==================== pattern_loader
File: src/rtl/pattern_loader.sv
// Serial pattern-buffer loader: streams one BUF_BYTES frame MSB first over
// sclk/sin/ssel and collects the sout readback into whole bytes.
module pattern_loader #(
  parameter int BUF_BYTES = 16,
  parameter int CLK_DIV   = 4
) (
  input  logic       clk,
  input  logic       reset,
  input  logic       start,
  input  logic [2:0] buf_addr,
  input  logic       abort,
  input  logic [7:0] byte_in,
  input  logic       byte_valid,
  output logic       byte_ready,
  output logic       busy,
  output logic       done,
  output logic [7:0] rb_byte,
  output logic       rb_valid,
  output logic       sclk,
  output logic       sin,
  output logic       ssel,
  output logic [2:0] saddr,
  input  logic       sout
);

  localparam int BYTE_W = (BUF_BYTES > 1) ? $clog2(BUF_BYTES) : 1;

  typedef enum logic [2:0] {
    IDLE, SETUP, LOAD, SHIFT_LO, SHIFT_HI, HOLD
  } state_t;

  state_t            r_state, w_next;
  logic [3:0]        r_div;
  logic [2:0]        r_bit;
  logic [BYTE_W-1:0] r_byte;
  logic [7:0]        r_shreg;
  logic [7:0]        r_rbsh;
  logic [7:0]        r_rb_byte;
  logic              r_rb_valid;
  logic              r_sin;
  logic              r_done;
  logic [2:0]        r_saddr;

  logic w_div_last;
  logic w_last_byte;
  logic w_accept;
  logic w_sample;
  logic w_timed;

  assign w_div_last  = (r_div == 4'(CLK_DIV - 1));
  assign w_last_byte = (r_byte == BYTE_W'(BUF_BYTES - 1));
  assign w_accept    = (r_state == LOAD) && byte_valid && !abort;
  assign w_sample    = (r_state == SHIFT_HI) && w_div_last && !abort;
  assign w_timed     = (r_state == SETUP) || (r_state == SHIFT_LO) ||
                       (r_state == SHIFT_HI) || (r_state == HOLD);

  assign done     = r_done;
  assign rb_byte  = r_rb_byte;
  assign rb_valid = r_rb_valid;
  assign sin      = r_sin;
  assign saddr    = r_saddr;

  always_ff @(posedge clk or negedge reset) begin
    if (!reset) r_state <= IDLE;
    else        r_state <= w_next;
  end

  // Serial-port outputs are decoded straight from state so that the async
  // reset clears them in the same cycle it is asserted.
  always_comb begin
    w_next     = r_state;
    byte_ready = 1'b0;
    busy       = 1'b1;
    ssel       = 1'b1;
    sclk       = 1'b0;
    case (r_state)
      IDLE: begin
        busy = 1'b0;
        ssel = 1'b0;
        if (start) w_next = SETUP;
      end
      SETUP:    if (w_div_last) w_next = LOAD;
      LOAD: begin
        byte_ready = 1'b1;
        if (byte_valid) w_next = SHIFT_LO;
      end
      SHIFT_LO: if (w_div_last) w_next = SHIFT_HI;
      SHIFT_HI: begin
        sclk = 1'b1;
        if (w_div_last) begin
          if (r_bit != 3'd0)    w_next = SHIFT_LO;
          else if (w_last_byte) w_next = HOLD;
          else                  w_next = LOAD;
        end
      end
      HOLD:     if (w_div_last) w_next = IDLE;
      default: begin
        w_next = IDLE;
        busy   = 1'b0;
        ssel   = 1'b0;
      end
    endcase
    if (abort && (r_state != IDLE)) w_next = IDLE;
  end

  always_ff @(posedge clk or negedge reset) begin
    if (!reset) begin
      r_div      <= '0;
      r_bit      <= '0;
      r_byte     <= '0;
      r_sin      <= 1'b0;
      r_saddr    <= '0;
      r_done     <= 1'b0;
      r_rb_valid <= 1'b0;
      r_rb_byte  <= '0;
    end else begin
      r_done     <= (r_state == HOLD) && w_div_last && !abort;
      r_rb_valid <= 1'b0;

      if (w_next != r_state) r_div <= '0;
      else if (w_timed)      r_div <= r_div + 4'd1;

      if ((r_state == IDLE) && start) begin
        r_saddr <= buf_addr;
        r_byte  <= '0;
        r_bit   <= '0;
      end

      if (w_accept) begin
        r_bit <= 3'd7;
        r_sin <= byte_in[7];
      end

      // Bit 0 completes a byte: publish readback, advance without wrapping.
      if (w_sample) begin
        if (r_bit != 3'd0) begin
          r_bit <= r_bit - 3'd1;
          r_sin <= r_shreg[7];
        end else begin
          r_rb_byte  <= {r_rbsh[6:0], sout};
          r_rb_valid <= 1'b1;
          if (!w_last_byte) r_byte <= r_byte + BYTE_W'(1);
        end
      end
    end
  end

  always_ff @(posedge clk) begin
    if (w_accept)
      r_shreg <= {byte_in[6:0], 1'b0};
    else if (w_sample && (r_bit != 3'd0))
      r_shreg <= {r_shreg[6:0], 1'b0};

    if (r_state == IDLE)
      r_rbsh <= '0;
    else if (w_sample)
      r_rbsh <= {r_rbsh[6:0], sout};
  end

endmodule
File: config.mk
export PLATFORM = sky130hd
export DESIGN_NAME = pattern_loader
export DESIGN_NICKNAME = d
export VERILOG_FILES = /design/src/rtl/pattern_loader.sv
export SDC_FILE = /design/constraint.sdc
export NUM_CORES = 1
export LEC_CHECK = 0
export ABC_AREA = 1
export CAP_MARGIN = 20
export CORE_AREA = 2 2 94 96
export CTS_CLUSTER_DIAMETER = 40
export DETAILED_ROUTE_END_ITERATION = 12
export DIE_AREA = 0 0 96 98
export MAX_ROUTING_LAYER = met4
export PLACE_DENSITY = 0.53
export SLEW_MARGIN = 5
export SYNTH_ARGS = -nofsm -noshare
export SYNTH_HDL_FRONTEND = slang
export SYNTH_SLANG_ARGS = --single-unit
File: constraint.sdc
create_clock -name clk -period 2.15 [get_ports clk]
set_clock_uncertainty 0.1 [all_clocks]
set_input_delay 0.43 -clock clk [delete_from_list [all_inputs] [get_ports clk]]
set_output_delay 0.43 -clock clk [all_outputs]
set_load 0.005 [all_outputs]
### PDN straps and rails, pattern_loader

(4 px per um) Pins as bars on the die edge. Tap cells in grey.
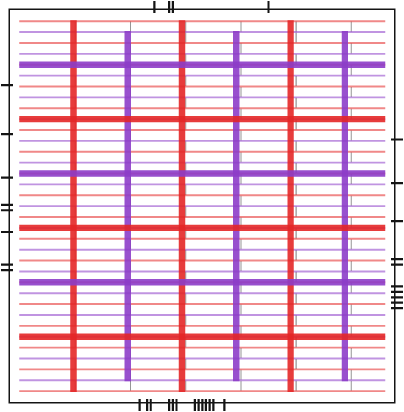
[VSS] red
[VDD] purple
met1 rails: 35
rows: 34
signal pins: 35
met4 straps: 6

### Cell classes on the final placement, pattern_loader

(4 px per um) Fill, decap, tap and diode cells in grey.
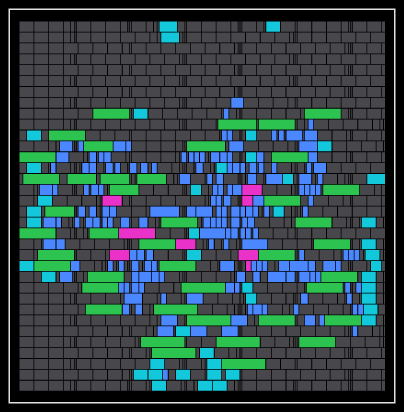
[sequential cells] green | cells: 42 | share of their area: 41%
[remaining logic cells] blue | cells: 176 | share of their area: 38%
[remaining buffers and delay cells] cyan | cells: 44 | share of their area: 16%
[clock drivers and dummy loads] magenta | cells: 8 | share of their area: 4.1%

==> flow_metrics.tcl <==
# collected from the flow reports
set metrics [dict create \
    htreeDepth 2 \
    taps 108 \
    finalNonFillerCells 378 \
    achievable-frequency_ghz 0.482 \
    io_pins 35 \
    layout-drive-gt1-share_pct 18.5 \
    power_frac_clock_pct 23.7 \
    final_hold_viol_count 0 \
    port_buffers 34 \
    multi_input_comb_cells 146 \
    tool_warnings 27 \
    clk_pin_slew_ps 90 \
    largest_reg_flops 8 \
    worstSetupEndpoint "byte_ready" \
    path_max_fanout 8 \
    comb_power_w 0.000923 \
    grt_pass1_wl_mm 7.40 \
    reg2reg_slack_ps 230 \
    ys_seq_share_pct 51.1 \
    antenna_found_initial 0 \
    cts_resized 5 \
    flops 42 \
    outcome "finished, final reports clean" \
    root_buffer "clkbuf_8" \
    n_all_inverters 30 \
    signal_buffers 44 \
]

==================== uart_alu_intf
### PDN straps and rails, uart_alu_intf

(6 px per um) Pins as bars on the die edge. Tap cells in grey.
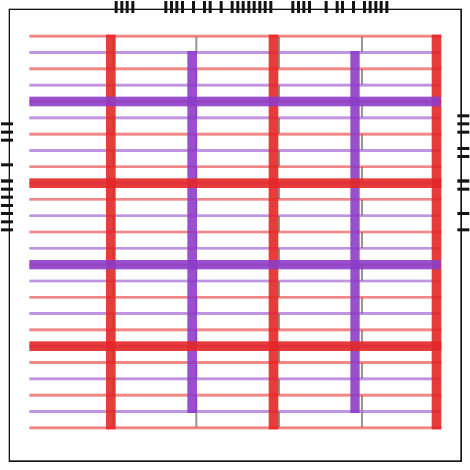
### Clock distribution, uart_alu_intf

(4 px per um)
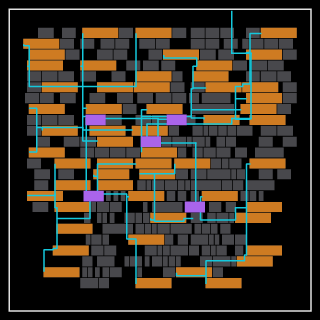
### Cell classes on the final placement, uart_alu_intf

(6 px per um) Fill, decap, tap and diode cells in grey.
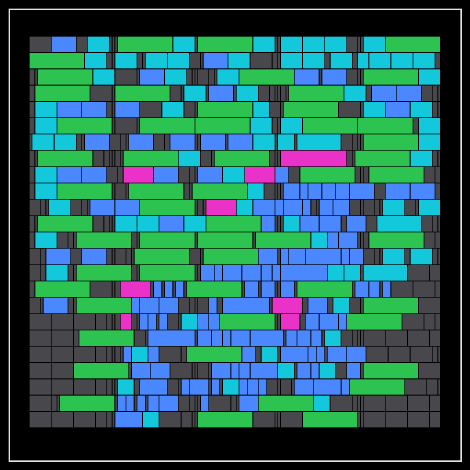
<file path="config.mk">
export PLATFORM = sky130hd
export DESIGN_NAME = uart_alu_intf
export DESIGN_NICKNAME = d
export VERILOG_FILES = /design/src/rtl/uart_alu_intf.sv
export SDC_FILE = /design/constraint.sdc
export NUM_CORES = 1
export LEC_CHECK = 0
export ABC_AREA = 0
export ABC_CLOCK_PERIOD_IN_PS = 1680
export CAP_MARGIN = 5
export CORE_MARGIN = 3
export CORE_UTILIZATION = 50
export DETAILED_ROUTE_END_ITERATION = 8
export PLACE_DENSITY = 0.79
export SYNTH_ARGS = -nofsm -noshare
export SYNTH_HDL_FRONTEND = slang
export SYNTH_SLANG_ARGS = --single-unit
</file>
<file path="constraint.sdc">
create_clock -name i_clk -period 1.68 [get_ports i_clk]
set_input_delay 0.336 -clock i_clk [delete_from_list [all_inputs] [get_ports i_clk]]
set_output_delay 0.336 -clock i_clk [all_outputs]
set_load 0.005 [all_outputs]
</file>
<file path="src/rtl/uart_alu_intf.sv">
// uart_alu_intf: collects an (A, B, opcode) frame from a UART receiver,
// presents it to a combinational ALU and returns the one-byte result
// through the transmitter start/done handshake. A partial frame that
// stalls longer than TIMEOUT_CYCLES between bytes is dropped so the host
// can resynchronise on the next byte.

module uart_alu_intf #(
    parameter int NB_DATA        = 8,
    parameter int NB_OP          = 6,
    parameter int TIMEOUT_CYCLES = 500000
) (
    input  logic               i_clk,
    input  logic               i_reset,
    input  logic [NB_DATA-1:0] i_rx_data,
    input  logic               i_rx_done,
    input  logic               i_tx_done,
    output logic [NB_DATA-1:0] o_tx_data,
    output logic               o_tx_start,
    output logic [NB_DATA-1:0] o_alu_a,
    output logic [NB_DATA-1:0] o_alu_b,
    output logic [NB_OP-1:0]   o_alu_op,
    input  logic [NB_DATA-1:0] i_alu_result,
    output logic               o_busy,
    output logic               o_frame_err
);

    // A zero timeout disables the check; keep the counter at least one bit
    // wide so the declarations stay legal in that configuration.
    localparam logic TIMEOUT_EN = (TIMEOUT_CYCLES > 0);
    localparam int   CNT_W      = (TIMEOUT_CYCLES > 0) ? $clog2(TIMEOUT_CYCLES + 1) : 1;
    localparam logic [CNT_W-1:0] CNT_LAST =
        (TIMEOUT_CYCLES > 0) ? CNT_W'(TIMEOUT_CYCLES - 1) : {CNT_W{1'b0}};
    localparam logic [CNT_W-1:0] CNT_ONE  = CNT_W'(1);

    typedef enum logic [2:0] {
        ST_WAIT_A  = 3'd0,
        ST_WAIT_B  = 3'd1,
        ST_WAIT_OP = 3'd2,
        ST_EXEC    = 3'd3,
        ST_SEND    = 3'd4,
        ST_WAIT_TX = 3'd5
    } state_t;

    state_t             state_q,     state_d;
    logic [NB_DATA-1:0] alu_a_q,     alu_a_d;
    logic [NB_DATA-1:0] alu_b_q,     alu_b_d;
    logic [NB_OP-1:0]   alu_op_q,    alu_op_d;
    logic [NB_DATA-1:0] tx_data_q,   tx_data_d;
    logic               tx_start_q,  tx_start_d;
    logic               busy_q,      busy_d;
    logic               frame_err_q, frame_err_d;
    logic [CNT_W-1:0]   cnt_q,       cnt_d;
    logic               timeout_hit_s;

    // Inter-byte timeout fires when the idle count reaches its last value.
    always_comb begin
        if (TIMEOUT_EN && (cnt_q == CNT_LAST)) begin
            timeout_hit_s = 1'b1;
        end else begin
            timeout_hit_s = 1'b0;
        end
    end

    // Frame collection FSM: next state, operand capture, timeout and outputs.
    always_comb begin
        state_d     = state_q;
        alu_a_d     = alu_a_q;
        alu_b_d     = alu_b_q;
        alu_op_d    = alu_op_q;
        tx_data_d   = tx_data_q;
        tx_start_d  = 1'b0;
        frame_err_d = 1'b0;
        cnt_d       = {CNT_W{1'b0}};

        case (state_q)
            ST_WAIT_A: begin
                if (i_rx_done) begin
                    alu_a_d = i_rx_data;
                    state_d = ST_WAIT_B;
                end else begin
                    state_d = ST_WAIT_A;
                end
            end
            ST_WAIT_B: begin
                // An arriving byte wins over an expiring timeout.
                if (i_rx_done) begin
                    alu_b_d = i_rx_data;
                    state_d = ST_WAIT_OP;
                end else if (timeout_hit_s) begin
                    state_d     = ST_WAIT_A;
                    frame_err_d = 1'b1;
                end else begin
                    state_d = ST_WAIT_B;
                    cnt_d   = TIMEOUT_EN ? (cnt_q + CNT_ONE) : {CNT_W{1'b0}};
                end
            end
            ST_WAIT_OP: begin
                if (i_rx_done) begin
                    alu_op_d = i_rx_data[NB_OP-1:0];
                    state_d  = ST_EXEC;
                end else if (timeout_hit_s) begin
                    state_d     = ST_WAIT_A;
                    frame_err_d = 1'b1;
                end else begin
                    state_d = ST_WAIT_OP;
                    cnt_d   = TIMEOUT_EN ? (cnt_q + CNT_ONE) : {CNT_W{1'b0}};
                end
            end
            ST_EXEC: begin
                // ALU inputs have been stable for a full cycle; take the result
                // and raise the start request so it lines up with SEND.
                tx_data_d  = i_alu_result;
                tx_start_d = 1'b1;
                state_d    = ST_SEND;
            end
            ST_SEND: begin
                state_d = ST_WAIT_TX;
            end
            ST_WAIT_TX: begin
                if (i_tx_done) begin
                    state_d = ST_WAIT_A;
                end else begin
                    state_d = ST_WAIT_TX;
                end
            end
            default: begin
                state_d = ST_WAIT_A;
            end
        endcase

        case (state_d)
            ST_EXEC, ST_SEND, ST_WAIT_TX: busy_d = 1'b1;
            default:                      busy_d = 1'b0;
        endcase
    end

    // State, operand, counter and output registers with asynchronous reset.
    always_ff @(posedge i_clk or negedge i_reset) begin
        if (!i_reset) begin
            state_q     <= ST_WAIT_A;
            alu_a_q     <= {NB_DATA{1'b0}};
            alu_b_q     <= {NB_DATA{1'b0}};
            alu_op_q    <= {NB_OP{1'b0}};
            tx_data_q   <= {NB_DATA{1'b0}};
            tx_start_q  <= 1'b0;
            busy_q      <= 1'b0;
            frame_err_q <= 1'b0;
            cnt_q       <= {CNT_W{1'b0}};
        end else begin
            state_q     <= state_d;
            alu_a_q     <= alu_a_d;
            alu_b_q     <= alu_b_d;
            alu_op_q    <= alu_op_d;
            tx_data_q   <= tx_data_d;
            tx_start_q  <= tx_start_d;
            busy_q      <= busy_d;
            frame_err_q <= frame_err_d;
            cnt_q       <= cnt_d;
        end
    end

    assign o_alu_a     = alu_a_q;
    assign o_alu_b     = alu_b_q;
    assign o_alu_op    = alu_op_q;
    assign o_tx_data   = tx_data_q;
    assign o_tx_start  = tx_start_q;
    assign o_busy      = busy_q;
    assign o_frame_err = frame_err_q;

    uart_alu_intf_chk u_chk (
        .i_clk      (i_clk),
        .i_reset    (i_reset),
        .i_tx_start (tx_start_q),
        .i_busy     (busy_q)
    );

endmodule

// Protocol properties of the responder's transmit side.
module uart_alu_intf_chk (
    input logic i_clk,
    input logic i_reset,
    input logic i_tx_start,
    input logic i_busy
);

    // A transmit request is a single-cycle pulse.
    a_start_single : assert property (@(posedge i_clk) disable iff (!i_reset)
        i_tx_start |=> !i_tx_start);

    // A transmit request is only issued while the block reports busy.
    a_start_busy : assert property (@(posedge i_clk) disable iff (!i_reset)
        i_tx_start |-> i_busy);

endmodule

</file>
==> flow_metrics.tcl <==
# collected from the flow reports
set metrics [dict create \
    outcome "finished, final reports clean" \
    seq_area_share_pct 41.7 \
    reg2reg_slack_ps 90 \
    synthTopCellsByArea "dfrtp_1 (58%), mux2_2 (14%), xnor2_1 (5.5%), nor2_1 (3.1%), nor4_1 (1.8%)" \
    ys_sh_simple_pct 16.1 \
    pwr-share-comb_pct 40.4 \
    whs_ps 498 \
    taps 52 \
    syn_nets 209 \
    power_clock_w 0.000860 \
    via_per_inst 5.23 \
    fp.coreArea_sq_um 4470 \
    final_layout_top_logic_cells "dfrtp_1 (55), clkdlybuf4s50_1 (51), mux2_2 (30)" \
    adder_share_pct 0.524 \
    nets 286 \
    arrival_ps 1780 \
]
Notes on 'PDN straps and rails' of uart_alu_intf above:
[VDD] purple
[VSS] red
tap cells: 52
signal pins: 53

Notes on 'Clock distribution' of uart_alu_intf above:
[clock-net drivers] purple | count: 5
[clock wires] cyan | length: 584 um
[flip-flops] orange | count: 55
flops lie: all over the die

Notes on 'Cell classes on the final placement' of uart_alu_intf above:
[sequential cells] green | cells: 55 | share of their area: 43%
[remaining logic cells] blue | cells: 128 | share of their area: 31%
[clock drivers and dummy loads] magenta | cells: 8 | share of their area: 3.5%
[remaining buffers and delay cells] cyan | cells: 75 | share of their area: 23%


==================== seven_seg_scan
### Clock distribution, seven_seg_scan

(3 px per um)
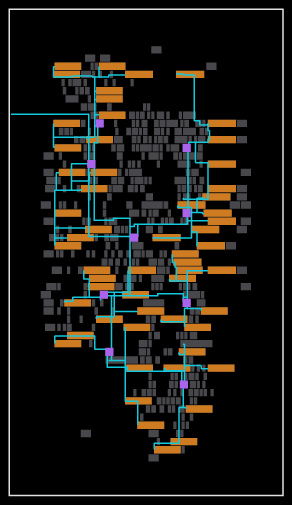
### PDN straps and rails, seven_seg_scan

(4 px per um) Pins as bars on the die edge. Tap cells in grey.
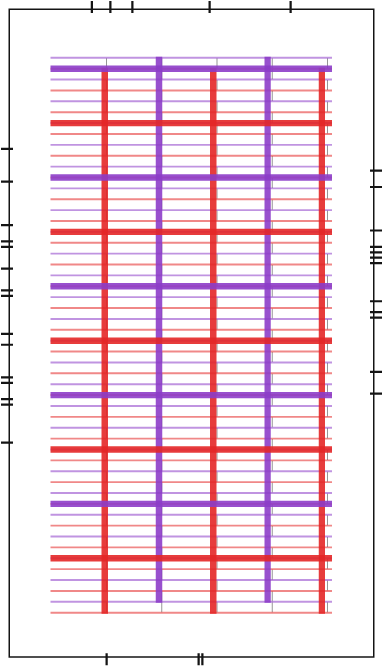
### Cell classes on the final placement, seven_seg_scan

(4 px per um) Fill, decap, tap and diode cells in grey.
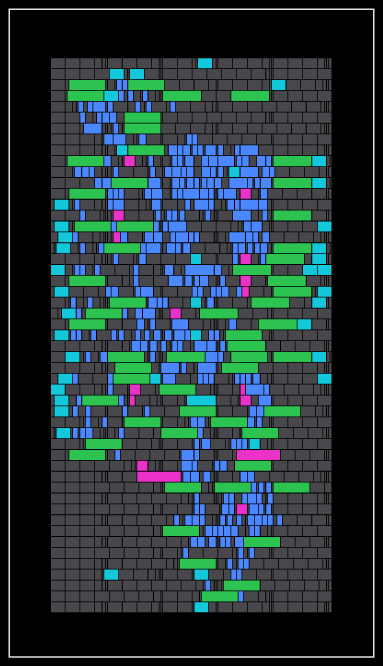
===== src/rtl/seven_seg_scan.sv =====
// Six-digit multiplexed seven-segment driver for an HH:MM:SS clock.
// A scan counter steps through the digits; time fields are snapshotted once
// per frame so a display frame is always self-consistent. The selected edit
// field blinks at a rate set in whole frames.
module seven_seg_scan #(
    parameter int SCAN_DIV  = 50000,
    parameter int BLINK_DIV = 40
) (
    input  logic       clk,
    input  logic       reset,
    input  logic [5:0] sec_in,
    input  logic [5:0] min_in,
    input  logic [4:0] hour_in,
    input  logic [1:0] select,
    output logic [5:0] an,
    output logic [6:0] seg,
    output logic       dp
);

    localparam int SW = (SCAN_DIV  > 1) ? $clog2(SCAN_DIV)  : 1;
    localparam int BW = (BLINK_DIV > 1) ? $clog2(BLINK_DIV) : 1;

    logic [SW-1:0] scan_cnt;
    logic [2:0]    idx;
    logic [BW-1:0] frame_cnt;
    logic          blink_phase;
    logic [5:0]    sec_s;
    logic [5:0]    min_s;
    logic [4:0]    hour_s;

    logic scan_tc;
    logic frame_wrap;
    logic frame_tc;

    assign scan_tc    = (scan_cnt == SW'(SCAN_DIV - 1));
    assign frame_wrap = scan_tc && (idx == 3'd5);
    assign frame_tc   = (frame_cnt == BW'(BLINK_DIV - 1));

    // Active-low segment pattern {g,f,e,d,c,b,a} for one decimal digit.
    function automatic logic [6:0] enc(input logic [3:0] d);
        case (d)
            4'd0:    enc = 7'h40;
            4'd1:    enc = 7'h79;
            4'd2:    enc = 7'h24;
            4'd3:    enc = 7'h30;
            4'd4:    enc = 7'h19;
            4'd5:    enc = 7'h12;
            4'd6:    enc = 7'h02;
            4'd7:    enc = 7'h78;
            4'd8:    enc = 7'h00;
            4'd9:    enc = 7'h10;
            default: enc = 7'h3F;
        endcase
    endfunction

    logic [5:0] fval;
    logic       fok;
    logic [5:0] tens;
    logic [5:0] ones;
    logic [3:0] digit;
    logic       blank;
    logic [5:0] an_nxt;
    logic [6:0] seg_nxt;
    logic       dp_nxt;

    // Pick the field for the current digit, split it, and form next outputs.
    always_comb begin
        fval = 6'd0;
        fok  = 1'b1;
        case (idx[2:1])
            2'd0: begin
                fval = sec_s;
                fok  = (sec_s < 6'd60);
            end
            2'd1: begin
                fval = min_s;
                fok  = (min_s < 6'd60);
            end
            default: begin
                fval = {1'b0, hour_s};
                fok  = (hour_s < 5'd24);
            end
        endcase
        tens    = fval / 6'd10;
        ones    = fval % 6'd10;
        digit   = idx[0] ? tens[3:0] : ones[3:0];
        seg_nxt = fok ? enc(digit) : 7'h3F;
        // select 1..3 maps to field 0..2 (idx[2:1]); select 0 never blanks
        blank   = blink_phase && (select != 2'd0) && (idx[2:1] == (select - 2'd1));
        an_nxt  = blank ? 6'h3F : ~(6'd1 << idx);
        if (blank)
            seg_nxt = 7'h7F;
        // dp marks the separators right of the minutes and hours fields
        dp_nxt  = !((idx == 3'd2) || (idx == 3'd4));
    end

    // Scan, frame and blink counters plus the once-per-frame time snapshot.
    always_ff @(posedge clk or posedge reset) begin
        if (reset) begin
            scan_cnt    <= '0;
            idx         <= 3'd0;
            frame_cnt   <= '0;
            blink_phase <= 1'b0;
            sec_s       <= 6'd0;
            min_s       <= 6'd0;
            hour_s      <= 5'd0;
        end else begin
            if (scan_tc) begin
                scan_cnt <= '0;
                idx      <= (idx == 3'd5) ? 3'd0 : idx + 3'd1;
            end else begin
                scan_cnt <= scan_cnt + SW'(1);
            end
            if (frame_wrap) begin
                sec_s  <= sec_in;
                min_s  <= min_in;
                hour_s <= hour_in;
                if (frame_tc) begin
                    frame_cnt   <= '0;
                    blink_phase <= ~blink_phase;
                end else begin
                    frame_cnt <= frame_cnt + BW'(1);
                end
            end
        end
    end

    // Registered display outputs, one cycle behind the scan state.
    always_ff @(posedge clk or posedge reset) begin
        if (reset) begin
            an  <= 6'h3F;
            seg <= 7'h7F;
            dp  <= 1'b1;
        end else begin
            an  <= an_nxt;
            seg <= seg_nxt;
            dp  <= dp_nxt;
        end
    end

endmodule


===== config.mk =====
export PLATFORM = sky130hd
export DESIGN_NAME = seven_seg_scan
export DESIGN_NICKNAME = d
export VERILOG_FILES = /design/src/rtl/seven_seg_scan.sv
export SDC_FILE = /design/constraint.sdc
export NUM_CORES = 1
export LEC_CHECK = 0
export ABC_AREA = 1
export CORE_ASPECT_RATIO = 2
export CORE_MARGIN = 10
export CORE_UTILIZATION = 30
export CTS_BUF_LIST = sky130_fd_sc_hd__clkbuf_4
export DETAILED_ROUTE_END_ITERATION = 10
export PLACE_DENSITY = 0.55
export SLEW_MARGIN = 30
export SYNTH_ARGS = -nofsm -noshare
export SYNTH_HDL_FRONTEND = slang
export SYNTH_SLANG_ARGS = --single-unit

===== constraint.sdc =====
create_clock -name clk -period 3.2 [get_ports clk]
set_input_delay 0.64 -clock clk [delete_from_list [all_inputs] [get_ports clk]]
set_output_delay 0.64 -clock clk [all_outputs]
set_load 0.02 [all_outputs]

==> flow_metrics.tcl <==
# collected from the flow reports
set metrics [dict create \
    max-slew-margin-rel_pct 56.6 \
    finalNonFillerCells 555 \
    whs_ps 469 \
    grtUsageMet2_pct 17.0 \
    htreeDepth 3 \
    outcome "finished, final reports clean" \
    layout-drive-gt1-share_pct 17.5 \
    root_buffer "clkbuf_4" \
    wl_met3_um 284 \
    ys_warn_count 0 \
    rows 51 \
    top_usage_layer "met2" \
    synthTopCellsByArea "dfrtp_1 (36%), dfstp_2 (12%), nand2_1 (12%), inv_1 (5.9%), nand3_1 (5.3%)" \
    crit_type "reg2reg" \
    netlist_area_sq_um 3010 \
    synthMuxAreaShare_pct 0 \
    multi_input_comb_cells 251 \
    logic_family "simple AND/OR/NAND/NOR gates" \
    tool_warnings 30 \
]
## Picture notes: 'Clock distribution' of seven_seg_scan
[clock-net drivers] purple | count: 9
[clock wires] cyan | length: 835 um
[flip-flops] orange | count: 57
routed clock nets: 10

## Picture notes: 'PDN straps and rails' of seven_seg_scan
[VSS] red
[VDD] purple
tap cells: 132
met1 rails: 52
rows: 51
signal pins: 35
met5 straps: 10

## Picture notes: 'Cell classes on the final placement' of seven_seg_scan
[clock drivers and dummy loads] magenta | cells: 16 | share of their area: 4.3%
[remaining buffers and delay cells] cyan | cells: 42 | share of their area: 12%
[sequential cells] green | cells: 57 | share of their area: 41%
[remaining logic cells] blue | cells: 308 | share of their area: 43%


==================== module_path_scheduler
`src/rtl/module_path_scheduler.sv`:
```
// Round-robin, burst-bounded arbiter for a shared 2-input select/register datapath.
// Drives the datapath select and tags the 2-cycle-late output word with valid/owner.
module module_path_scheduler #(
  parameter int unsigned ParamA   = 10,
  parameter int unsigned MaxBurst = 4
) (
  input  logic       i_clk,
  input  logic       i_rst,
  input  logic [1:0] i_req,
  output logic [1:0] o_gnt,
  output logic       o_sel,
  output logic       o_vld_d2,
  output logic       o_owner_d2,
  output logic       o_busy
);

  localparam int unsigned CntW = $clog2(MaxBurst + 1);

  if (MaxBurst < 1 || ParamA < 1) begin : g_param_check
    $error("module_path_scheduler: MaxBurst and ParamA must be >= 1");
  end

  typedef enum logic [1:0] {
    IDLE = 2'd0,
    OWN0 = 2'd1,
    OWN1 = 2'd2
  } state_t;

  state_t            state_q, state_d;
  logic              ptr_q, ptr_d;
  logic [CntW-1:0]   cnt_q, cnt_d;
  logic [1:0]        gnt_d;
  logic              sel_d;
  logic              beat;
  logic              own_now;
  logic [1:0]        vld_q;
  logic [1:0]        own_q;

  // State register plus registered grant/select decoded from the next state
  always_ff @(posedge i_clk or negedge i_rst) begin
    if (!i_rst) begin
      state_q <= IDLE;
      ptr_q   <= 1'b0;
      cnt_q   <= '0;
      o_gnt   <= 2'b00;
      o_sel   <= 1'b1;
    end else begin
      state_q <= state_d;
      ptr_q   <= ptr_d;
      cnt_q   <= cnt_d;
      o_gnt   <= gnt_d;
      o_sel   <= sel_d;
    end
  end

  // Next-state, burst counter and round-robin pointer
  always_comb begin
    state_d = state_q;
    ptr_d   = ptr_q;
    cnt_d   = cnt_q;
    own_now = (state_q == OWN1);
    beat    = ((state_q == OWN0) && i_req[0]) || ((state_q == OWN1) && i_req[1]);

    case (state_q)
      IDLE: begin
        if (i_req == 2'b11)   state_d = ptr_q ? OWN1 : OWN0;
        else if (i_req[0])    state_d = OWN0;
        else if (i_req[1])    state_d = OWN1;
      end
      OWN0, OWN1: begin
        if (!i_req[own_now]) begin
          // Owner released: hand over directly if the other side waits
          state_d = i_req[!own_now] ? (own_now ? OWN0 : OWN1) : IDLE;
          ptr_d   = !own_now;
          cnt_d   = '0;
        end else if (cnt_q == CntW'(MaxBurst - 1)) begin
          cnt_d = '0;
          if (i_req[!own_now]) begin
            state_d = own_now ? OWN0 : OWN1;
            ptr_d   = !own_now;
          end
        end else begin
          cnt_d = cnt_q + CntW'(1);
        end
      end
      default: state_d = IDLE;
    endcase

    gnt_d = {state_d == OWN1, state_d == OWN0};
    sel_d = (state_d == OWN0) ? 1'b1 : ((state_d == OWN1) ? 1'b0 : o_sel);
  end

  // Valid/owner shadow of the datapath's two register stages
  always_ff @(posedge i_clk or negedge i_rst) begin
    if (!i_rst) begin
      vld_q <= 2'b00;
      own_q <= 2'b00;
    end else begin
      vld_q <= {vld_q[0], beat};
      own_q <= {own_q[0], own_now};
    end
  end

  // Busy flag registered from the next state so it lines up with o_gnt
  always_ff @(posedge i_clk or negedge i_rst) begin
    if (!i_rst) o_busy <= 1'b0;
    else        o_busy <= (state_d != IDLE);
  end

  assign o_vld_d2   = vld_q[1];
  assign o_owner_d2 = own_q[1];

endmodule

```
`config.mk`:
```
export PLATFORM = sky130hd
export DESIGN_NAME = module_path_scheduler
export DESIGN_NICKNAME = d
export VERILOG_FILES = /design/src/rtl/module_path_scheduler.sv
export SDC_FILE = /design/constraint.sdc
export NUM_CORES = 1
export LEC_CHECK = 0
export CORE_ASPECT_RATIO = 1.4
export CORE_MARGIN = 5
export CORE_UTILIZATION = 25
export CTS_BUF_LIST = sky130_fd_sc_hd__clkbuf_8
export DETAILED_ROUTE_END_ITERATION = 10
export GPL_ROUTABILITY_DRIVEN = 0
export PLACE_DENSITY = 0.44
export SYNTH_ARGS = -nofsm -noshare
export SYNTH_HDL_FRONTEND = slang
export SYNTH_SLANG_ARGS = --single-unit
```
`constraint.sdc`:
```
create_clock -name i_clk -period 6.6 [get_ports i_clk]
set_input_delay 0.99 -clock i_clk [delete_from_list [all_inputs] [get_ports i_clk]]
set_output_delay 0.99 -clock i_clk [all_outputs]
set_load 0.01 [all_outputs]
```
### PDN straps and rails, module_path_scheduler

(6 px per um) Pins as bars on the die edge. Tap cells in grey.
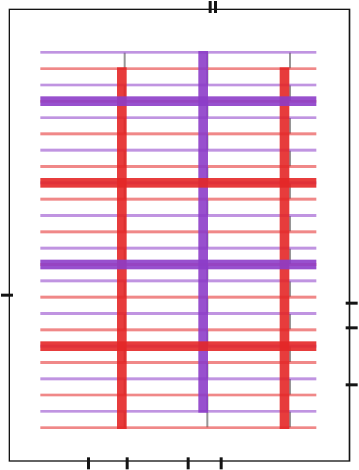
[VDD] purple
[VSS] red
met5 straps: 4
rows: 23
met4 straps: 3
signal pins: 10

==> flow_metrics.tcl <==
# collected from the flow reports
set metrics [dict create \
    comb_power_w 0.000192 \
    synthTopCellsByArea "dfrtp_1 (43%), ha_1 (13%), dfstp_2 (3.5%), inv_1 (3.0%), mux2i_1 (2.6%)" \
    placed_area_sq_um 875 \
    outcome "finished, final reports clean" \
    finalCritPeriodShare_pct 43.2 \
    overflow 0 \
    slowest_stage "clkdlybuf4s50_1" \
    drc_errors 0 \
    grtUsageTotal_pct 8.31 \
    worstSetupEndpoint "o_sel$_DFFE_PN1P_" \
    path_max_fanout 12 \
    final_hold_viol_count 0 \
    ys.flops 14 \
    numCtsBuffers 3 \
    power_w 0.000412 \
    fin_skew_ps 2.19 \
    grtUsageMet2_pct 15.3 \
    pwr-share-comb_pct 46.7 \
    p_seq_w 0.000136 \
    insertion_delay_ps 240 \
    top_register "cnt_q" \
    dp_hpwl_mm 1.13 \
    wl_per_cell_um 13.0 \
    signal_buffers 9 \
    rr_startpoint "state_q[0]$_DFF_PN0_" \
    top_area_cell "dfrtp_1" \
    ys_seq_share_pct 46.5 \
    dr.first_iter.drc_count 8 \
]

==================== dual_issue_queue_flat
### Routed metal, one colour a layer, dual_issue_queue_flat

(4 px per um)
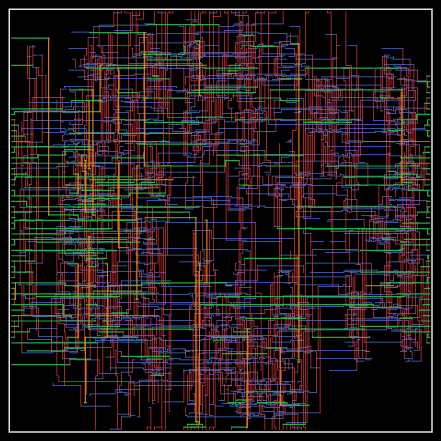
### Clock distribution, dual_issue_queue_flat

(4 px per um)
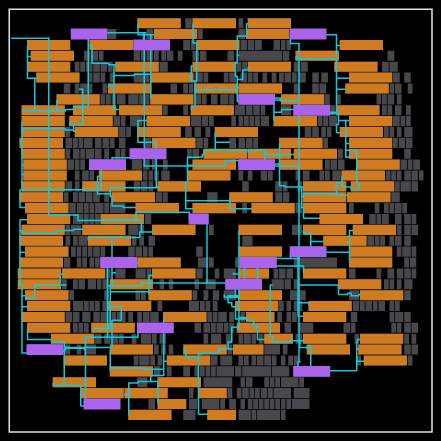
$ cat config.mk
export PLATFORM = sky130hd
export DESIGN_NAME = dual_issue_queue_flat
export DESIGN_NICKNAME = d
export VERILOG_FILES = /design/src/rtl/dual_issue_queue_pkg.sv /design/src/rtl/dual_issue_queue_if.sv /design/src/rtl/dual_issue_queue.sv /design/src/flat_wrapper.sv
export SDC_FILE = /design/constraint.sdc
export NUM_CORES = 1
export LEC_CHECK = 0
export ABC_AREA = 1
export CAP_MARGIN = 20
export CORE_UTILIZATION = 65
export DETAILED_ROUTE_END_ITERATION = 7
export DONT_BUFFER_PORTS = 1
export PLACE_DENSITY = 0.9
export SLEW_MARGIN = 20
export SYNTH_ARGS = -nofsm -noshare
export SYNTH_HDL_FRONTEND = slang
export SYNTH_SLANG_ARGS = --single-unit
$ cat constraint.sdc
create_clock -name clk -period 4.8 [get_ports clk]
set_input_delay 0.96 -clock clk [delete_from_list [all_inputs] [get_ports clk]]
set_output_delay 0.96 -clock clk [all_outputs]
set_load 0.01 [all_outputs]
$ cat src/rtl/dual_issue_queue_pkg.sv
// -----------------------------------------------------------------------------
// dual_issue_queue_pkg
// Purpose : Shared CPU constants used by the dual-issue instruction queue and
//           its bus interface: instruction word width and issue width.
// Ports   : none (package)
// -----------------------------------------------------------------------------
package dual_issue_queue_pkg;

    // Width of one fetched instruction word.
    localparam int INSTR_W = 32;

    // Maximum number of instructions issued per cycle.
    localparam int ISSUE_W = 2;

    // Bits needed to encode an issue count of 0..ISSUE_W.
    localparam int ICNT_W  = $clog2(ISSUE_W + 1);

endpackage

$ cat src/rtl/dual_issue_queue_if.sv
// -----------------------------------------------------------------------------
// dual_issue_queue_if
// Purpose : Bundles the fetch-side handshake, the RAW detector hookup and the
//           issue-side handshake of the dual-issue queue.
// Signals :
//   flush               parent -> queue  discard all queued instructions
//   in_valid, in_instr  parent -> queue  fetch offer
//   in_ready            queue -> parent  push accepted this cycle
//   i0, i1              queue -> parent  two oldest entries (to RAW detector)
//   has_RAW_dependence  parent -> queue  detector verdict for (i0, i1)
//   issue_ready         parent -> queue  downstream accepts up to two
//   issue_count         queue -> parent  instructions issued this cycle
//   issue0_instr/1      queue -> parent  issued instruction words
// Modports: slave = the queue, master = the parent / testbench.
// -----------------------------------------------------------------------------
interface dual_issue_queue_if;
    import dual_issue_queue_pkg::*;

    logic                 flush;
    logic                 in_valid;
    logic [INSTR_W-1:0]   in_instr;
    logic                 in_ready;
    logic [INSTR_W-1:0]   i0;
    logic [INSTR_W-1:0]   i1;
    logic                 has_RAW_dependence;
    logic                 issue_ready;
    logic [ICNT_W-1:0]    issue_count;
    logic [INSTR_W-1:0]   issue0_instr;
    logic [INSTR_W-1:0]   issue1_instr;

    modport slave (
        input  flush, in_valid, in_instr, has_RAW_dependence, issue_ready,
        output in_ready, i0, i1, issue_count, issue0_instr, issue1_instr
    );

    modport master (
        output flush, in_valid, in_instr, has_RAW_dependence, issue_ready,
        input  in_ready, i0, i1, issue_count, issue0_instr, issue1_instr
    );

endinterface

$ cat src/rtl/dual_issue_queue.sv
// -----------------------------------------------------------------------------
// dual_issue_queue
// Purpose : Circular instruction queue feeding a dual-issue stage. Presents
//           the two oldest entries to an external RAW detector and issues
//           0, 1 or 2 instructions per cycle with zero latency from head.
// Ports   :
//   clk   rising-edge clock
//   rst   synchronous, active-low reset (clears pointers and occupancy)
//   bus   dual_issue_queue_if.slave (fetch, detector and issue signals)
// Parameter:
//   DEPTH number of entries, power of two, >= 2
// -----------------------------------------------------------------------------
module dual_issue_queue
    import dual_issue_queue_pkg::*;
#(
    parameter int DEPTH = 4
) (
    input  logic                clk,
    input  logic                rst,
    dual_issue_queue_if.slave   bus
);

    localparam int              PTR_W    = $clog2(DEPTH);
    localparam logic [PTR_W:0]  CNT_FULL = (PTR_W + 1)'(DEPTH);
    localparam logic [PTR_W:0]  CNT_ONE  = (PTR_W + 1)'(1);

    if ((DEPTH < 2) || ((DEPTH & (DEPTH - 1)) != 0)) begin : g_bad_depth
        $error("dual_issue_queue: DEPTH must be a power of two >= 2");
    end

    logic [INSTR_W-1:0] r_mem [DEPTH];
    logic [PTR_W-1:0]   r_head;
    logic [PTR_W-1:0]   r_tail;
    logic [PTR_W:0]     r_count;

    logic [PTR_W:0]     w_cnt;
    logic [PTR_W-1:0]   w_head1;
    logic               w_ready;
    logic               w_push;
    logic [ICNT_W-1:0]  w_icnt;
    logic [INSTR_W-1:0] w_i0;
    logic [INSTR_W-1:0] w_i1;

    always_comb begin
        // While reset is held the queue looks empty: nothing is shown,
        // nothing issues, and the fetch side sees a ready queue.
        w_cnt   = rst ? r_count : '0;
        w_head1 = r_head + PTR_W'(1);
        w_ready = (w_cnt < CNT_FULL);
        w_push  = bus.in_valid && w_ready && !bus.flush && rst;

        w_i0 = (w_cnt != '0)     ? r_mem[r_head]  : '0;
        w_i1 = (w_cnt > CNT_ONE) ? r_mem[w_head1] : '0;

        // Dual issue only when two entries exist and the detector clears them.
        w_icnt = '0;
        if (!bus.issue_ready || bus.flush || (w_cnt == '0)) begin
            w_icnt = '0;
        end else if ((w_cnt == CNT_ONE) || bus.has_RAW_dependence) begin
            w_icnt = ICNT_W'(1);
        end else begin
            w_icnt = ICNT_W'(2);
        end
    end

    // Pointer/occupancy state; flush wins over push and pop.
    always_ff @(posedge clk) begin
        if (!rst) begin
            r_head  <= '0;
            r_tail  <= '0;
            r_count <= '0;
        end else if (bus.flush) begin
            r_head  <= '0;
            r_tail  <= '0;
            r_count <= '0;
        end else begin
            if (w_push) begin
                r_tail <= r_tail + PTR_W'(1);
            end
            r_head  <= r_head + PTR_W'(w_icnt);
            r_count <= r_count + (PTR_W + 1)'(w_push) - (PTR_W + 1)'(w_icnt);
        end
    end

    // Entry storage carries no reset; validity comes from r_count alone.
    always_ff @(posedge clk) begin
        if (w_push) begin
            r_mem[r_tail] <= bus.in_instr;
        end
    end

    assign bus.in_ready     = w_ready;
    assign bus.i0           = w_i0;
    assign bus.i1           = w_i1;
    assign bus.issue_count  = w_icnt;
    assign bus.issue0_instr = w_i0;
    assign bus.issue1_instr = w_i1;

endmodule

$ cat src/flat_wrapper.sv
// flat-port wrapper written by rule: the top's interface ports become plain ports
module dual_issue_queue_flat import dual_issue_queue_pkg::*;
#(
    parameter int DEPTH = 4
)
  (clk, rst, bus_flush, bus_in_valid, bus_in_instr, bus_has_RAW_dependence, bus_issue_ready, bus_in_ready, bus_i0, bus_i1, bus_issue_count, bus_issue0_instr, bus_issue1_instr);
  dual_issue_queue_if bus_i ();
  input  logic clk;
  input  logic rst;
  input wire logic [$bits(bus_i.flush)-1:0] bus_flush;
  input wire logic [$bits(bus_i.in_valid)-1:0] bus_in_valid;
  input wire logic [$bits(bus_i.in_instr)-1:0] bus_in_instr;
  input wire logic [$bits(bus_i.has_RAW_dependence)-1:0] bus_has_RAW_dependence;
  input wire logic [$bits(bus_i.issue_ready)-1:0] bus_issue_ready;
  output wire logic [$bits(bus_i.in_ready)-1:0] bus_in_ready;
  output wire logic [$bits(bus_i.i0)-1:0] bus_i0;
  output wire logic [$bits(bus_i.i1)-1:0] bus_i1;
  output wire logic [$bits(bus_i.issue_count)-1:0] bus_issue_count;
  output wire logic [$bits(bus_i.issue0_instr)-1:0] bus_issue0_instr;
  output wire logic [$bits(bus_i.issue1_instr)-1:0] bus_issue1_instr;
  assign bus_i.flush = bus_flush;
  assign bus_i.in_valid = bus_in_valid;
  assign bus_i.in_instr = bus_in_instr;
  assign bus_i.has_RAW_dependence = bus_has_RAW_dependence;
  assign bus_i.issue_ready = bus_issue_ready;
  assign bus_in_ready = bus_i.in_ready;
  assign bus_i0 = bus_i.i0;
  assign bus_i1 = bus_i.i1;
  assign bus_issue_count = bus_i.issue_count;
  assign bus_issue0_instr = bus_i.issue0_instr;
  assign bus_issue1_instr = bus_i.issue1_instr;
  dual_issue_queue #(.DEPTH(DEPTH)) u_core (.clk(clk), .rst(rst), .bus(bus_i));
endmodule
==> flow_metrics.tcl <==
# collected from the flow reports
set metrics [dict create \
    p_seq_w 0.00131 \
    power_w 0.00261 \
    die_h_um 105 \
    dp_hpwl_mm 9.42 \
    vias 5000 \
    reg2reg_slack_ps 2250 \
    ys_types 24 \
    grtUsageMet2_pct 50.4 \
    drtAntennaViolNets 0 \
    fin_ws_ps 697 \
    drv_cap 0 \
    worstSetupEndpoint "bus_issue1_instr[28]" \
    via_per_inst 6.31 \
    nets 689 \
    hold_class "in2reg" \
    fin_setup_tns_ps 0 \
    rows 37 \
    peakVddDrop_mv 0.294 \
    synth.most_common_cell "nand2_1" \
    area_growth_pct 1.79 \
    synthTopCellsByArea "edfxtp_1 (55%), nand2_1 (7.5%), buf_4 (7.5%), o21ai_0 (4.8%), a21oi_1 (4.6%)" \
    outcome "finished, final reports clean" \
    crit_family "buffers and inverters" \
    power_clock_w 0.00125 \
    powerDensity_nw_per_um2 369 \
]
Notes on 'Routed metal, one colour a layer' of dual_issue_queue_flat above:
[M2] red | wire length: 7860 um
[M4] orange | wire length: 571 um
[M1] blue | wire length: 5650 um
[M3] green | wire length: 2080 um

Notes on 'Clock distribution' of dual_issue_queue_flat above:
[clock-net drivers] purple | count: 17
[flip-flops] orange | count: 135
[clock wires] cyan | length: 1580 um
flops lie: all over the die
routed clock nets: 18


==================== id_fwd_stage
### PDN straps and rails, id_fwd_stage

(3 px per um) Pins as bars on the die edge. Tap cells in grey.
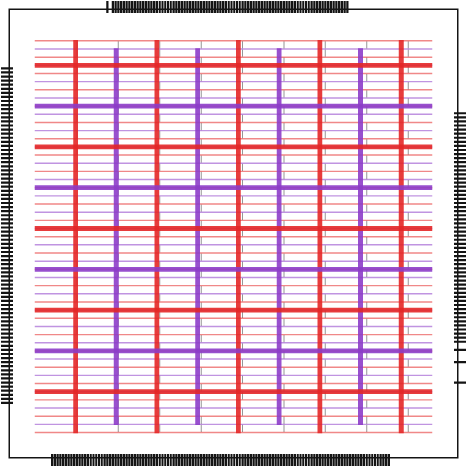
### Cell classes on the final placement, id_fwd_stage

(3 px per um) Fill, decap, tap and diode cells in grey.
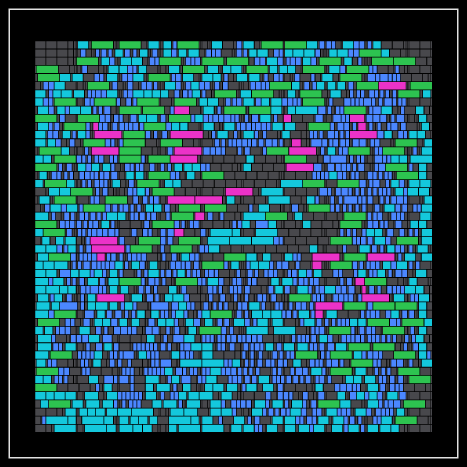
### Clock distribution, id_fwd_stage

(2 px per um)
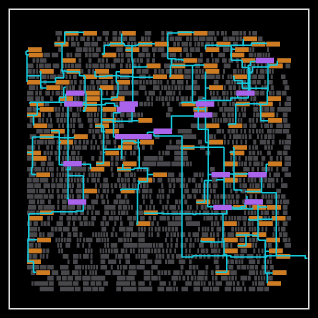
[src/rtl/id_fwd_stage_pkg.sv]
// Shared decode constants and the instruction decode helper for the ID stage.
package id_fwd_stage_pkg;

    localparam logic [5:0] EXE_SPECIAL = 6'b000000;
    localparam logic [5:0] EXE_ANDI    = 6'b001100;
    localparam logic [5:0] EXE_ORI     = 6'b001101;
    localparam logic [5:0] EXE_XORI    = 6'b001110;
    localparam logic [5:0] EXE_LUI     = 6'b001111;

    localparam logic [5:0] EXE_AND = 6'b100100;
    localparam logic [5:0] EXE_OR  = 6'b100101;
    localparam logic [5:0] EXE_XOR = 6'b100110;
    localparam logic [5:0] EXE_NOR = 6'b100111;

    localparam logic [7:0] EXE_NOP_OP = 8'b0000_0000;
    localparam logic [7:0] EXE_AND_OP = 8'b0010_0100;
    localparam logic [7:0] EXE_OR_OP  = 8'b0010_0101;
    localparam logic [7:0] EXE_XOR_OP = 8'b0010_0110;
    localparam logic [7:0] EXE_NOR_OP = 8'b0010_0111;

    localparam logic [2:0] EXE_RES_NOP   = 3'b000;
    localparam logic [2:0] EXE_RES_LOGIC = 3'b001;

    localparam logic [4:0]  NOPRegAddr = 5'b00000;
    localparam logic [31:0] ZeroWord   = 32'h0000_0000;

    typedef struct packed {
        logic [7:0]  aluop;
        logic [2:0]  alusel;
        logic [4:0]  wd;
        logic        wreg;
        logic        instvalid;
        logic        reg1_read;
        logic        reg2_read;
        logic        reg2_imm;
        logic [31:0] imm;
    } decode_t;

    // Fields are passed individually so the caller decides which bits are consumed.
    function automatic decode_t decode_inst(input logic [5:0]  op,
                                            input logic [5:0]  funct,
                                            input logic [4:0]  rt,
                                            input logic [4:0]  rd,
                                            input logic [15:0] imm16);
        decode_t d;
        d.aluop     = EXE_NOP_OP;
        d.alusel    = EXE_RES_NOP;
        d.wd        = NOPRegAddr;
        d.wreg      = 1'b0;
        d.instvalid = 1'b0;
        d.reg1_read = 1'b0;
        d.reg2_read = 1'b0;
        d.reg2_imm  = 1'b0;
        d.imm       = ZeroWord;
        case (op)
            EXE_ORI, EXE_ANDI, EXE_XORI: begin
                d.aluop     = (op == EXE_ORI)  ? EXE_OR_OP  :
                              (op == EXE_ANDI) ? EXE_AND_OP : EXE_XOR_OP;
                d.alusel    = EXE_RES_LOGIC;
                d.wd        = rt;
                d.wreg      = 1'b1;
                d.instvalid = 1'b1;
                d.reg1_read = 1'b1;
                d.reg2_imm  = 1'b1;
                d.imm       = {16'h0000, imm16};
            end
            // LUI carries its shifted immediate on operand 1 and ORs it with zero.
            EXE_LUI: begin
                d.aluop     = EXE_OR_OP;
                d.alusel    = EXE_RES_LOGIC;
                d.wd        = rt;
                d.wreg      = 1'b1;
                d.instvalid = 1'b1;
                d.imm       = {imm16, 16'h0000};
            end
            EXE_SPECIAL: begin
                if (funct == EXE_AND || funct == EXE_OR ||
                    funct == EXE_XOR || funct == EXE_NOR) begin
                    d.aluop     = {2'b00, funct};
                    d.alusel    = EXE_RES_LOGIC;
                    d.wd        = rd;
                    d.wreg      = 1'b1;
                    d.instvalid = 1'b1;
                    d.reg1_read = 1'b1;
                    d.reg2_read = 1'b1;
                end
            end
            default: ;
        endcase
        return d;
    endfunction

endpackage

[src/rtl/id_fwd_stage_fwd_mux.sv]
// Per-operand forwarding select: youngest matching source wins, $0 never forwards.
module id_fwd_stage_fwd_mux #(
    parameter int NUM_FWD = 2,
    parameter int DATA_W  = 32,
    parameter int REG_AW  = 5
) (
    input  logic [REG_AW-1:0]         addr,
    input  logic [DATA_W-1:0]         rf_data,
    input  logic [NUM_FWD-1:0]        fwd_wreg,
    input  logic [NUM_FWD*REG_AW-1:0] fwd_wd,
    input  logic [NUM_FWD*DATA_W-1:0] fwd_wdata,
    input  logic [NUM_FWD-1:0]        fwd_pend,
    output logic [DATA_W-1:0]         data,
    output logic                      pend
);

    // Scan oldest to youngest so the lowest-index match overwrites the rest.
    always_comb begin
        data = rf_data;
        pend = 1'b0;
        for (int k = NUM_FWD - 1; k >= 0; k--) begin
            if (fwd_wreg[k] && fwd_wd[k*REG_AW +: REG_AW] == addr) begin
                data = fwd_wdata[k*DATA_W +: DATA_W];
                pend = fwd_pend[k];
            end
        end
        if (addr == '0) begin
            data = '0;
            pend = 1'b0;
        end
    end

endmodule

[src/rtl/id_fwd_stage.sv]
// Registered decode stage: logic-class decode, operand forwarding, load-use stall.
module id_fwd_stage
    import id_fwd_stage_pkg::*;
#(
    parameter int DATA_W  = 32,
    parameter int REG_AW  = 5,
    parameter int NUM_FWD = 2
) (
    input  logic                      clk,
    input  logic                      rst,
    input  logic                      in_valid,
    output logic                      in_ready,
    input  logic [31:0]               pc_i,
    input  logic [31:0]               inst_i,
    output logic [REG_AW-1:0]         reg1_addr_o,
    output logic [REG_AW-1:0]         reg2_addr_o,
    input  logic [DATA_W-1:0]         reg1_data_i,
    input  logic [DATA_W-1:0]         reg2_data_i,
    input  logic [NUM_FWD-1:0]        fwd_wreg_i,
    input  logic [NUM_FWD*REG_AW-1:0] fwd_wd_i,
    input  logic [NUM_FWD*DATA_W-1:0] fwd_wdata_i,
    input  logic [NUM_FWD-1:0]        fwd_pend_i,
    input  logic                      flush_i,
    input  logic                      ex_ready_i,
    output logic                      out_valid_o,
    output logic [31:0]               pc_o,
    output logic [7:0]                aluop_o,
    output logic [2:0]                alusel_o,
    output logic [DATA_W-1:0]         reg1_o,
    output logic [DATA_W-1:0]         reg2_o,
    output logic [REG_AW-1:0]         wd_o,
    output logic                      wreg_o,
    output logic                      instvalid_o,
    output logic [15:0]               stall_cnt_o
);

    decode_t             dec;
    logic [DATA_W-1:0]   op1_data, op2_data;
    logic                op1_pend, op2_pend;
    logic [DATA_W-1:0]   reg1_nx, reg2_nx;
    logic                hazard;
    logic                unused_shamt;

    assign dec = decode_inst(inst_i[31:26], inst_i[5:0], inst_i[20:16],
                             inst_i[15:11], inst_i[15:0]);
    assign unused_shamt = ^inst_i[10:6];

    assign reg1_addr_o = inst_i[25:21];
    assign reg2_addr_o = inst_i[20:16];

    id_fwd_stage_fwd_mux #(.NUM_FWD(NUM_FWD), .DATA_W(DATA_W), .REG_AW(REG_AW)) u_mux1 (
        .addr      (reg1_addr_o),
        .rf_data   (reg1_data_i),
        .fwd_wreg  (fwd_wreg_i),
        .fwd_wd    (fwd_wd_i),
        .fwd_wdata (fwd_wdata_i),
        .fwd_pend  (fwd_pend_i),
        .data      (op1_data),
        .pend      (op1_pend)
    );

    id_fwd_stage_fwd_mux #(.NUM_FWD(NUM_FWD), .DATA_W(DATA_W), .REG_AW(REG_AW)) u_mux2 (
        .addr      (reg2_addr_o),
        .rf_data   (reg2_data_i),
        .fwd_wreg  (fwd_wreg_i),
        .fwd_wd    (fwd_wd_i),
        .fwd_wdata (fwd_wdata_i),
        .fwd_pend  (fwd_pend_i),
        .data      (op2_data),
        .pend      (op2_pend)
    );

    assign reg1_nx = dec.reg1_read ? op1_data : dec.imm;
    assign reg2_nx = dec.reg2_read ? op2_data : (dec.reg2_imm ? dec.imm : ZeroWord);

    // Only operands that are actually read can stall on a pending result.
    assign hazard   = in_valid & ((dec.reg1_read & op1_pend) | (dec.reg2_read & op2_pend));
    assign in_ready = flush_i | (!hazard & (ex_ready_i | !out_valid_o));

    // Output register: flush drops, free slot loads or bubbles, otherwise hold.
    always_ff @(posedge clk) begin
        if (rst) begin
            out_valid_o <= 1'b0;
            pc_o        <= ZeroWord;
            aluop_o     <= EXE_NOP_OP;
            alusel_o    <= EXE_RES_NOP;
            reg1_o      <= '0;
            reg2_o      <= '0;
            wd_o        <= '0;
            wreg_o      <= 1'b0;
            instvalid_o <= 1'b0;
        end else if (flush_i) begin
            out_valid_o <= 1'b0;
        end else if (ex_ready_i || !out_valid_o) begin
            if (in_valid && !hazard) begin
                out_valid_o <= 1'b1;
                pc_o        <= pc_i;
                aluop_o     <= dec.aluop;
                alusel_o    <= dec.alusel;
                reg1_o      <= reg1_nx;
                reg2_o      <= reg2_nx;
                wd_o        <= dec.wd;
                wreg_o      <= dec.wreg;
                instvalid_o <= dec.instvalid;
            end else begin
                out_valid_o <= 1'b0;
            end
        end
    end

    // Saturating stall counter; survives flush, cleared only by reset.
    always_ff @(posedge clk) begin
        if (rst) begin
            stall_cnt_o <= 16'h0000;
        end else if (hazard && !flush_i && stall_cnt_o != 16'hFFFF) begin
            stall_cnt_o <= stall_cnt_o + 16'h0001;
        end
    end

endmodule

[config.mk]
export PLATFORM = sky130hd
export DESIGN_NAME = id_fwd_stage
export DESIGN_NICKNAME = d
export VERILOG_FILES = /design/src/rtl/id_fwd_stage_pkg.sv /design/src/rtl/id_fwd_stage_fwd_mux.sv /design/src/rtl/id_fwd_stage.sv
export SDC_FILE = /design/constraint.sdc
export NUM_CORES = 1
export LEC_CHECK = 0
export ABC_AREA = 1
export CORE_MARGIN = 8
export CORE_UTILIZATION = 42
export DETAILED_ROUTE_END_ITERATION = 10
export PLACE_DENSITY = 0.82
export SYNTH_ARGS = -nofsm -noshare
export SYNTH_HDL_FRONTEND = slang
export SYNTH_SLANG_ARGS = --single-unit
export TNS_END_PERCENT = 20
[constraint.sdc]
create_clock -name clk -period 3 [get_ports clk]
set_clock_uncertainty 0.15 [all_clocks]
set_input_delay 0.6 -clock clk [delete_from_list [all_inputs] [get_ports clk]]
set_output_delay 0.6 -clock clk [all_outputs]
set_load 0.1 [all_outputs]
==> flow_metrics.tcl <==
# collected from the flow reports
set metrics [dict create \
    grt_max_degree 97 \
    period_needed_ps 2890 \
    ys_seq_share_pct 33.7 \
    via_per_inst 5.30 \
    outcome "finished, final reports clean" \
    largest_class "non-clock buffers" \
    overflow 0 \
    switchingPower_w 0.00152 \
    finalCritPeriodShare_pct 96.2 \
    hold_end "reg2_o[25]$_SDFFE_PP0P_" \
    hold_class "reg2reg" \
    yosys_area_sq_um 7430 \
    total_leakage_power_nw 5.74 \
    crit_chain "clkdlybuf4s50_1 > nand2_1 > nor2_1 > nand3_2 > nor2_1 > nor2_1 > nand2_1 > nand2_2 > nand2_2 > o21a_4 > buf_12" \
    met3_usage_pct 9.77 \
    cts_resized 15 \
    top_area_share_pct 33.7 \
    final_hold_viol_count 0 \
    cp-startpoint "fwd_wreg_i[0]" \
    aoi_share_pct 15.7 \
    drc_errors 0 \
]
## Picture notes: 'PDN straps and rails' of id_fwd_stage
[VDD] purple
[VSS] red
signal pins: 353
met5 straps: 9
met4 straps: 9

## Picture notes: 'Cell classes on the final placement' of id_fwd_stage
[clock drivers and dummy loads] magenta | cells: 32 | share of their area: 5.1%
[remaining logic cells] blue | cells: 1010 | share of their area: 39%
[sequential cells] green | cells: 125 | share of their area: 21%
[remaining buffers and delay cells] cyan | cells: 435 | share of their area: 35%

## Picture notes: 'Clock distribution' of id_fwd_stage
[flip-flops] orange | count: 125
[clock wires] cyan | length: 1860 um
[clock-net drivers] purple | count: 17
routed clock nets: 18
flops lie: all over the die


==================== hex_display_ctrl_flat
### Routed metal, one colour a layer, hex_display_ctrl_flat

(3 px per um)
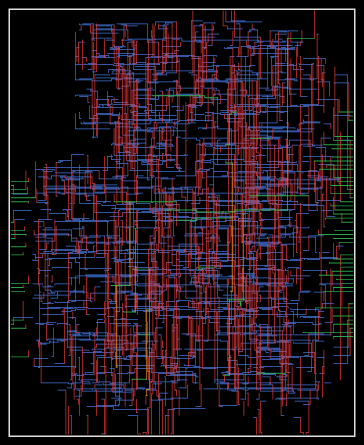
==> src/rtl/hex_display_ctrl_if.sv <==
// Write-side handshake for hex_display_ctrl: one packed hex value plus its
// decimal-point mask and leading-zero-blank flag.
interface hex_display_ctrl_if #(
    parameter int NUM_DIGITS = 6
);
    logic                    wr_valid;
    logic                    wr_ready;
    logic [4*NUM_DIGITS-1:0] wr_value;
    logic [NUM_DIGITS-1:0]   wr_dp;
    logic                    blank_lz;

    modport master (output wr_valid, wr_value, wr_dp, blank_lz, input wr_ready);
    modport slave  (input wr_valid, wr_value, wr_dp, blank_lz, output wr_ready);
endinterface

==> src/rtl/hex_display_ctrl.sv <==
// Seven-segment bank sequencer: one shared decoder refreshes one digit per clock,
// with leading-zero blanking, per-digit DP and a free-running blink overlay.
module seven_segment (
    input  logic [3:0] nibble,
    output logic [6:0] seg
);
    // Active-low segments, bit0=a .. bit6=g
    always_comb begin
        seg = 7'h7F;
        case (nibble)
            4'h0: seg = 7'h40;
            4'h1: seg = 7'h79;
            4'h2: seg = 7'h24;
            4'h3: seg = 7'h30;
            4'h4: seg = 7'h19;
            4'h5: seg = 7'h12;
            4'h6: seg = 7'h02;
            4'h7: seg = 7'h78;
            4'h8: seg = 7'h00;
            4'h9: seg = 7'h10;
            4'hA: seg = 7'h08;
            4'hB: seg = 7'h03;
            4'hC: seg = 7'h46;
            4'hD: seg = 7'h21;
            4'hE: seg = 7'h06;
            4'hF: seg = 7'h0E;
            default: seg = 7'h7F;
        endcase
    end
endmodule

module hex_display_ctrl #(
    parameter int NUM_DIGITS = 6,
    parameter int BLINK_DIV  = 25_000_000
) (
    input  logic                    clk,
    input  logic                    reset,
    hex_display_ctrl_if.slave       wr,
    input  logic [NUM_DIGITS-1:0]   blink_en,
    output logic [8*NUM_DIGITS-1:0] hex_out,
    output logic                    busy,
    output logic                    refresh_done
);
    localparam int IDX_W = (NUM_DIGITS > 1) ? $clog2(NUM_DIGITS) : 1;
    localparam int CNT_W = $clog2(BLINK_DIV);

    typedef enum logic [1:0] {IDLE, SCAN, DONE} state_e;

    state_e state_q, state_d;

    logic [NUM_DIGITS-1:0][3:0] nib_q, nib_d;
    logic [NUM_DIGITS-1:0]      dp_q, dp_d;
    logic                       blz_q, blz_d;
    logic [IDX_W-1:0]           idx_q, idx_d;
    logic                       lz_run_q, lz_run_d;
    logic [NUM_DIGITS-1:0][7:0] digit_q, digit_d;
    logic [CNT_W-1:0]           cnt_q, cnt_d;
    logic                       phase_q, phase_d;

    logic       accept, scan_we, blank;
    logic [3:0] cur_nib;
    logic [6:0] dec_seg;

    assign cur_nib = nib_q[idx_q];

    seven_segment u_dec (.nibble(cur_nib), .seg(dec_seg));

    always_ff @(posedge clk) begin
        if (reset) begin
            state_q  <= IDLE;
            nib_q    <= '0;
            dp_q     <= '0;
            blz_q    <= 1'b0;
            idx_q    <= '0;
            lz_run_q <= 1'b0;
            digit_q  <= '1;
            cnt_q    <= '0;
            phase_q  <= 1'b0;
        end else begin
            state_q  <= state_d;
            nib_q    <= nib_d;
            dp_q     <= dp_d;
            blz_q    <= blz_d;
            idx_q    <= idx_d;
            lz_run_q <= lz_run_d;
            digit_q  <= digit_d;
            cnt_q    <= cnt_d;
            phase_q  <= phase_d;
        end
    end

    always_comb begin
        state_d = state_q;
        case (state_q)
            IDLE:    if (wr.wr_valid) state_d = SCAN;
            SCAN:    if (idx_q == '0) state_d = DONE;
            DONE:    state_d = IDLE;
            default: state_d = IDLE;
        endcase
    end

    always_comb begin
        wr.wr_ready  = (state_q == IDLE);
        busy         = (state_q != IDLE);
        refresh_done = (state_q == DONE);
        accept       = (state_q == IDLE) && wr.wr_valid;
        scan_we      = (state_q == SCAN);
    end

    // Digit 0 always shows, so a zero value still reads "0"
    assign blank = blz_q && lz_run_q && (cur_nib == 4'h0) && (idx_q != '0);

    always_comb begin
        nib_d    = nib_q;
        dp_d     = dp_q;
        blz_d    = blz_q;
        idx_d    = idx_q;
        lz_run_d = lz_run_q;
        digit_d  = digit_q;
        if (accept) begin
            nib_d    = wr.wr_value;
            dp_d     = wr.wr_dp;
            blz_d    = wr.blank_lz;
            idx_d    = IDX_W'(NUM_DIGITS - 1);
            lz_run_d = 1'b1;
        end
        if (scan_we) begin
            digit_d[idx_q] = {~dp_q[idx_q], blank ? 7'h7F : dec_seg};
            idx_d          = idx_q - 1'b1;
            lz_run_d       = lz_run_q && (cur_nib == 4'h0);
        end
    end

    always_comb begin
        cnt_d   = cnt_q + 1'b1;
        phase_d = phase_q;
        if (cnt_q == CNT_W'(BLINK_DIV - 1)) begin
            cnt_d   = '0;
            phase_d = ~phase_q;
        end
    end

    for (genvar i = 0; i < NUM_DIGITS; i++) begin : g_out
        assign hex_out[8*i +: 8] = (blink_en[i] && phase_q) ? 8'hFF : digit_q[i];
    end
endmodule

==> src/flat_wrapper.sv <==
// flat-port wrapper written by rule: the top's interface ports become plain ports
module hex_display_ctrl_flat 
#(
    parameter int NUM_DIGITS = 6,
    parameter int BLINK_DIV  = 25_000_000
)
  (clk, reset, blink_en, hex_out, busy, refresh_done, wr_wr_valid, wr_wr_value, wr_wr_dp, wr_blank_lz, wr_wr_ready);
  hex_display_ctrl_if #(.NUM_DIGITS(NUM_DIGITS)) wr_i ();
  input  logic clk;
  input  logic reset;
  input  logic [NUM_DIGITS-1:0] blink_en;
  output logic [8*NUM_DIGITS-1:0] hex_out;
  output logic busy;
  output logic refresh_done;
  input wire logic [$bits(wr_i.wr_valid)-1:0] wr_wr_valid;
  input wire logic [$bits(wr_i.wr_value)-1:0] wr_wr_value;
  input wire logic [$bits(wr_i.wr_dp)-1:0] wr_wr_dp;
  input wire logic [$bits(wr_i.blank_lz)-1:0] wr_blank_lz;
  output wire logic [$bits(wr_i.wr_ready)-1:0] wr_wr_ready;
  assign wr_i.wr_valid = wr_wr_valid;
  assign wr_i.wr_value = wr_wr_value;
  assign wr_i.wr_dp = wr_wr_dp;
  assign wr_i.blank_lz = wr_blank_lz;
  assign wr_wr_ready = wr_i.wr_ready;
  hex_display_ctrl #(.NUM_DIGITS(NUM_DIGITS), .BLINK_DIV(BLINK_DIV)) u_core (.clk(clk), .reset(reset), .wr(wr_i), .blink_en(blink_en), .hex_out(hex_out), .busy(busy), .refresh_done(refresh_done));
endmodule
==> config.mk <==
export PLATFORM = sky130hd
export DESIGN_NAME = hex_display_ctrl_flat
export DESIGN_NICKNAME = d
export VERILOG_FILES = /design/src/rtl/hex_display_ctrl_if.sv /design/src/rtl/hex_display_ctrl.sv /design/src/flat_wrapper.sv
export SDC_FILE = /design/constraint.sdc
export NUM_CORES = 1
export LEC_CHECK = 0
export ABC_CLOCK_PERIOD_IN_PS = 5200
export CAP_MARGIN = 0
export CELL_PAD_IN_SITES_DETAIL_PLACEMENT = 2
export CELL_PAD_IN_SITES_GLOBAL_PLACEMENT = 2
export CORE_ASPECT_RATIO = 1.25
export CORE_MARGIN = 3
export CORE_UTILIZATION = 35
export CTS_BUF_LIST = sky130_fd_sc_hd__clkbuf_4 sky130_fd_sc_hd__clkbuf_8
export CTS_CLUSTER_DIAMETER = 150
export DETAILED_ROUTE_END_ITERATION = 6
export PLACE_DENSITY = 0.85
export SLEW_MARGIN = 20
export SYNTH_ARGS = -nofsm -noshare
export SYNTH_HDL_FRONTEND = slang
export SYNTH_HIERARCHICAL = 1
export SYNTH_SLANG_ARGS = --single-unit
==> constraint.sdc <==
create_clock -name clk -period 5.2 [get_ports clk]
set_clock_uncertainty 0.1 [all_clocks]
set_input_delay 0.78 -clock clk [delete_from_list [all_inputs] [get_ports clk]]
set_output_delay 0.78 -clock clk [all_outputs]
set_load 0.005 [all_outputs]
==> flow_metrics.tcl <==
# collected from the flow reports
set metrics [dict create \
    outcome "finished, final reports clean" \
    aoi_share_pct 10.7 \
    dr.first_iter.drc_count 157 \
    drv_cap 0 \
    power_w 0.00177 \
    io_pins 91 \
    cts_hold_buf 0 \
    wl_per_cell_um 18.4 \
    ys.flops 111 \
    netlist_instances 609 \
    p_seq_w 0.000926 \
    whs_ps 361 \
    drc_errors 0 \
    signal_buffers 91 \
    finalCritPeriodShare_pct 66.0 \
    synth.most_common_cell "dfxtp_1" \
    flops 111 \
    met1_length_mm 6.50 \
    adder_share_pct 2.42 \
]
## Picture notes: 'Routed metal, one colour a layer' of hex_display_ctrl_flat
[M4] orange | wire length: 313 um
[M2] red | wire length: 8370 um
[M1] blue | wire length: 6500 um
[M3] green | wire length: 562 um


==================== piso_serializer_flat
### PDN straps and rails, piso_serializer_flat

(12 px per um) Pins as bars on the die edge. Tap cells in grey.
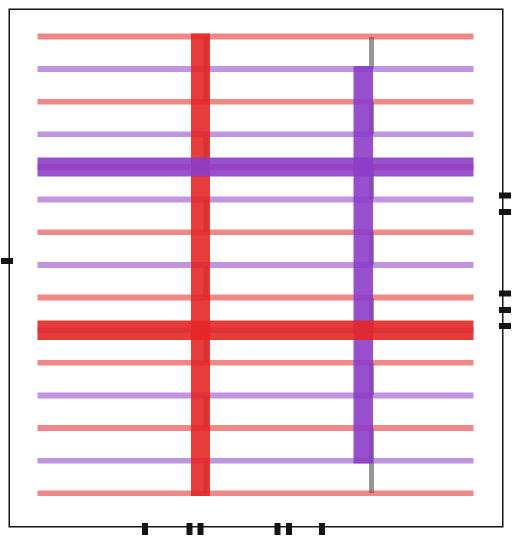
### Cell classes on the final placement, piso_serializer_flat

(12 px per um) Fill, decap, tap and diode cells in grey.
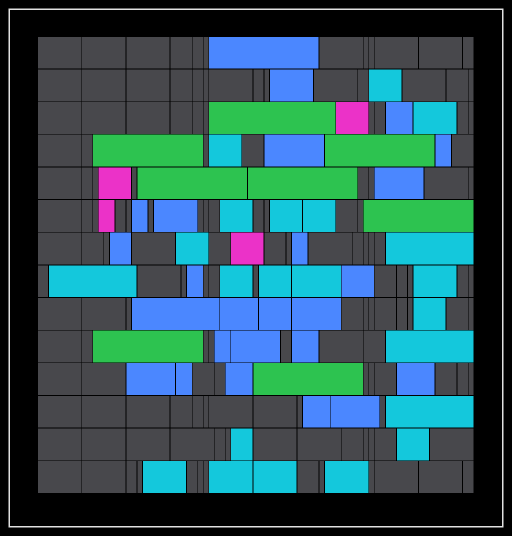
$ cat src/rtl/piso_serializer_pkg.sv
// Shared types and frame-geometry helpers for the PISO serializer.
// Build option: PISO_SERIALIZER_PARITY_EN appends an even-parity bit.
package piso_serializer_pkg;

   typedef logic [0:0] state_t;

   localparam state_t ST_IDLE  = 1'b0;
   localparam state_t ST_SHIFT = 1'b1;

   localparam int DEF_WIDTH = 4;

   function automatic int cnt_w(input int width);
      return $clog2(width + 1);
   endfunction

   function automatic int frame_len(input int width);
`ifdef PISO_SERIALIZER_PARITY_EN
      return width + 1;
`else
      return width;
`endif
   endfunction

   localparam int CNT_W     = cnt_w(DEF_WIDTH);
   localparam int FRAME_LEN = frame_len(DEF_WIDTH);

endpackage

$ cat src/rtl/piso_serializer_if.sv
// Parallel load handshake plus serial stream outputs.
// slave = serializer side, master = producer/consumer side.
interface piso_serializer_if #(
   parameter int WIDTH = 4
);
   logic [WIDTH-1:0] din;
   logic             din_valid;
   logic             din_ready;
   logic             sout;
   logic             sout_valid;
   logic             busy;
   logic             frame_done;

   modport slave (
      input  din,
      input  din_valid,
      output din_ready,
      output sout,
      output sout_valid,
      output busy,
      output frame_done
   );

   modport master (
      output din,
      output din_valid,
      input  din_ready,
      input  sout,
      input  sout_valid,
      input  busy,
      input  frame_done
   );
endinterface

$ cat src/rtl/piso_serializer.sv
// Parallel-in/serial-out loader, one bit per clk, zero-gap frames.
// Build option: PISO_SERIALIZER_PARITY_EN appends an even-parity bit.
module piso_serializer
   import piso_serializer_pkg::*;
#(
   parameter int WIDTH     = 4,
   parameter bit MSB_FIRST = 1'b1
) (
   input  logic               clk,
   input  logic               clr,
   piso_serializer_if.slave   bus
);

   localparam int L_CNT_W = cnt_w(WIDTH);
   localparam int L_FLEN  = frame_len(WIDTH);

   localparam logic [L_CNT_W-1:0] LAST =
      L_CNT_W'(L_FLEN - 1);

`ifdef PISO_SERIALIZER_PARITY_EN
   localparam logic [L_CNT_W-1:0] PAR_IDX =
      L_CNT_W'(WIDTH);
`endif

   state_t             r_state;
   logic [WIDTH-1:0]   r_sr;
   logic [L_CNT_W-1:0] r_cnt;
`ifdef PISO_SERIALIZER_PARITY_EN
   logic               r_par;
`endif

   logic             w_shift;
   logic             w_last;
   logic             w_ready;
   logic             w_accept;
   logic             w_data_bit;
   logic             w_bit;
   logic [WIDTH-1:0] w_sr_next;

   // Handshake and frame-position decode from registered state.
   always_comb begin
      w_shift  = (r_state == ST_SHIFT);
      w_last   = w_shift && (r_cnt == LAST);
      w_ready  = (r_state == ST_IDLE) || w_last;
      w_accept = bus.din_valid && w_ready;
   end

   // Bit selection and one-step shift in the configured order.
   always_comb begin
      w_data_bit = 1'b0;
      w_sr_next  = r_sr;
      if (MSB_FIRST) begin
         w_data_bit = r_sr[WIDTH-1];
         w_sr_next  = {r_sr[WIDTH-2:0], 1'b0};
      end else begin
         w_data_bit = r_sr[0];
         w_sr_next  = {1'b0, r_sr[WIDTH-1:1]};
      end
`ifdef PISO_SERIALIZER_PARITY_EN
      w_bit = (r_cnt == PAR_IDX) ? r_par : w_data_bit;
`else
      w_bit = w_data_bit;
`endif
   end

   // FSM, shift register and bit counter.
   always_ff @(posedge clk or posedge clr) begin
      if (clr) begin
         r_state <= ST_IDLE;
         r_sr    <= '0;
         r_cnt   <= '0;
`ifdef PISO_SERIALIZER_PARITY_EN
         r_par   <= 1'b0;
`endif
      end else if (w_accept) begin
         r_state <= ST_SHIFT;
         r_sr    <= bus.din;
         r_cnt   <= '0;
`ifdef PISO_SERIALIZER_PARITY_EN
         r_par   <= ^bus.din;
`endif
      end else if (w_shift) begin
         r_sr <= w_sr_next;
         if (w_last) begin
            r_state <= ST_IDLE;
            r_cnt   <= '0;
         end else begin
            r_cnt <= r_cnt + 1'b1;
         end
      end
   end

   // Outputs depend only on registered state (din_ready aside).
   always_comb begin
      bus.din_ready  = w_ready;
      bus.sout       = w_shift && w_bit;
      bus.sout_valid = w_shift;
      bus.busy       = w_shift;
      bus.frame_done = w_last;
   end

endmodule

$ cat src/flat_wrapper.sv
// flat-port wrapper written by rule: the top's interface ports become plain ports
module piso_serializer_flat import piso_serializer_pkg::*;
#(
   parameter int WIDTH     = 4,
   parameter bit MSB_FIRST = 1'b1
)
  (clk, clr, bus_din, bus_din_valid, bus_din_ready, bus_sout, bus_sout_valid, bus_busy, bus_frame_done);
  piso_serializer_if #(.WIDTH(WIDTH)) bus_i ();
  input  logic clk;
  input  logic clr;
  input wire logic [$bits(bus_i.din)-1:0] bus_din;
  input wire logic [$bits(bus_i.din_valid)-1:0] bus_din_valid;
  output wire logic [$bits(bus_i.din_ready)-1:0] bus_din_ready;
  output wire logic [$bits(bus_i.sout)-1:0] bus_sout;
  output wire logic [$bits(bus_i.sout_valid)-1:0] bus_sout_valid;
  output wire logic [$bits(bus_i.busy)-1:0] bus_busy;
  output wire logic [$bits(bus_i.frame_done)-1:0] bus_frame_done;
  assign bus_i.din = bus_din;
  assign bus_i.din_valid = bus_din_valid;
  assign bus_din_ready = bus_i.din_ready;
  assign bus_sout = bus_i.sout;
  assign bus_sout_valid = bus_i.sout_valid;
  assign bus_busy = bus_i.busy;
  assign bus_frame_done = bus_i.frame_done;
  piso_serializer #(.WIDTH(WIDTH), .MSB_FIRST(MSB_FIRST)) u_core (.clk(clk), .clr(clr), .bus(bus_i));
endmodule
$ cat config.mk
export PLATFORM = sky130hd
export DESIGN_NAME = piso_serializer_flat
export DESIGN_NICKNAME = d
export VERILOG_FILES = /design/src/rtl/piso_serializer_pkg.sv /design/src/rtl/piso_serializer_if.sv /design/src/rtl/piso_serializer.sv /design/src/flat_wrapper.sv
export SDC_FILE = /design/constraint.sdc
export NUM_CORES = 1
export LEC_CHECK = 0
export CAP_MARGIN = 30
export CORE_AREA = 2 2 39 41
export CTS_CLUSTER_SIZE = 24
export DETAILED_ROUTE_END_ITERATION = 8
export DIE_AREA = 0 0 41 43
export GPL_ROUTABILITY_DRIVEN = 0
export GPL_TIMING_DRIVEN = 0
export PLACE_DENSITY = 0.66
export SYNTH_ARGS = -nofsm -noshare
export SYNTH_HDL_FRONTEND = slang
export SYNTH_SLANG_ARGS = --single-unit
$ cat constraint.sdc
create_clock -name clk -period 1.34 [get_ports clk]
set_input_delay 0.134 -clock clk [delete_from_list [all_inputs] [get_ports clk]]
set_output_delay 0.134 -clock clk [all_outputs]
set_load 0.1 [all_outputs]
==> flow_metrics.tcl <==
# collected from the flow reports
set metrics [dict create \
    ys_sh_simple_pct 16.1 \
    ys_seq_share_pct 50.5 \
    fin_skew_ps 4.92 \
    fin_ws_ps -19.3 \
    yosys_area_sq_um 397 \
    failed_checks "setup timing" \
    grtUsageMet2_pct 23.4 \
    critPathMaxStageDelay_ps 390 \
    drc_errors 0 \
    dp_hpwl_um 631 \
    n_antenna_cell 0 \
    grt_pass1_vias 373 \
    outcome "finished with violations" \
    setup_viol 3 \
    wl_per_cell_um 14.0 \
    max-slew-margin-rel_pct 67.9 \
    netlist_area_sq_um 397 \
    aoi_share_pct 23.7 \
    crit_cells 4 \
    reg2reg_slack_ps 20 \
]
Notes on 'PDN straps and rails' of piso_serializer_flat above:
[VDD] purple
[VSS] red
rows: 14
signal pins: 12
met1 rails: 15
tap cells: 16

Notes on 'Cell classes on the final placement' of piso_serializer_flat above:
[sequential cells] green | cells: 8 | share of their area: 30%
[remaining buffers and delay cells] cyan | cells: 22 | share of their area: 34%
[clock drivers and dummy loads] magenta | cells: 4 | share of their area: 3.9%
[remaining logic cells] blue | cells: 25 | share of their area: 32%


==================== button_event_flat
--- config.mk ---
export PLATFORM = sky130hd
export DESIGN_NAME = button_event_flat
export DESIGN_NICKNAME = d
export VERILOG_FILES = /design/src/rtl/button_event_if.sv /design/src/rtl/button_event.sv /design/src/flat_wrapper.sv
export SDC_FILE = /design/constraint.sdc
export NUM_CORES = 1
export LEC_CHECK = 0
export CAP_MARGIN = 20
export CORE_MARGIN = 8
export CORE_UTILIZATION = 50
export DETAILED_ROUTE_END_ITERATION = 8
export MAX_ROUTING_LAYER = met4
export PLACE_DENSITY_LB_ADDON = 0.15
export SLEW_MARGIN = 20
export SYNTH_ARGS = -nofsm -noshare
export SYNTH_HDL_FRONTEND = slang
export SYNTH_SLANG_ARGS = --single-unit
--- constraint.sdc ---
create_clock -name clk -period 2.5 [get_ports clk]
set_input_delay 0.75 -clock clk [delete_from_list [all_inputs] [get_ports clk]]
set_output_delay 0.75 -clock clk [all_outputs]
set_load 0.005 [all_outputs]
--- src/rtl/button_event_if.sv ---
// Event bus between a debounced button level and the logic that reacts to key actions.
// The master drives the level and the slave (button_event) returns registered event pulses.
interface button_event_if;
   logic in;
   logic press;
   logic release_evt;
   logic long_press;
   logic repeat_evt;
   logic held;

   modport master (
      output in,
      input  press,
      input  release_evt,
      input  long_press,
      input  repeat_evt,
      input  held
   );

   modport slave (
      input  in,
      output press,
      output release_evt,
      output long_press,
      output repeat_evt,
      output held
   );
endinterface

--- src/rtl/button_event.sv ---
// Converts a debounced button level into one-cycle press/release/long-press/repeat pulses
// plus a registered held level; every output comes straight from a flop.
module button_event #(
   parameter int HOLD_CYCLES   = 50_000_000,
   parameter int REPEAT_CYCLES = 10_000_000,
   parameter int CNT_WIDTH     = 26
) (
   input  logic           clk,
   input  logic           async_reset,
   button_event_if.slave  bus
);

   localparam longint MAX_CYCLES = (HOLD_CYCLES > REPEAT_CYCLES) ? HOLD_CYCLES : REPEAT_CYCLES;

   if (HOLD_CYCLES < 2) begin : g_bad_hold
      $error("button_event: HOLD_CYCLES must be at least 2");
   end
   if (REPEAT_CYCLES < 2) begin : g_bad_repeat
      $error("button_event: REPEAT_CYCLES must be at least 2");
   end
   if ((MAX_CYCLES - 1) >= (64'sd1 <<< CNT_WIDTH)) begin : g_bad_width
      $error("button_event: CNT_WIDTH too small for max(HOLD_CYCLES, REPEAT_CYCLES)-1");
   end

   localparam logic [CNT_WIDTH-1:0] HOLD_LAST   = CNT_WIDTH'(HOLD_CYCLES - 1);
   localparam logic [CNT_WIDTH-1:0] REPEAT_LAST = CNT_WIDTH'(REPEAT_CYCLES - 1);

   typedef enum logic [1:0] {
      IDLE,
      PRESSED,
      REPEATING
   } state_t;

   state_t               state_q, state_d;
   logic [CNT_WIDTH-1:0] cnt_q, cnt_d;
   logic                 press_q, press_d;
   logic                 release_q, release_d;
   logic                 long_press_q, long_press_d;
   logic                 repeat_q, repeat_d;
   logic                 held_q, held_d;

   // Release takes priority over a terminal count on the same edge.
   always_comb begin
      state_d      = state_q;
      cnt_d        = '0;
      press_d      = 1'b0;
      release_d    = 1'b0;
      long_press_d = 1'b0;
      repeat_d     = 1'b0;

      unique case (state_q)
         IDLE: begin
            if (bus.in) begin
               state_d = PRESSED;
               press_d = 1'b1;
            end
         end
         PRESSED: begin
            if (!bus.in) begin
               state_d   = IDLE;
               release_d = 1'b1;
            end else if (cnt_q == HOLD_LAST) begin
               state_d      = REPEATING;
               long_press_d = 1'b1;
            end else begin
               cnt_d = cnt_q + 1'b1;
            end
         end
         REPEATING: begin
            if (!bus.in) begin
               state_d   = IDLE;
               release_d = 1'b1;
            end else if (cnt_q == REPEAT_LAST) begin
               repeat_d = 1'b1;
            end else begin
               cnt_d = cnt_q + 1'b1;
            end
         end
         default: begin
            state_d = IDLE;
         end
      endcase

      held_d = (state_d != IDLE);
   end

   always_ff @(posedge clk or posedge async_reset) begin
      if (async_reset) begin
         state_q      <= IDLE;
         cnt_q        <= '0;
         press_q      <= 1'b0;
         release_q    <= 1'b0;
         long_press_q <= 1'b0;
         repeat_q     <= 1'b0;
         held_q       <= 1'b0;
      end else begin
         state_q      <= state_d;
         cnt_q        <= cnt_d;
         press_q      <= press_d;
         release_q    <= release_d;
         long_press_q <= long_press_d;
         repeat_q     <= repeat_d;
         held_q       <= held_d;
      end
   end

   assign bus.press       = press_q;
   assign bus.release_evt = release_q;
   assign bus.long_press  = long_press_q;
   assign bus.repeat_evt  = repeat_q;
   assign bus.held        = held_q;

endmodule

--- src/flat_wrapper.sv ---
// flat-port wrapper written by rule: the top's interface ports become plain ports
module button_event_flat 
#(
   parameter int HOLD_CYCLES   = 50_000_000,
   parameter int REPEAT_CYCLES = 10_000_000,
   parameter int CNT_WIDTH     = 26
)
  (clk, async_reset, bus_in, bus_press, bus_release_evt, bus_long_press, bus_repeat_evt, bus_held);
  button_event_if bus_i ();
  input  logic clk;
  input  logic async_reset;
  input wire logic [$bits(bus_i.in)-1:0] bus_in;
  output wire logic [$bits(bus_i.press)-1:0] bus_press;
  output wire logic [$bits(bus_i.release_evt)-1:0] bus_release_evt;
  output wire logic [$bits(bus_i.long_press)-1:0] bus_long_press;
  output wire logic [$bits(bus_i.repeat_evt)-1:0] bus_repeat_evt;
  output wire logic [$bits(bus_i.held)-1:0] bus_held;
  assign bus_i.in = bus_in;
  assign bus_press = bus_i.press;
  assign bus_release_evt = bus_i.release_evt;
  assign bus_long_press = bus_i.long_press;
  assign bus_repeat_evt = bus_i.repeat_evt;
  assign bus_held = bus_i.held;
  button_event #(.HOLD_CYCLES(HOLD_CYCLES), .REPEAT_CYCLES(REPEAT_CYCLES), .CNT_WIDTH(CNT_WIDTH)) u_core (.clk(clk), .async_reset(async_reset), .bus(bus_i));
endmodule
### PDN straps and rails, button_event_flat

(6 px per um) Pins as bars on the die edge. Tap cells in grey.
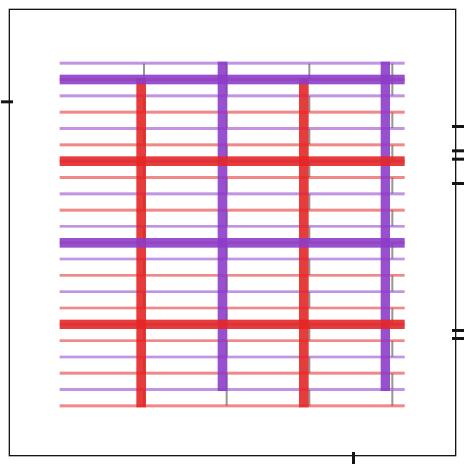
[VDD] purple
[VSS] red
rows: 21
met5 straps: 4
met1 rails: 22

==> flow_metrics.tcl <==
# collected from the flow reports
set metrics [dict create \
    max-slew-margin-rel_pct 72.6 \
    taps 46 \
    achievable-frequency_ghz 0.461 \
    peakVddDrop_mv 0.314 \
    fp_util_pct 51.5 \
    outcome "finished, final reports clean" \
    synth_stat.cells 173 \
    flop_cell "dfrtp_1" \
    reg2reg_slack_ps 330 \
    grt_pass1_vias 1287 \
    rr_endpoint "u_core.cnt_q[16]$_DFF_PP0_" \
    grtUsageTotal_pct 14.6 \
    port_buffers 7 \
    crit_required_ps 2730 \
    grt_pass1_wl_mm 5.88 \
    fp.dieW_um 74.1 \
    wl_per_cell_um 13.4 \
    top_register "u_core.cnt_q" \
    adder_share_pct 3.70 \
    grt_use_met1_pct 16.2 \
]
### Cell classes on the final placement, button_event_flat

(6 px per um) Fill, decap, tap and diode cells in grey.
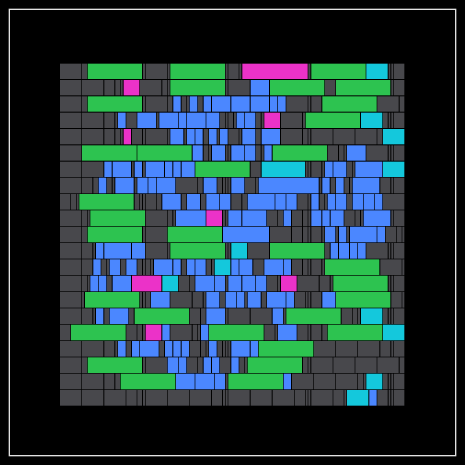
[clock drivers and dummy loads] magenta | cells: 8 | share of their area: 4.6%
[sequential cells] green | cells: 33 | share of their area: 44%
[remaining logic cells] blue | cells: 137 | share of their area: 45%
[remaining buffers and delay cells] cyan | cells: 12 | share of their area: 6.4%


==================== shift_sequencer
<file path="src/rtl/shift_sequencer.sv">
`default_nettype none
// +----------------------------------------------------------------------------+
// | Module     : shift_sequencer                                               |
// | Description: Round-robin arbiter in front of a shared shift datapath.      |
// |              Each accepted request is shifted at most 2 bits per cycle     |
// |              and the result is returned over a valid/ready handshake,      |
// |              tagged with the ID of the requester that owns it.             |
// | Revision   : 1.0 - initial release                                         |
// +----------------------------------------------------------------------------+
module shift_sequencer #(
  parameter int WIDTH = 4
) (
  input  logic           clk,
  input  logic           rst_n,
  input  logic           req0_valid,
  output logic           req0_ready,
  input  logic [1:WIDTH] req0_data,
  input  logic [2:0]     req0_amt,
  input  logic           req0_dir,
  input  logic           req0_arith,
  input  logic           req1_valid,
  output logic           req1_ready,
  input  logic [1:WIDTH] req1_data,
  input  logic [2:0]     req1_amt,
  input  logic           req1_dir,
  input  logic           req1_arith,
  output logic           res_valid,
  input  logic           res_ready,
  output logic [1:WIDTH] res_data,
  output logic           res_id,
  output logic           busy
);

  typedef enum logic [1:0] {
    IDLE  = 2'd0,
    SHIFT = 2'd1,
    DONE  = 2'd2
  } state_t;

  state_t         state_q, state_d;
  logic [1:WIDTH] work_q, work_d;          // operand being shifted
  logic [2:0]     rem_q, rem_d;            // bits still to shift
  logic           dir_q, dir_d;            // 0 = left, 1 = right
  logic           fill_q, fill_d;          // bit shifted in on right shifts
  logic [1:WIDTH] res_data_q, res_data_d;
  logic           res_valid_q, res_valid_d;
  logic           res_id_q, res_id_d;
  logic           last_grant_q, last_grant_d;
  logic           busy_q, busy_d;

  logic           w_idle;
  logic           w_grant;
  logic           w_accept;
  logic [1:WIDTH] w_sel_data;
  logic [2:0]     w_sel_amt;
  logic           w_sel_dir;
  logic           w_sel_arith;
  logic [1:WIDTH] w_step1;
  logic [1:WIDTH] w_step2;
  logic [1:WIDTH] w_step;
  logic [2:0]     w_rem_next;

  // Single-bit shift; bit 1 is the MSB, so "left" moves data toward bit 1.
  // The sign fill is captured at accept time, so it always reflects the
  // original operand MSB regardless of how many steps have run.
  function automatic logic [1:WIDTH] shift_one(input logic [1:WIDTH] v,
                                               input logic           dir,
                                               input logic           fill);
    logic [1:WIDTH] r;
    if (!dir) begin
      r = {v[2:WIDTH], 1'b0};
    end else begin
      r = {fill, v[1:WIDTH-1]};
    end
    return r;
  endfunction

  // Arbitration: a lone requester wins; on contention the one not served last
  // time wins. Readies depend only on state and the valids.
  always_comb begin
    w_idle      = (state_q == IDLE);
    w_grant     = (req0_valid && req1_valid) ? ~last_grant_q : req1_valid;
    req0_ready  = w_idle && req0_valid && !w_grant;
    req1_ready  = w_idle && req1_valid &&  w_grant;
    w_accept    = req0_ready || req1_ready;
    w_sel_data  = w_grant ? req1_data  : req0_data;
    w_sel_amt   = w_grant ? req1_amt   : req0_amt;
    w_sel_dir   = w_grant ? req1_dir   : req0_dir;
    w_sel_arith = w_grant ? req1_arith : req0_arith;
  end

  // One datapath step: shift by 2 while at least 2 bits remain, else by 1.
  always_comb begin
    w_step1 = shift_one(work_q, dir_q, fill_q);
    w_step2 = shift_one(w_step1, dir_q, fill_q);
    if (rem_q >= 3'd2) begin
      w_step     = w_step2;
      w_rem_next = rem_q - 3'd2;
    end else begin
      w_step     = w_step1;
      w_rem_next = 3'd0;
    end
  end

  // Next-state and next-output logic for the IDLE/SHIFT/DONE sequencer.
  always_comb begin
    state_d      = state_q;
    work_d       = work_q;
    rem_d        = rem_q;
    dir_d        = dir_q;
    fill_d       = fill_q;
    res_data_d   = res_data_q;
    res_valid_d  = res_valid_q;
    res_id_d     = res_id_q;
    last_grant_d = last_grant_q;

    case (state_q)
      IDLE: begin
        if (w_accept) begin
          work_d       = w_sel_data;
          rem_d        = w_sel_amt;
          dir_d        = w_sel_dir;
          fill_d       = w_sel_dir && w_sel_arith && w_sel_data[1];
          res_id_d     = w_grant;
          last_grant_d = w_grant;
          if (w_sel_amt == 3'd0) begin
            state_d     = DONE;
            res_data_d  = w_sel_data;
            res_valid_d = 1'b1;
          end else begin
            state_d = SHIFT;
          end
        end
      end
      SHIFT: begin
        work_d = w_step;
        rem_d  = w_rem_next;
        if (w_rem_next == 3'd0) begin
          state_d     = DONE;
          res_data_d  = w_step;
          res_valid_d = 1'b1;
        end
      end
      DONE: begin
        // Result is held until consumed; no accept is possible this cycle
        // because the readies only assert in IDLE.
        if (res_ready) begin
          state_d     = IDLE;
          res_valid_d = 1'b0;
        end
      end
      default: begin
        state_d     = IDLE;
        res_valid_d = 1'b0;
      end
    endcase

    busy_d = (state_d != IDLE);
  end

  // State and registered outputs; reset aborts any in-flight request.
  always_ff @(posedge clk or negedge rst_n) begin
    if (!rst_n) begin
      state_q      <= IDLE;
      work_q       <= '0;
      rem_q        <= 3'd0;
      dir_q        <= 1'b0;
      fill_q       <= 1'b0;
      res_data_q   <= '0;
      res_valid_q  <= 1'b0;
      res_id_q     <= 1'b0;
      last_grant_q <= 1'b1;
      busy_q       <= 1'b0;
    end else begin
      state_q      <= state_d;
      work_q       <= work_d;
      rem_q        <= rem_d;
      dir_q        <= dir_d;
      fill_q       <= fill_d;
      res_data_q   <= res_data_d;
      res_valid_q  <= res_valid_d;
      res_id_q     <= res_id_d;
      last_grant_q <= last_grant_d;
      busy_q       <= busy_d;
    end
  end

  assign res_valid = res_valid_q;
  assign res_data  = res_data_q;
  assign res_id    = res_id_q;
  assign busy      = busy_q;

endmodule
`default_nettype wire

</file>
<file path="config.mk">
export PLATFORM = sky130hd
export DESIGN_NAME = shift_sequencer
export DESIGN_NICKNAME = d
export VERILOG_FILES = /design/src/rtl/shift_sequencer.sv
export SDC_FILE = /design/constraint.sdc
export NUM_CORES = 1
export LEC_CHECK = 0
export ABC_CLOCK_PERIOD_IN_PS = 5000
export CORE_MARGIN = 1
export CORE_UTILIZATION = 40
export DETAILED_ROUTE_END_ITERATION = 16
export PLACE_DENSITY = 0.67
export SKIP_LAST_GASP = 1
export SYNTH_ARGS = -nofsm -noshare
export SYNTH_HDL_FRONTEND = slang
export SYNTH_SLANG_ARGS = --single-unit
</file>
<file path="constraint.sdc">
create_clock -name clk -period 5 [get_ports clk]
set_input_delay 0.5 -clock clk [delete_from_list [all_inputs] [get_ports clk]]
set_output_delay 0.5 -clock clk [all_outputs]
set_load 0.01 [all_outputs]
</file>
### PDN straps and rails, shift_sequencer

(8 px per um) Pins as bars on the die edge. Tap cells in grey.
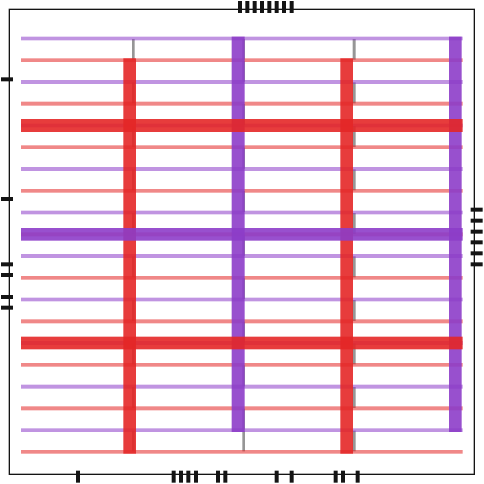
[VSS] red
[VDD] purple
met1 rails: 20
tap cells: 31
rows: 19

### Cell classes on the final placement, shift_sequencer

(8 px per um) Fill, decap, tap and diode cells in grey.
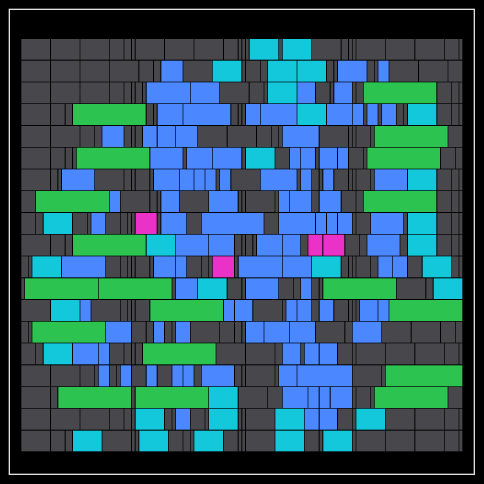
[sequential cells] green | cells: 19 | share of their area: 31%
[remaining logic cells] blue | cells: 101 | share of their area: 47%
[clock drivers and dummy loads] magenta | cells: 4 | share of their area: 1.8%
[remaining buffers and delay cells] cyan | cells: 31 | share of their area: 20%

==> flow_metrics.tcl <==
# collected from the flow reports
set metrics [dict create \
    outcome "finished with violations" \
    failed_checks "DRC" \
    drc_errors 2 \
    fp_util_pct 43.9 \
    netSwitchingFraction_pct 44.0 \
    syn_avg_cell_area_sq_um 9.94 \
    fp.dieW_um 58.0 \
    final_hold_viol_count 0 \
    switchingPower_w 0.000426 \
    synthArstFlopShare_pct 100 \
    final_layout_top_logic_cells "clkdlybuf4s50_1 (31), dfrtp_1 (18), nand2_1 (12)" \
    fill_cells 279 \
    maxUsedRoutingLayer "met4" \
    numCtsBuffers 3 \
    finalNonFillerCells 186 \
    finalCritPeriodShare_pct 54.9 \
    peakVddDrop_mv 0.294 \
    grt_max_degree 20 \
    hold_class "reg2reg" \
    taps 31 \
    tool_warnings 26 \
    ys_sh_simple_pct 17.8 \
    wl_met2_mm 1.43 \
    signal_buffers 31 \
    final_area_sq_um 1590 \
    netlist_area_sq_um 1250 \
    grtUsageMet2_pct 32.0 \
    fin_setup_tns_ps 0 \
    vias 1069 \
]

==================== imm_gen_pipe
### PDN straps and rails, imm_gen_pipe

(4 px per um) Pins as bars on the die edge. Tap cells in grey.
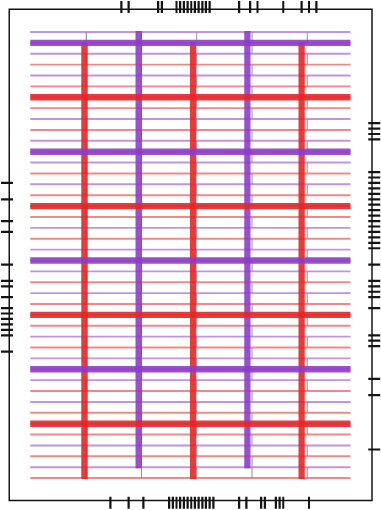
### Cell classes on the final placement, imm_gen_pipe

(4 px per um) Fill, decap, tap and diode cells in grey.
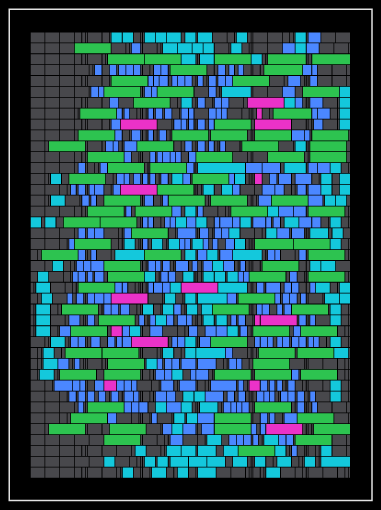
### Clock distribution, imm_gen_pipe

(3 px per um)
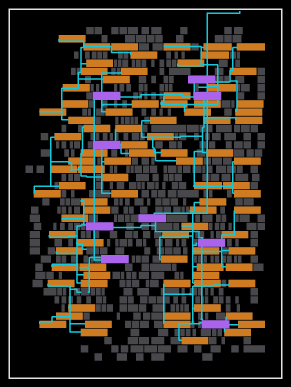
### config.mk
export PLATFORM = sky130hd
export DESIGN_NAME = imm_gen_pipe
export DESIGN_NICKNAME = d
export VERILOG_FILES = /design/src/rtl/imm_gen_pipe.sv
export SDC_FILE = /design/constraint.sdc
export NUM_CORES = 1
export LEC_CHECK = 0
export CORE_ASPECT_RATIO = 1.4
export CORE_MARGIN = 5
export CORE_UTILIZATION = 45
export CTS_CLUSTER_DIAMETER = 40
export DETAILED_ROUTE_END_ITERATION = 16
export PLACE_DENSITY = 0.77
export SLEW_MARGIN = 20
export SYNTH_ARGS = -nofsm -noshare
export SYNTH_HDL_FRONTEND = slang
export SYNTH_SLANG_ARGS = --single-unit
### constraint.sdc
create_clock -name clk_i -period 1.7 [get_ports clk_i]
set_input_delay 0.34 -clock clk_i [delete_from_list [all_inputs] [get_ports clk_i]]
set_output_delay 0.34 -clock clk_i [all_outputs]
set_load 0.05 [all_outputs]
### src/rtl/imm_gen_pipe.sv
// Registered immediate generator with a 2-entry skid buffer on a valid/ready interface.
// Define IMMGEN_ZICSR_EN to decode the SYSTEM opcode as a zero-extended CSR uimm (type 6).
module imm_gen_pipe #(
  parameter int XLEN  = 32,
  parameter int CNT_W = 16
) (
  input  logic              clk_i,
  input  logic              rst_ni,
  input  logic              flush_i,
  input  logic [31:0]       ir_i,
  input  logic              ir_valid_i,
  output logic              ir_ready_o,
  output logic [XLEN-1:0]   imm_o,
  output logic [2:0]        imm_type_o,
  output logic              imm_illegal_o,
  output logic              imm_valid_o,
  input  logic              imm_ready_i,
  output logic [CNT_W-1:0]  beat_cnt_o
);

  localparam logic [2:0] T_NONE = 3'd0;
  localparam logic [2:0] T_I    = 3'd1;
  localparam logic [2:0] T_S    = 3'd2;
  localparam logic [2:0] T_B    = 3'd3;
  localparam logic [2:0] T_U    = 3'd4;
  localparam logic [2:0] T_J    = 3'd5;
`ifdef IMMGEN_ZICSR_EN
  localparam logic [2:0] T_Z    = 3'd6;
`endif

  typedef struct packed {
    logic [XLEN-1:0] imm;
    logic [2:0]      typ;
    logic            ill;
  } beat_t;

  typedef enum logic [1:0] {EMPTY, ONE, TWO} state_e;

  state_e            state_q, state_d;
  beat_t             out_q, out_d, skid_q, skid_d, in_beat;
  logic [CNT_W-1:0]  cnt_q, cnt_d;
  logic              accept, consume;

  function automatic logic [XLEN-1:0] sext32(input logic [31:0] v);
    return XLEN'($signed(v));
  endfunction

  function automatic beat_t decode(input logic [31:0] ir);
    beat_t b;
    b     = '0;
    b.ill = (ir[1:0] != 2'b11);
    case (ir[6:0])
      7'b0110111, 7'b0010111: begin
        b.typ = T_U;
        b.imm = sext32({ir[31:12], 12'b0});
      end
      7'b1101111: begin
        b.typ = T_J;
        b.imm = sext32({{11{ir[31]}}, ir[31], ir[19:12], ir[20], ir[30:21], 1'b0});
      end
      7'b1100111, 7'b0000011, 7'b0010011: begin
        b.typ = T_I;
        b.imm = sext32({{20{ir[31]}}, ir[31:20]});
      end
      // OP-IMM-32 only exists on RV64
      7'b0011011: begin
        if (XLEN == 64) begin
          b.typ = T_I;
          b.imm = sext32({{20{ir[31]}}, ir[31:20]});
        end
      end
      7'b0100011: begin
        b.typ = T_S;
        b.imm = sext32({{20{ir[31]}}, ir[31:25], ir[11:7]});
      end
      7'b1100011: begin
        b.typ = T_B;
        b.imm = sext32({{19{ir[31]}}, ir[31], ir[7], ir[30:25], ir[11:8], 1'b0});
      end
`ifdef IMMGEN_ZICSR_EN
      7'b1110011: begin
        b.typ = T_Z;
        b.imm = XLEN'(ir[19:15]);
      end
`endif
      default: b = b;
    endcase
    return b;
  endfunction

  assign ir_ready_o    = (state_q != TWO);
  assign imm_valid_o   = (state_q != EMPTY);
  assign imm_o         = out_q.imm;
  assign imm_type_o    = out_q.typ;
  assign imm_illegal_o = out_q.ill;
  assign beat_cnt_o    = cnt_q;
  assign accept        = ir_valid_i & ir_ready_o;
  assign consume       = imm_valid_o & imm_ready_i;

  always_comb begin
    in_beat = decode(ir_i);
    state_d = state_q;
    out_d   = out_q;
    skid_d  = skid_q;
    cnt_d   = consume ? cnt_q + 1'b1 : cnt_q;
    case (state_q)
      EMPTY: begin
        if (accept) begin
          out_d   = in_beat;
          state_d = ONE;
        end
      end
      ONE: begin
        if (accept && consume) begin
          out_d = in_beat;
        end else if (accept) begin
          skid_d  = in_beat;
          state_d = TWO;
        end else if (consume) begin
          state_d = EMPTY;
        end
      end
      TWO: begin
        if (consume) begin
          out_d   = skid_q;
          state_d = ONE;
        end
      end
      default: state_d = EMPTY;
    endcase
    // Flush only kills validity; the consume counter above still advances
    if (flush_i) state_d = EMPTY;
  end

  always_ff @(posedge clk_i or negedge rst_ni) begin
    if (!rst_ni) begin
      state_q <= EMPTY;
      out_q   <= '0;
      skid_q  <= '0;
      cnt_q   <= '0;
    end else begin
      state_q <= state_d;
      out_q   <= out_d;
      skid_q  <= skid_d;
      cnt_q   <= cnt_d;
    end
  end

endmodule

==> flow_metrics.tcl <==
# collected from the flow reports
set metrics [dict create \
    cts_max_path_buffers 2 \
    seq_area_share_pct 39.5 \
    met3_usage_pct 4.05 \
    netlist_area_sq_um 4070 \
    clock_area_share_pct 4.57 \
    rows 41 \
    grt_max_degree 91 \
    first_pass_iters 4 \
    endpoint_kind "output port" \
    largest_reg_flops 36 \
    start_kind "flip-flop" \
    fill_cells 769 \
    cts_tree "yes" \
    flop_cell "dfrtp_1" \
    overflow 0 \
    taps 107 \
    place_inst 657 \
    yosys-top-cells-count "dfrtp_1 (90), nand2_1 (69), a21oi_1 (66), o21ai_0 (43), nor2_1 (35)" \
    fin_ws_ps 17.6 \
    outcome "finished, final reports clean" \
]
Notes on 'PDN straps and rails' of imm_gen_pipe above:
[VSS] red
[VDD] purple
met5 straps: 8
tap cells: 107

Notes on 'Cell classes on the final placement' of imm_gen_pipe above:
[sequential cells] green | cells: 90 | share of their area: 40%
[remaining logic cells] blue | cells: 319 | share of their area: 31%
[clock drivers and dummy loads] magenta | cells: 15 | share of their area: 4.7%
[remaining buffers and delay cells] cyan | cells: 146 | share of their area: 24%

Notes on 'Clock distribution' of imm_gen_pipe above:
[clock-net drivers] purple | count: 9
[clock wires] cyan | length: 1060 um
[flip-flops] orange | count: 90
routed clock nets: 10


==================== game_sequencer
### PDN straps and rails, game_sequencer

(8 px per um) Pins as bars on the die edge. Tap cells in grey.
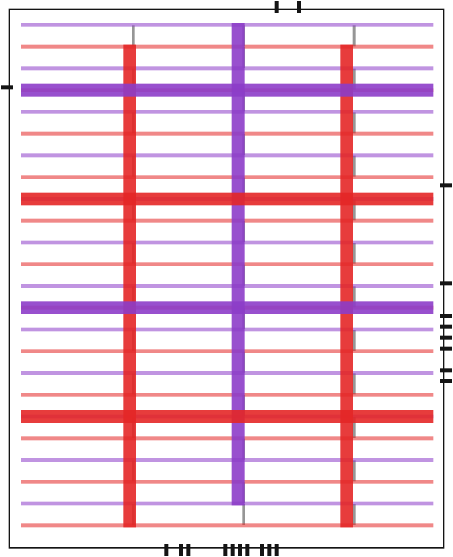
<file path="src/rtl/game_sequencer.sv">
// Purpose: top-level game flow sequencer (title, ready, play, death, level-up, game over, optional pause).
// Latency: every decision takes effect on the clk edge after its causing input; outputs decode registered state only.
// Backpressure: none; inputs are levels/strobes sampled every clk, outputs are steady levels.
//
// Ports:
//   clk, rst            system clock, synchronous active-high reset
//   tick                one-cycle frame strobe
//   btn_c               centre button level (already synchronous)
//   pacman_dead         death level from game logic
//   level_clear         all-food-eaten level from game logic
//   logic_en            game logic may advance (PLAY only)
//   pos_rst             hold sprite positions in reset (IDLE, READY)
//   score_rst           hold score and food map in reset (IDLE)
//   lives, level        remaining lives, current level
//   state               encoded state
//   banner              overlay select: 0 none, 1 TITLE, 2 READY, 3 GAME OVER
//
// Optional feature: define GAME_SEQ_PAUSE_EN to add the PAUSE state
// (button press toggles PLAY <-> PAUSE).
module game_sequencer #(
    parameter int unsigned LIVES_INIT   = 3,
    parameter int unsigned READY_FRAMES = 120,
    parameter int unsigned PAUSE_FRAMES = 90
) (
    input  logic       clk,
    input  logic       rst,
    input  logic       tick,
    input  logic       btn_c,
    input  logic       pacman_dead,
    input  logic       level_clear,
    output logic       logic_en,
    output logic       pos_rst,
    output logic       score_rst,
    output logic [2:0] lives,
    output logic [3:0] level,
    output logic [2:0] state,
    output logic [1:0] banner
);

    typedef enum logic [2:0] {
        S_IDLE      = 3'd0,
        S_READY     = 3'd1,
        S_PLAY      = 3'd2,
        S_DYING     = 3'd3,
        S_LEVEL_UP  = 3'd4,
        S_GAME_OVER = 3'd5,
        S_PAUSE     = 3'd6
    } state_t;

    localparam logic [7:0] READY_CNT = 8'(READY_FRAMES);
    localparam logic [7:0] PAUSE_CNT = 8'(PAUSE_FRAMES);

    state_t     r_state;
    state_t     w_state_nxt;
    logic [7:0] r_cnt;
    logic [7:0] w_cnt_nxt;
    logic [7:0] w_cnt_inc;
    logic [2:0] r_lives;
    logic [2:0] w_lives_nxt;
    logic [3:0] r_level;
    logic [3:0] w_level_nxt;
    logic       r_btn_q;
    logic       w_press;

    // Rising edge of the button; a single-cycle pulse, so it can drive at most one transition.
    assign w_press   = btn_c & ~r_btn_q;
    assign w_cnt_inc = r_cnt + 8'd1;

    always_ff @(posedge clk) begin
        if (rst) begin
            r_state <= S_IDLE;
            r_cnt   <= '0;
            r_lives <= '0;
            r_level <= '0;
            // Held high so a button kept down through reset is not seen as a press.
            r_btn_q <= 1'b1;
        end else begin
            r_state <= w_state_nxt;
            r_cnt   <= w_cnt_nxt;
            r_lives <= w_lives_nxt;
            r_level <= w_level_nxt;
            r_btn_q <= btn_c;
        end
    end

    always_comb begin
        w_state_nxt = r_state;
        w_cnt_nxt   = r_cnt;
        w_lives_nxt = r_lives;
        w_level_nxt = r_level;
        case (r_state)
            S_IDLE: begin
                if (w_press) begin
                    w_state_nxt = S_READY;
                    w_lives_nxt = 3'(LIVES_INIT);
                    w_level_nxt = 4'd1;
                end
            end
            S_READY: begin
                if (tick) begin
                    if (w_cnt_inc == READY_CNT) w_state_nxt = S_PLAY;
                    else                        w_cnt_nxt   = w_cnt_inc;
                end
            end
            S_PLAY: begin
                // Death outranks level clear (and pause), so a simultaneous clear is lost.
                if (pacman_dead)      w_state_nxt = S_DYING;
                else if (level_clear) w_state_nxt = S_LEVEL_UP;
`ifdef GAME_SEQ_PAUSE_EN
                else if (w_press)     w_state_nxt = S_PAUSE;
`endif
            end
            S_DYING: begin
                if (tick) begin
                    if (w_cnt_inc == PAUSE_CNT) begin
                        w_lives_nxt = r_lives - 3'd1;
                        if (r_lives == 3'd1) w_state_nxt = S_GAME_OVER;
                        else                 w_state_nxt = S_READY;
                    end else begin
                        w_cnt_nxt = w_cnt_inc;
                    end
                end
            end
            S_LEVEL_UP: begin
                if (tick) begin
                    if (w_cnt_inc == PAUSE_CNT) begin
                        w_state_nxt = S_READY;
                        if (r_level != 4'd15) w_level_nxt = r_level + 4'd1;
                    end else begin
                        w_cnt_nxt = w_cnt_inc;
                    end
                end
            end
            S_GAME_OVER: begin
                // Lives remain 0 and score is not cleared so the final score stays visible.
                if (w_press) w_state_nxt = S_IDLE;
            end
`ifdef GAME_SEQ_PAUSE_EN
            S_PAUSE: begin
                // Counter held, death/clear ignored while paused.
                if (w_press) w_state_nxt = S_PLAY;
            end
`endif
            default: w_state_nxt = S_IDLE;
        endcase
        // Counter restarts from zero in every new state; a tick in the transition cycle is dropped.
        if (w_state_nxt != r_state) w_cnt_nxt = '0;
    end

    always_comb begin
        logic_en  = 1'b0;
        pos_rst   = 1'b0;
        score_rst = 1'b0;
        banner    = 2'd0;
        case (r_state)
            S_IDLE: begin
                pos_rst   = 1'b1;
                score_rst = 1'b1;
                banner    = 2'd1;
            end
            S_READY: begin
                pos_rst = 1'b1;
                banner  = 2'd2;
            end
            S_PLAY:      logic_en = 1'b1;
            S_GAME_OVER: banner   = 2'd3;
            S_PAUSE:     banner   = 2'd2;
            default: ;
        endcase
    end

    assign lives = r_lives;
    assign level = r_level;
    assign state = r_state;

endmodule

</file>
<file path="config.mk">
export PLATFORM = sky130hd
export DESIGN_NAME = game_sequencer
export DESIGN_NICKNAME = d
export VERILOG_FILES = /design/src/rtl/game_sequencer.sv
export SDC_FILE = /design/constraint.sdc
export NUM_CORES = 1
export LEC_CHECK = 0
export CAP_MARGIN = 15
export CORE_ASPECT_RATIO = 1.25
export CORE_UTILIZATION = 40
export CTS_BUF_LIST = sky130_fd_sc_hd__clkbuf_4
export DETAILED_ROUTE_END_ITERATION = 16
export GPL_ROUTABILITY_DRIVEN = 1
export GPL_TIMING_DRIVEN = 0
export PLACE_DENSITY = 0.74
export SLEW_MARGIN = 20
export SYNTH_ARGS = -nofsm -noshare
export SYNTH_HDL_FRONTEND = slang
export SYNTH_SLANG_ARGS = --single-unit
</file>
<file path="constraint.sdc">
create_clock -name clk -period 2.3 [get_ports clk]
set_clock_uncertainty 0.05 [all_clocks]
set_input_delay 0.46 -clock clk [delete_from_list [all_inputs] [get_ports clk]]
set_output_delay 0.46 -clock clk [all_outputs]
set_load 0.05 [all_outputs]
</file>
==> flow_metrics.tcl <==
# collected from the flow reports
set metrics [dict create \
    n_antenna_cell 0 \
    port_buffers 20 \
    switchingPower_w 0.000190 \
    synthXorXnorAreaFrac_pct 0.645 \
    taps 37 \
    rr_startpoint "state[2]$_SDFF_PP0_" \
    seq_area_sq_um 383 \
    crit_family "buffers and inverters" \
    cts_tree "yes" \
    outcome "finished, final reports clean" \
    wl_met2_mm 1.80 \
    fin_ws_ps 64.6 \
    top_area_share_pct 28.0 \
    root_buffer "clkbuf_4" \
    drv_cap 0 \
    final_area_sq_um 1680 \
    maxUsedRoutingLayer "met4" \
    fill_cells 322 \
    rows 23 \
    n_all_inverters 6 \
    dp_hpwl_mm 2.53 \
    hold_class "reg2reg" \
    period_needed_ps 2240 \
    clk_pin_slew_ps 130 \
    comb_power_w 0.000112 \
    met1_length_mm 1.41 \
    ys.flops 19 \
    yosys_area_sq_um 1360 \
    path_max_fanout 10 \
]
## Picture notes: 'PDN straps and rails' of game_sequencer
[VDD] purple
[VSS] red
met5 straps: 4
signal pins: 21
met4 straps: 3
tap cells: 37


==================== ldpc_min_sum_decoder
### PDN straps and rails, ldpc_min_sum_decoder

(1.5 px per um) Pins as bars on the die edge. Tap cells in grey.
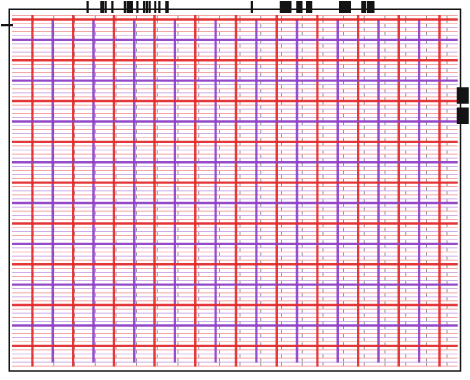
### Cell classes on the final placement, ldpc_min_sum_decoder

(1.5 px per um) Fill, decap, tap and diode cells in grey.
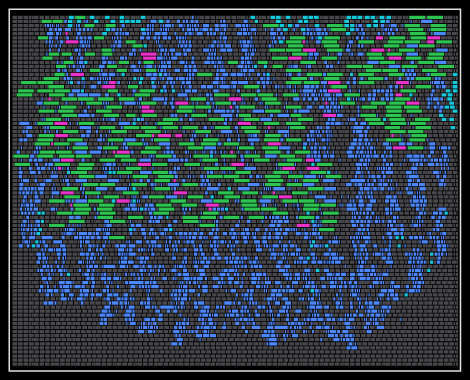
==> config.mk <==
export PLATFORM = sky130hd
export DESIGN_NAME = ldpc_min_sum_decoder
export DESIGN_NICKNAME = d
export VERILOG_FILES = /design/src/rtl/ldpc_min_sum_decoder.sv
export SDC_FILE = /design/constraint.sdc
export NUM_CORES = 1
export LEC_CHECK = 0
export CAP_MARGIN = 10
export CORE_ASPECT_RATIO = 0.8
export CORE_UTILIZATION = 40
export DETAILED_ROUTE_END_ITERATION = 16
export GPL_ROUTABILITY_DRIVEN = 0
export PLACE_DENSITY = 0.54
export SYNTH_ARGS = -nofsm -noshare
export SYNTH_HDL_FRONTEND = slang
export SYNTH_SLANG_ARGS = --single-unit
==> constraint.sdc <==
create_clock -name clk -period 19.35 [get_ports clk]
set_input_delay 3.87 -clock clk [delete_from_list [all_inputs] [get_ports clk]]
set_output_delay 3.87 -clock clk [all_outputs]
set_load 0.01 [all_outputs]
==> src/rtl/ldpc_min_sum_decoder.sv <==
// ----------------------------------------------------------------------------
// ldpc_min_sum_decoder
//
// Iterative min-sum LDPC decoder for a small parity-check matrix held as a
// parameter.  One check-node row is processed per cycle, then one
// variable-node column per cycle, then a single syndrome check.  An
// iteration therefore takes M_ROWS + N_COLS + 1 cycles.
//
// Ports
//   clk         single clock, rising edge
//   reset       synchronous, active-high reset
//   start       decode request, only sampled while idle
//   llr_in      channel LLRs, column c at [c*LLR_W +: LLR_W], positive = bit 0
//   busy        high in every state except IDLE
//   done        one-cycle completion pulse
//   decoded     hard decisions, bit c = column c
//   parity_ok   final syndrome was all-zero
//   iter_count  iterations executed in the last decode
//
// State | meaning
// ------+---------------------------------------------------------------
// IDLE  | waiting for start, results held
// ROW   | check-node update of row row_q (one row per cycle)
// COL   | variable-node total and hard decision of column col_q
// CHECK | syndrome test, iteration count update
// DONE  | done pulse, back to IDLE next cycle
// ----------------------------------------------------------------------------
module ldpc_min_sum_decoder #(
    parameter int                         N_COLS   = 6,
    parameter int                         M_ROWS   = 3,
    parameter int                         LLR_W    = 8,
    parameter int                         MAX_ITER = 8,
    parameter logic [M_ROWS*N_COLS-1:0]   H_MATRIX = 18'h3158B
) (
    input  logic                      clk,
    input  logic                      reset,
    input  logic                      start,
    input  logic [N_COLS*LLR_W-1:0]   llr_in,
    output logic                      busy,
    output logic                      done,
    output logic [N_COLS-1:0]         decoded,
    output logic                      parity_ok,
    output logic [7:0]                iter_count
);

    localparam int ACC_W = LLR_W + 8;
    localparam int RW    = (M_ROWS > 1) ? $clog2(M_ROWS) : 1;
    localparam int CW    = (N_COLS > 1) ? $clog2(N_COLS) : 1;

    localparam logic signed [ACC_W-1:0] SAT_MAX  = ACC_W'(2**(LLR_W-1) - 1);
    localparam logic signed [ACC_W-1:0] SAT_MIN  = -SAT_MAX;
    localparam logic [RW-1:0]           ROW_LAST = RW'(M_ROWS - 1);
    localparam logic [CW-1:0]           COL_LAST = CW'(N_COLS - 1);
    localparam logic [7:0]              ITER_LIM = 8'(MAX_ITER);

    typedef enum logic [2:0] {
        S_IDLE,
        S_ROW,
        S_COL,
        S_CHECK,
        S_DONE
    } state_t;

    // Clamp to the symmetric range so the most-negative code never appears;
    // this keeps |x| representable in LLR_W bits for the min search.
    function automatic logic signed [LLR_W-1:0] sat(input logic signed [ACC_W-1:0] x);
        if (x > SAT_MAX) begin
            return SAT_MAX[LLR_W-1:0];
        end else if (x < SAT_MIN) begin
            return SAT_MIN[LLR_W-1:0];
        end else begin
            return x[LLR_W-1:0];
        end
    endfunction

    function automatic logic signed [ACC_W-1:0] sx(input logic signed [LLR_W-1:0] x);
        return {{(ACC_W-LLR_W){x[LLR_W-1]}}, x};
    endfunction

    state_t                   state_q, state_d;
    logic [RW-1:0]            row_q, row_d;
    logic [CW-1:0]            col_q, col_d;
    logic [7:0]               iter_q, iter_d;
    logic                     parity_ok_q, parity_ok_d;
    logic                     busy_q, done_q;
    logic [N_COLS-1:0]        decoded_q;

    logic signed [LLR_W-1:0]  ch_q    [N_COLS];
    logic signed [LLR_W-1:0]  total_q [N_COLS];
    logic signed [LLR_W-1:0]  c2v_q   [M_ROWS][N_COLS];

    logic [N_COLS-1:0]        h_row   [M_ROWS];
    logic signed [LLR_W-1:0]  llr_ch  [N_COLS];

    for (genvar gr = 0; gr < M_ROWS; gr++) begin : g_hrow
        assign h_row[gr] = H_MATRIX[gr*N_COLS +: N_COLS];
    end

    // Channel values are clamped on capture as well, so a -2^(LLR_W-1)
    // input is stored as the symmetric minimum.
    for (genvar gc = 0; gc < N_COLS; gc++) begin : g_llr
        assign llr_ch[gc] = sat(sx(llr_in[gc*LLR_W +: LLR_W]));
    end

    // ------------------------------------------------------------------
    // Check-node update for the current row
    // ------------------------------------------------------------------
    logic [N_COLS-1:0]        row_mask;
    logic                     row_deg_ge2;
    logic signed [LLR_W-1:0]  v2c      [N_COLS];
    logic [LLR_W-1:0]         v2c_mag  [N_COLS];
    logic [N_COLS-1:0]        v2c_neg;
    logic [LLR_W-1:0]         oth_min  [N_COLS];
    logic [N_COLS-1:0]        oth_neg;
    logic signed [LLR_W-1:0]  c2v_new  [N_COLS];

    always_comb begin
        row_mask    = h_row[row_q];
        row_deg_ge2 = ($countones(row_mask) > 1);
        v2c_neg     = '0;
        oth_neg     = '0;
        for (int c = 0; c < N_COLS; c++) begin
            v2c[c]     = sat(sx(total_q[c]) - sx(c2v_q[row_q][c]));
            v2c_neg[c] = v2c[c][LLR_W-1];
            v2c_mag[c] = v2c_neg[c] ? -v2c[c] : v2c[c];
        end
        for (int c = 0; c < N_COLS; c++) begin
            oth_min[c] = '1;
            for (int k = 0; k < N_COLS; k++) begin
                if (k != c && row_mask[k]) begin
                    if (v2c_mag[k] < oth_min[c]) begin
                        oth_min[c] = v2c_mag[k];
                    end
                    oth_neg[c] = oth_neg[c] ^ v2c_neg[k];
                end
            end
            if (row_mask[c] && row_deg_ge2) begin
                c2v_new[c] = oth_neg[c] ? -$signed(oth_min[c]) : $signed(oth_min[c]);
            end else begin
                c2v_new[c] = '0;
            end
        end
    end

    // ------------------------------------------------------------------
    // Variable-node total for the current column
    // ------------------------------------------------------------------
    logic signed [ACC_W-1:0]  col_acc;
    logic signed [LLR_W-1:0]  col_total;

    always_comb begin
        col_acc = sx(ch_q[col_q]);
        for (int r = 0; r < M_ROWS; r++) begin
            if (h_row[r][col_q]) begin
                col_acc = col_acc + sx(c2v_q[r][col_q]);
            end
        end
        col_total = sat(col_acc);
    end

    logic [M_ROWS-1:0] syndrome;

    always_comb begin
        syndrome = '0;
        for (int r = 0; r < M_ROWS; r++) begin
            syndrome[r] = ^(h_row[r] & decoded_q);
        end
    end

    // ------------------------------------------------------------------
    // FSM
    // ------------------------------------------------------------------
    always_comb begin
        state_d     = state_q;
        row_d       = row_q;
        col_d       = col_q;
        iter_d      = iter_q;
        parity_ok_d = parity_ok_q;
        case (state_q)
            S_IDLE: begin
                if (start) begin
                    state_d = S_ROW;
                    row_d   = '0;
                    iter_d  = '0;
                end
            end
            S_ROW: begin
                if (row_q == ROW_LAST) begin
                    state_d = S_COL;
                    col_d   = '0;
                end else begin
                    row_d = row_q + RW'(1);
                end
            end
            S_COL: begin
                if (col_q == COL_LAST) begin
                    state_d = S_CHECK;
                end else begin
                    col_d = col_q + CW'(1);
                end
            end
            S_CHECK: begin
                iter_d = iter_q + 8'd1;
                if (syndrome == '0) begin
                    parity_ok_d = 1'b1;
                    state_d     = S_DONE;
                end else if (iter_d == ITER_LIM) begin
                    parity_ok_d = 1'b0;
                    state_d     = S_DONE;
                end else begin
                    state_d = S_ROW;
                    row_d   = '0;
                end
            end
            S_DONE: begin
                state_d = S_IDLE;
            end
            default: begin
                state_d = S_IDLE;
            end
        endcase
    end

    always_ff @(posedge clk) begin
        if (reset) begin
            state_q     <= S_IDLE;
            row_q       <= '0;
            col_q       <= '0;
            iter_q      <= '0;
            parity_ok_q <= 1'b0;
            busy_q      <= 1'b0;
            done_q      <= 1'b0;
        end else begin
            state_q     <= state_d;
            row_q       <= row_d;
            col_q       <= col_d;
            iter_q      <= iter_d;
            parity_ok_q <= parity_ok_d;
            // Registered flags track the state being entered, so they line
            // up with state_q in the following cycle.
            busy_q      <= (state_d != S_IDLE);
            done_q      <= (state_d == S_DONE);
        end
    end

    // ------------------------------------------------------------------
    // Message and decision storage
    // ------------------------------------------------------------------
    always_ff @(posedge clk) begin
        if (reset) begin
            decoded_q <= '0;
            for (int c = 0; c < N_COLS; c++) begin
                ch_q[c]    <= '0;
                total_q[c] <= '0;
                for (int r = 0; r < M_ROWS; r++) begin
                    c2v_q[r][c] <= '0;
                end
            end
        end else begin
            case (state_q)
                S_IDLE: begin
                    if (start) begin
                        for (int c = 0; c < N_COLS; c++) begin
                            ch_q[c]    <= llr_ch[c];
                            total_q[c] <= llr_ch[c];
                            for (int r = 0; r < M_ROWS; r++) begin
                                c2v_q[r][c] <= '0;
                            end
                        end
                    end
                end
                S_ROW: begin
                    for (int c = 0; c < N_COLS; c++) begin
                        c2v_q[row_q][c] <= c2v_new[c];
                    end
                end
                S_COL: begin
                    total_q[col_q]   <= col_total;
                    decoded_q[col_q] <= col_total[LLR_W-1];
                end
                default: begin
                end
            endcase
        end
    end

    assign busy       = busy_q;
    assign done       = done_q;
    assign decoded    = decoded_q;
    assign parity_ok  = parity_ok_q;
    assign iter_count = iter_q;

endmodule

==> flow_metrics.tcl <==
# collected from the flow reports
set metrics [dict create \
    synth-edff-count 288 \
    ys_warn_count 0 \
    layout-drive-gt1-share_pct 9.98 \
    grt_pass1_vias 24600 \
    tool_warnings 35 \
    met1_length_mm 49.0 \
    fp_util_pct 40.8 \
    rows 86 \
    ys_sh_simple_pct 18.6 \
    fill_cells 6697 \
    crit_top_cell "o21ai_0" \
    achievable-frequency_ghz 0.0604 \
    rr_endpoint "c2v_q[1][4]$_SDFFCE_PN0P_" \
    area_growth_pct 10.6 \
    worstSetupEndpoint "c2v_q[1][4]$_SDFFCE_PN0P_" \
    hold_class "reg2reg" \
    crit_type "reg2reg" \
    outcome "finished, final reports clean" \
    cts_resized 0 \
    drv_cap 0 \
    overflow 0 \
    tightest_slew_ps 1430 \
]
About 'PDN straps and rails' of ldpc_min_sum_decoder:
[VDD] purple
[VSS] red
met4 straps: 21
rows: 86
tap cells: 924
signal pins: 68
met1 rails: 87

About 'Cell classes on the final placement' of ldpc_min_sum_decoder:
[remaining buffers and delay cells] cyan | cells: 132 | share of their area: 3.8%
[clock drivers and dummy loads] magenta | cells: 61 | share of their area: 3.6%
[sequential cells] green | cells: 321 | share of their area: 31%
[remaining logic cells] blue | cells: 2713 | share of their area: 62%



==> gallery <==
Congestion heat map.
shot_01.png
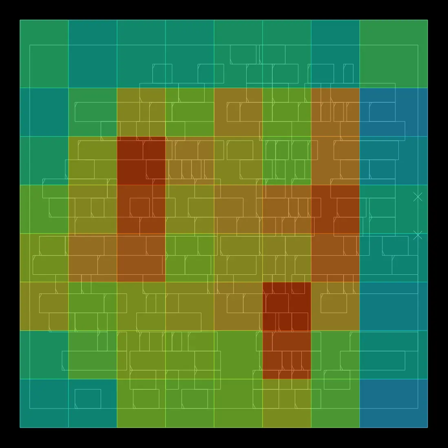
shot_02.png
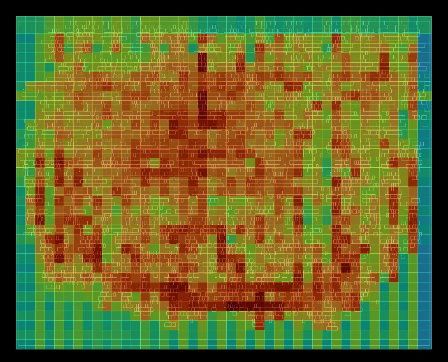
shot_03.png
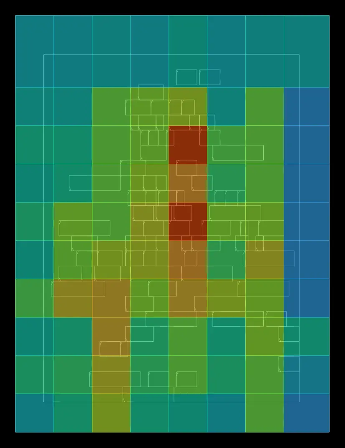
shot_04.png
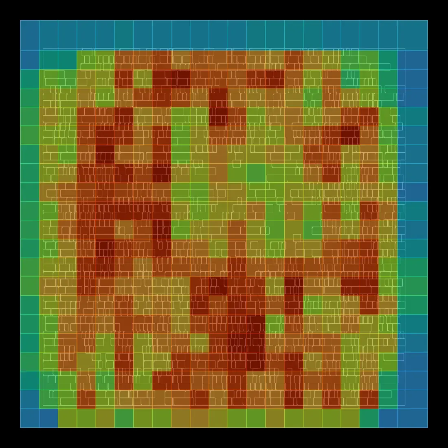
shot_05.png
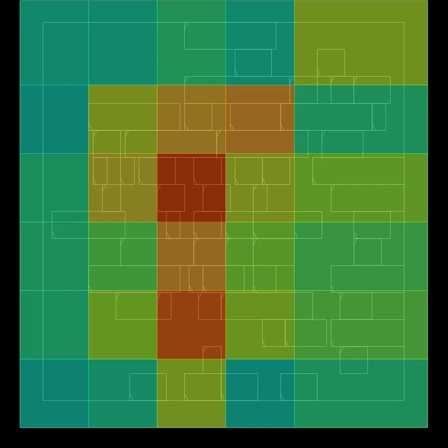
shot_06.png
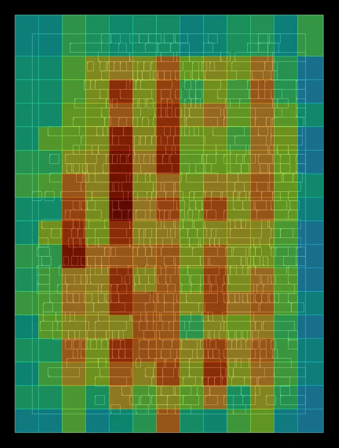
shot_02.png is ldpc_min_sum_decoder.
shot_03.png is module_path_scheduler.
shot_01.png is shift_sequencer.
shot_05.png is piso_serializer_flat.
shot_04.png is id_fwd_stage.
shot_06.png is imm_gen_pipe.
The one with the lowest utilization is shot_03.png.
The one with the lowest track usage is shot_03.png.


==> gallery <==
Congestion heat map.
Plate I
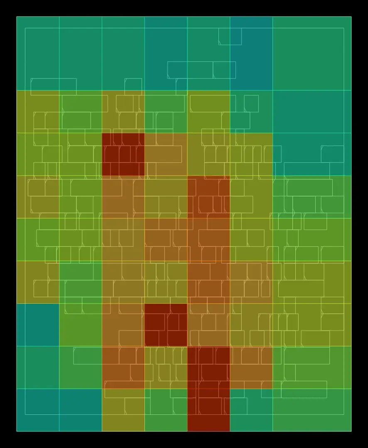
Plate II
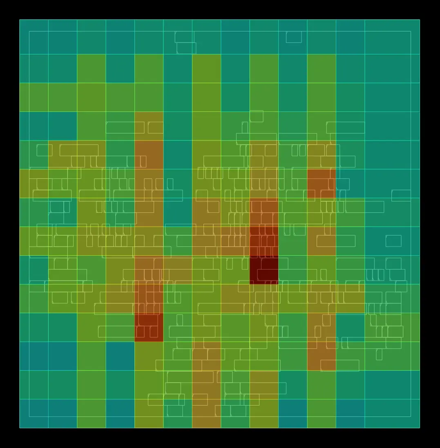
Plate III
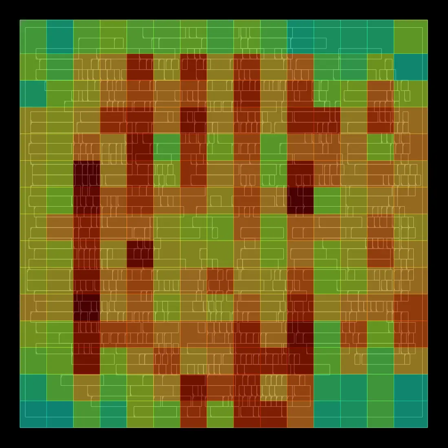
Plate IV
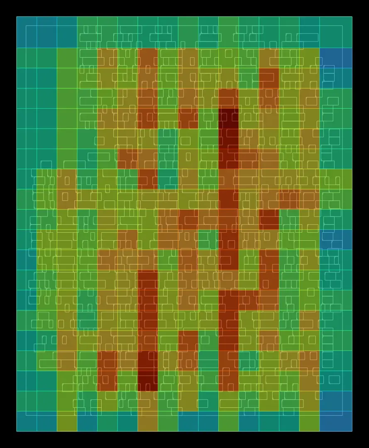
Plate V
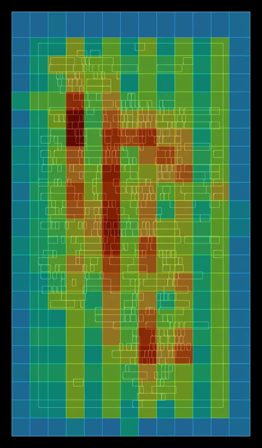
The one with the lowest utilization is Plate II.
seven_seg_scan is Plate V.
hex_display_ctrl_flat is Plate IV.
pattern_loader is Plate II.
game_sequencer is Plate I.
dual_issue_queue_flat is Plate III.

Power and IR drop assume default switching activity.
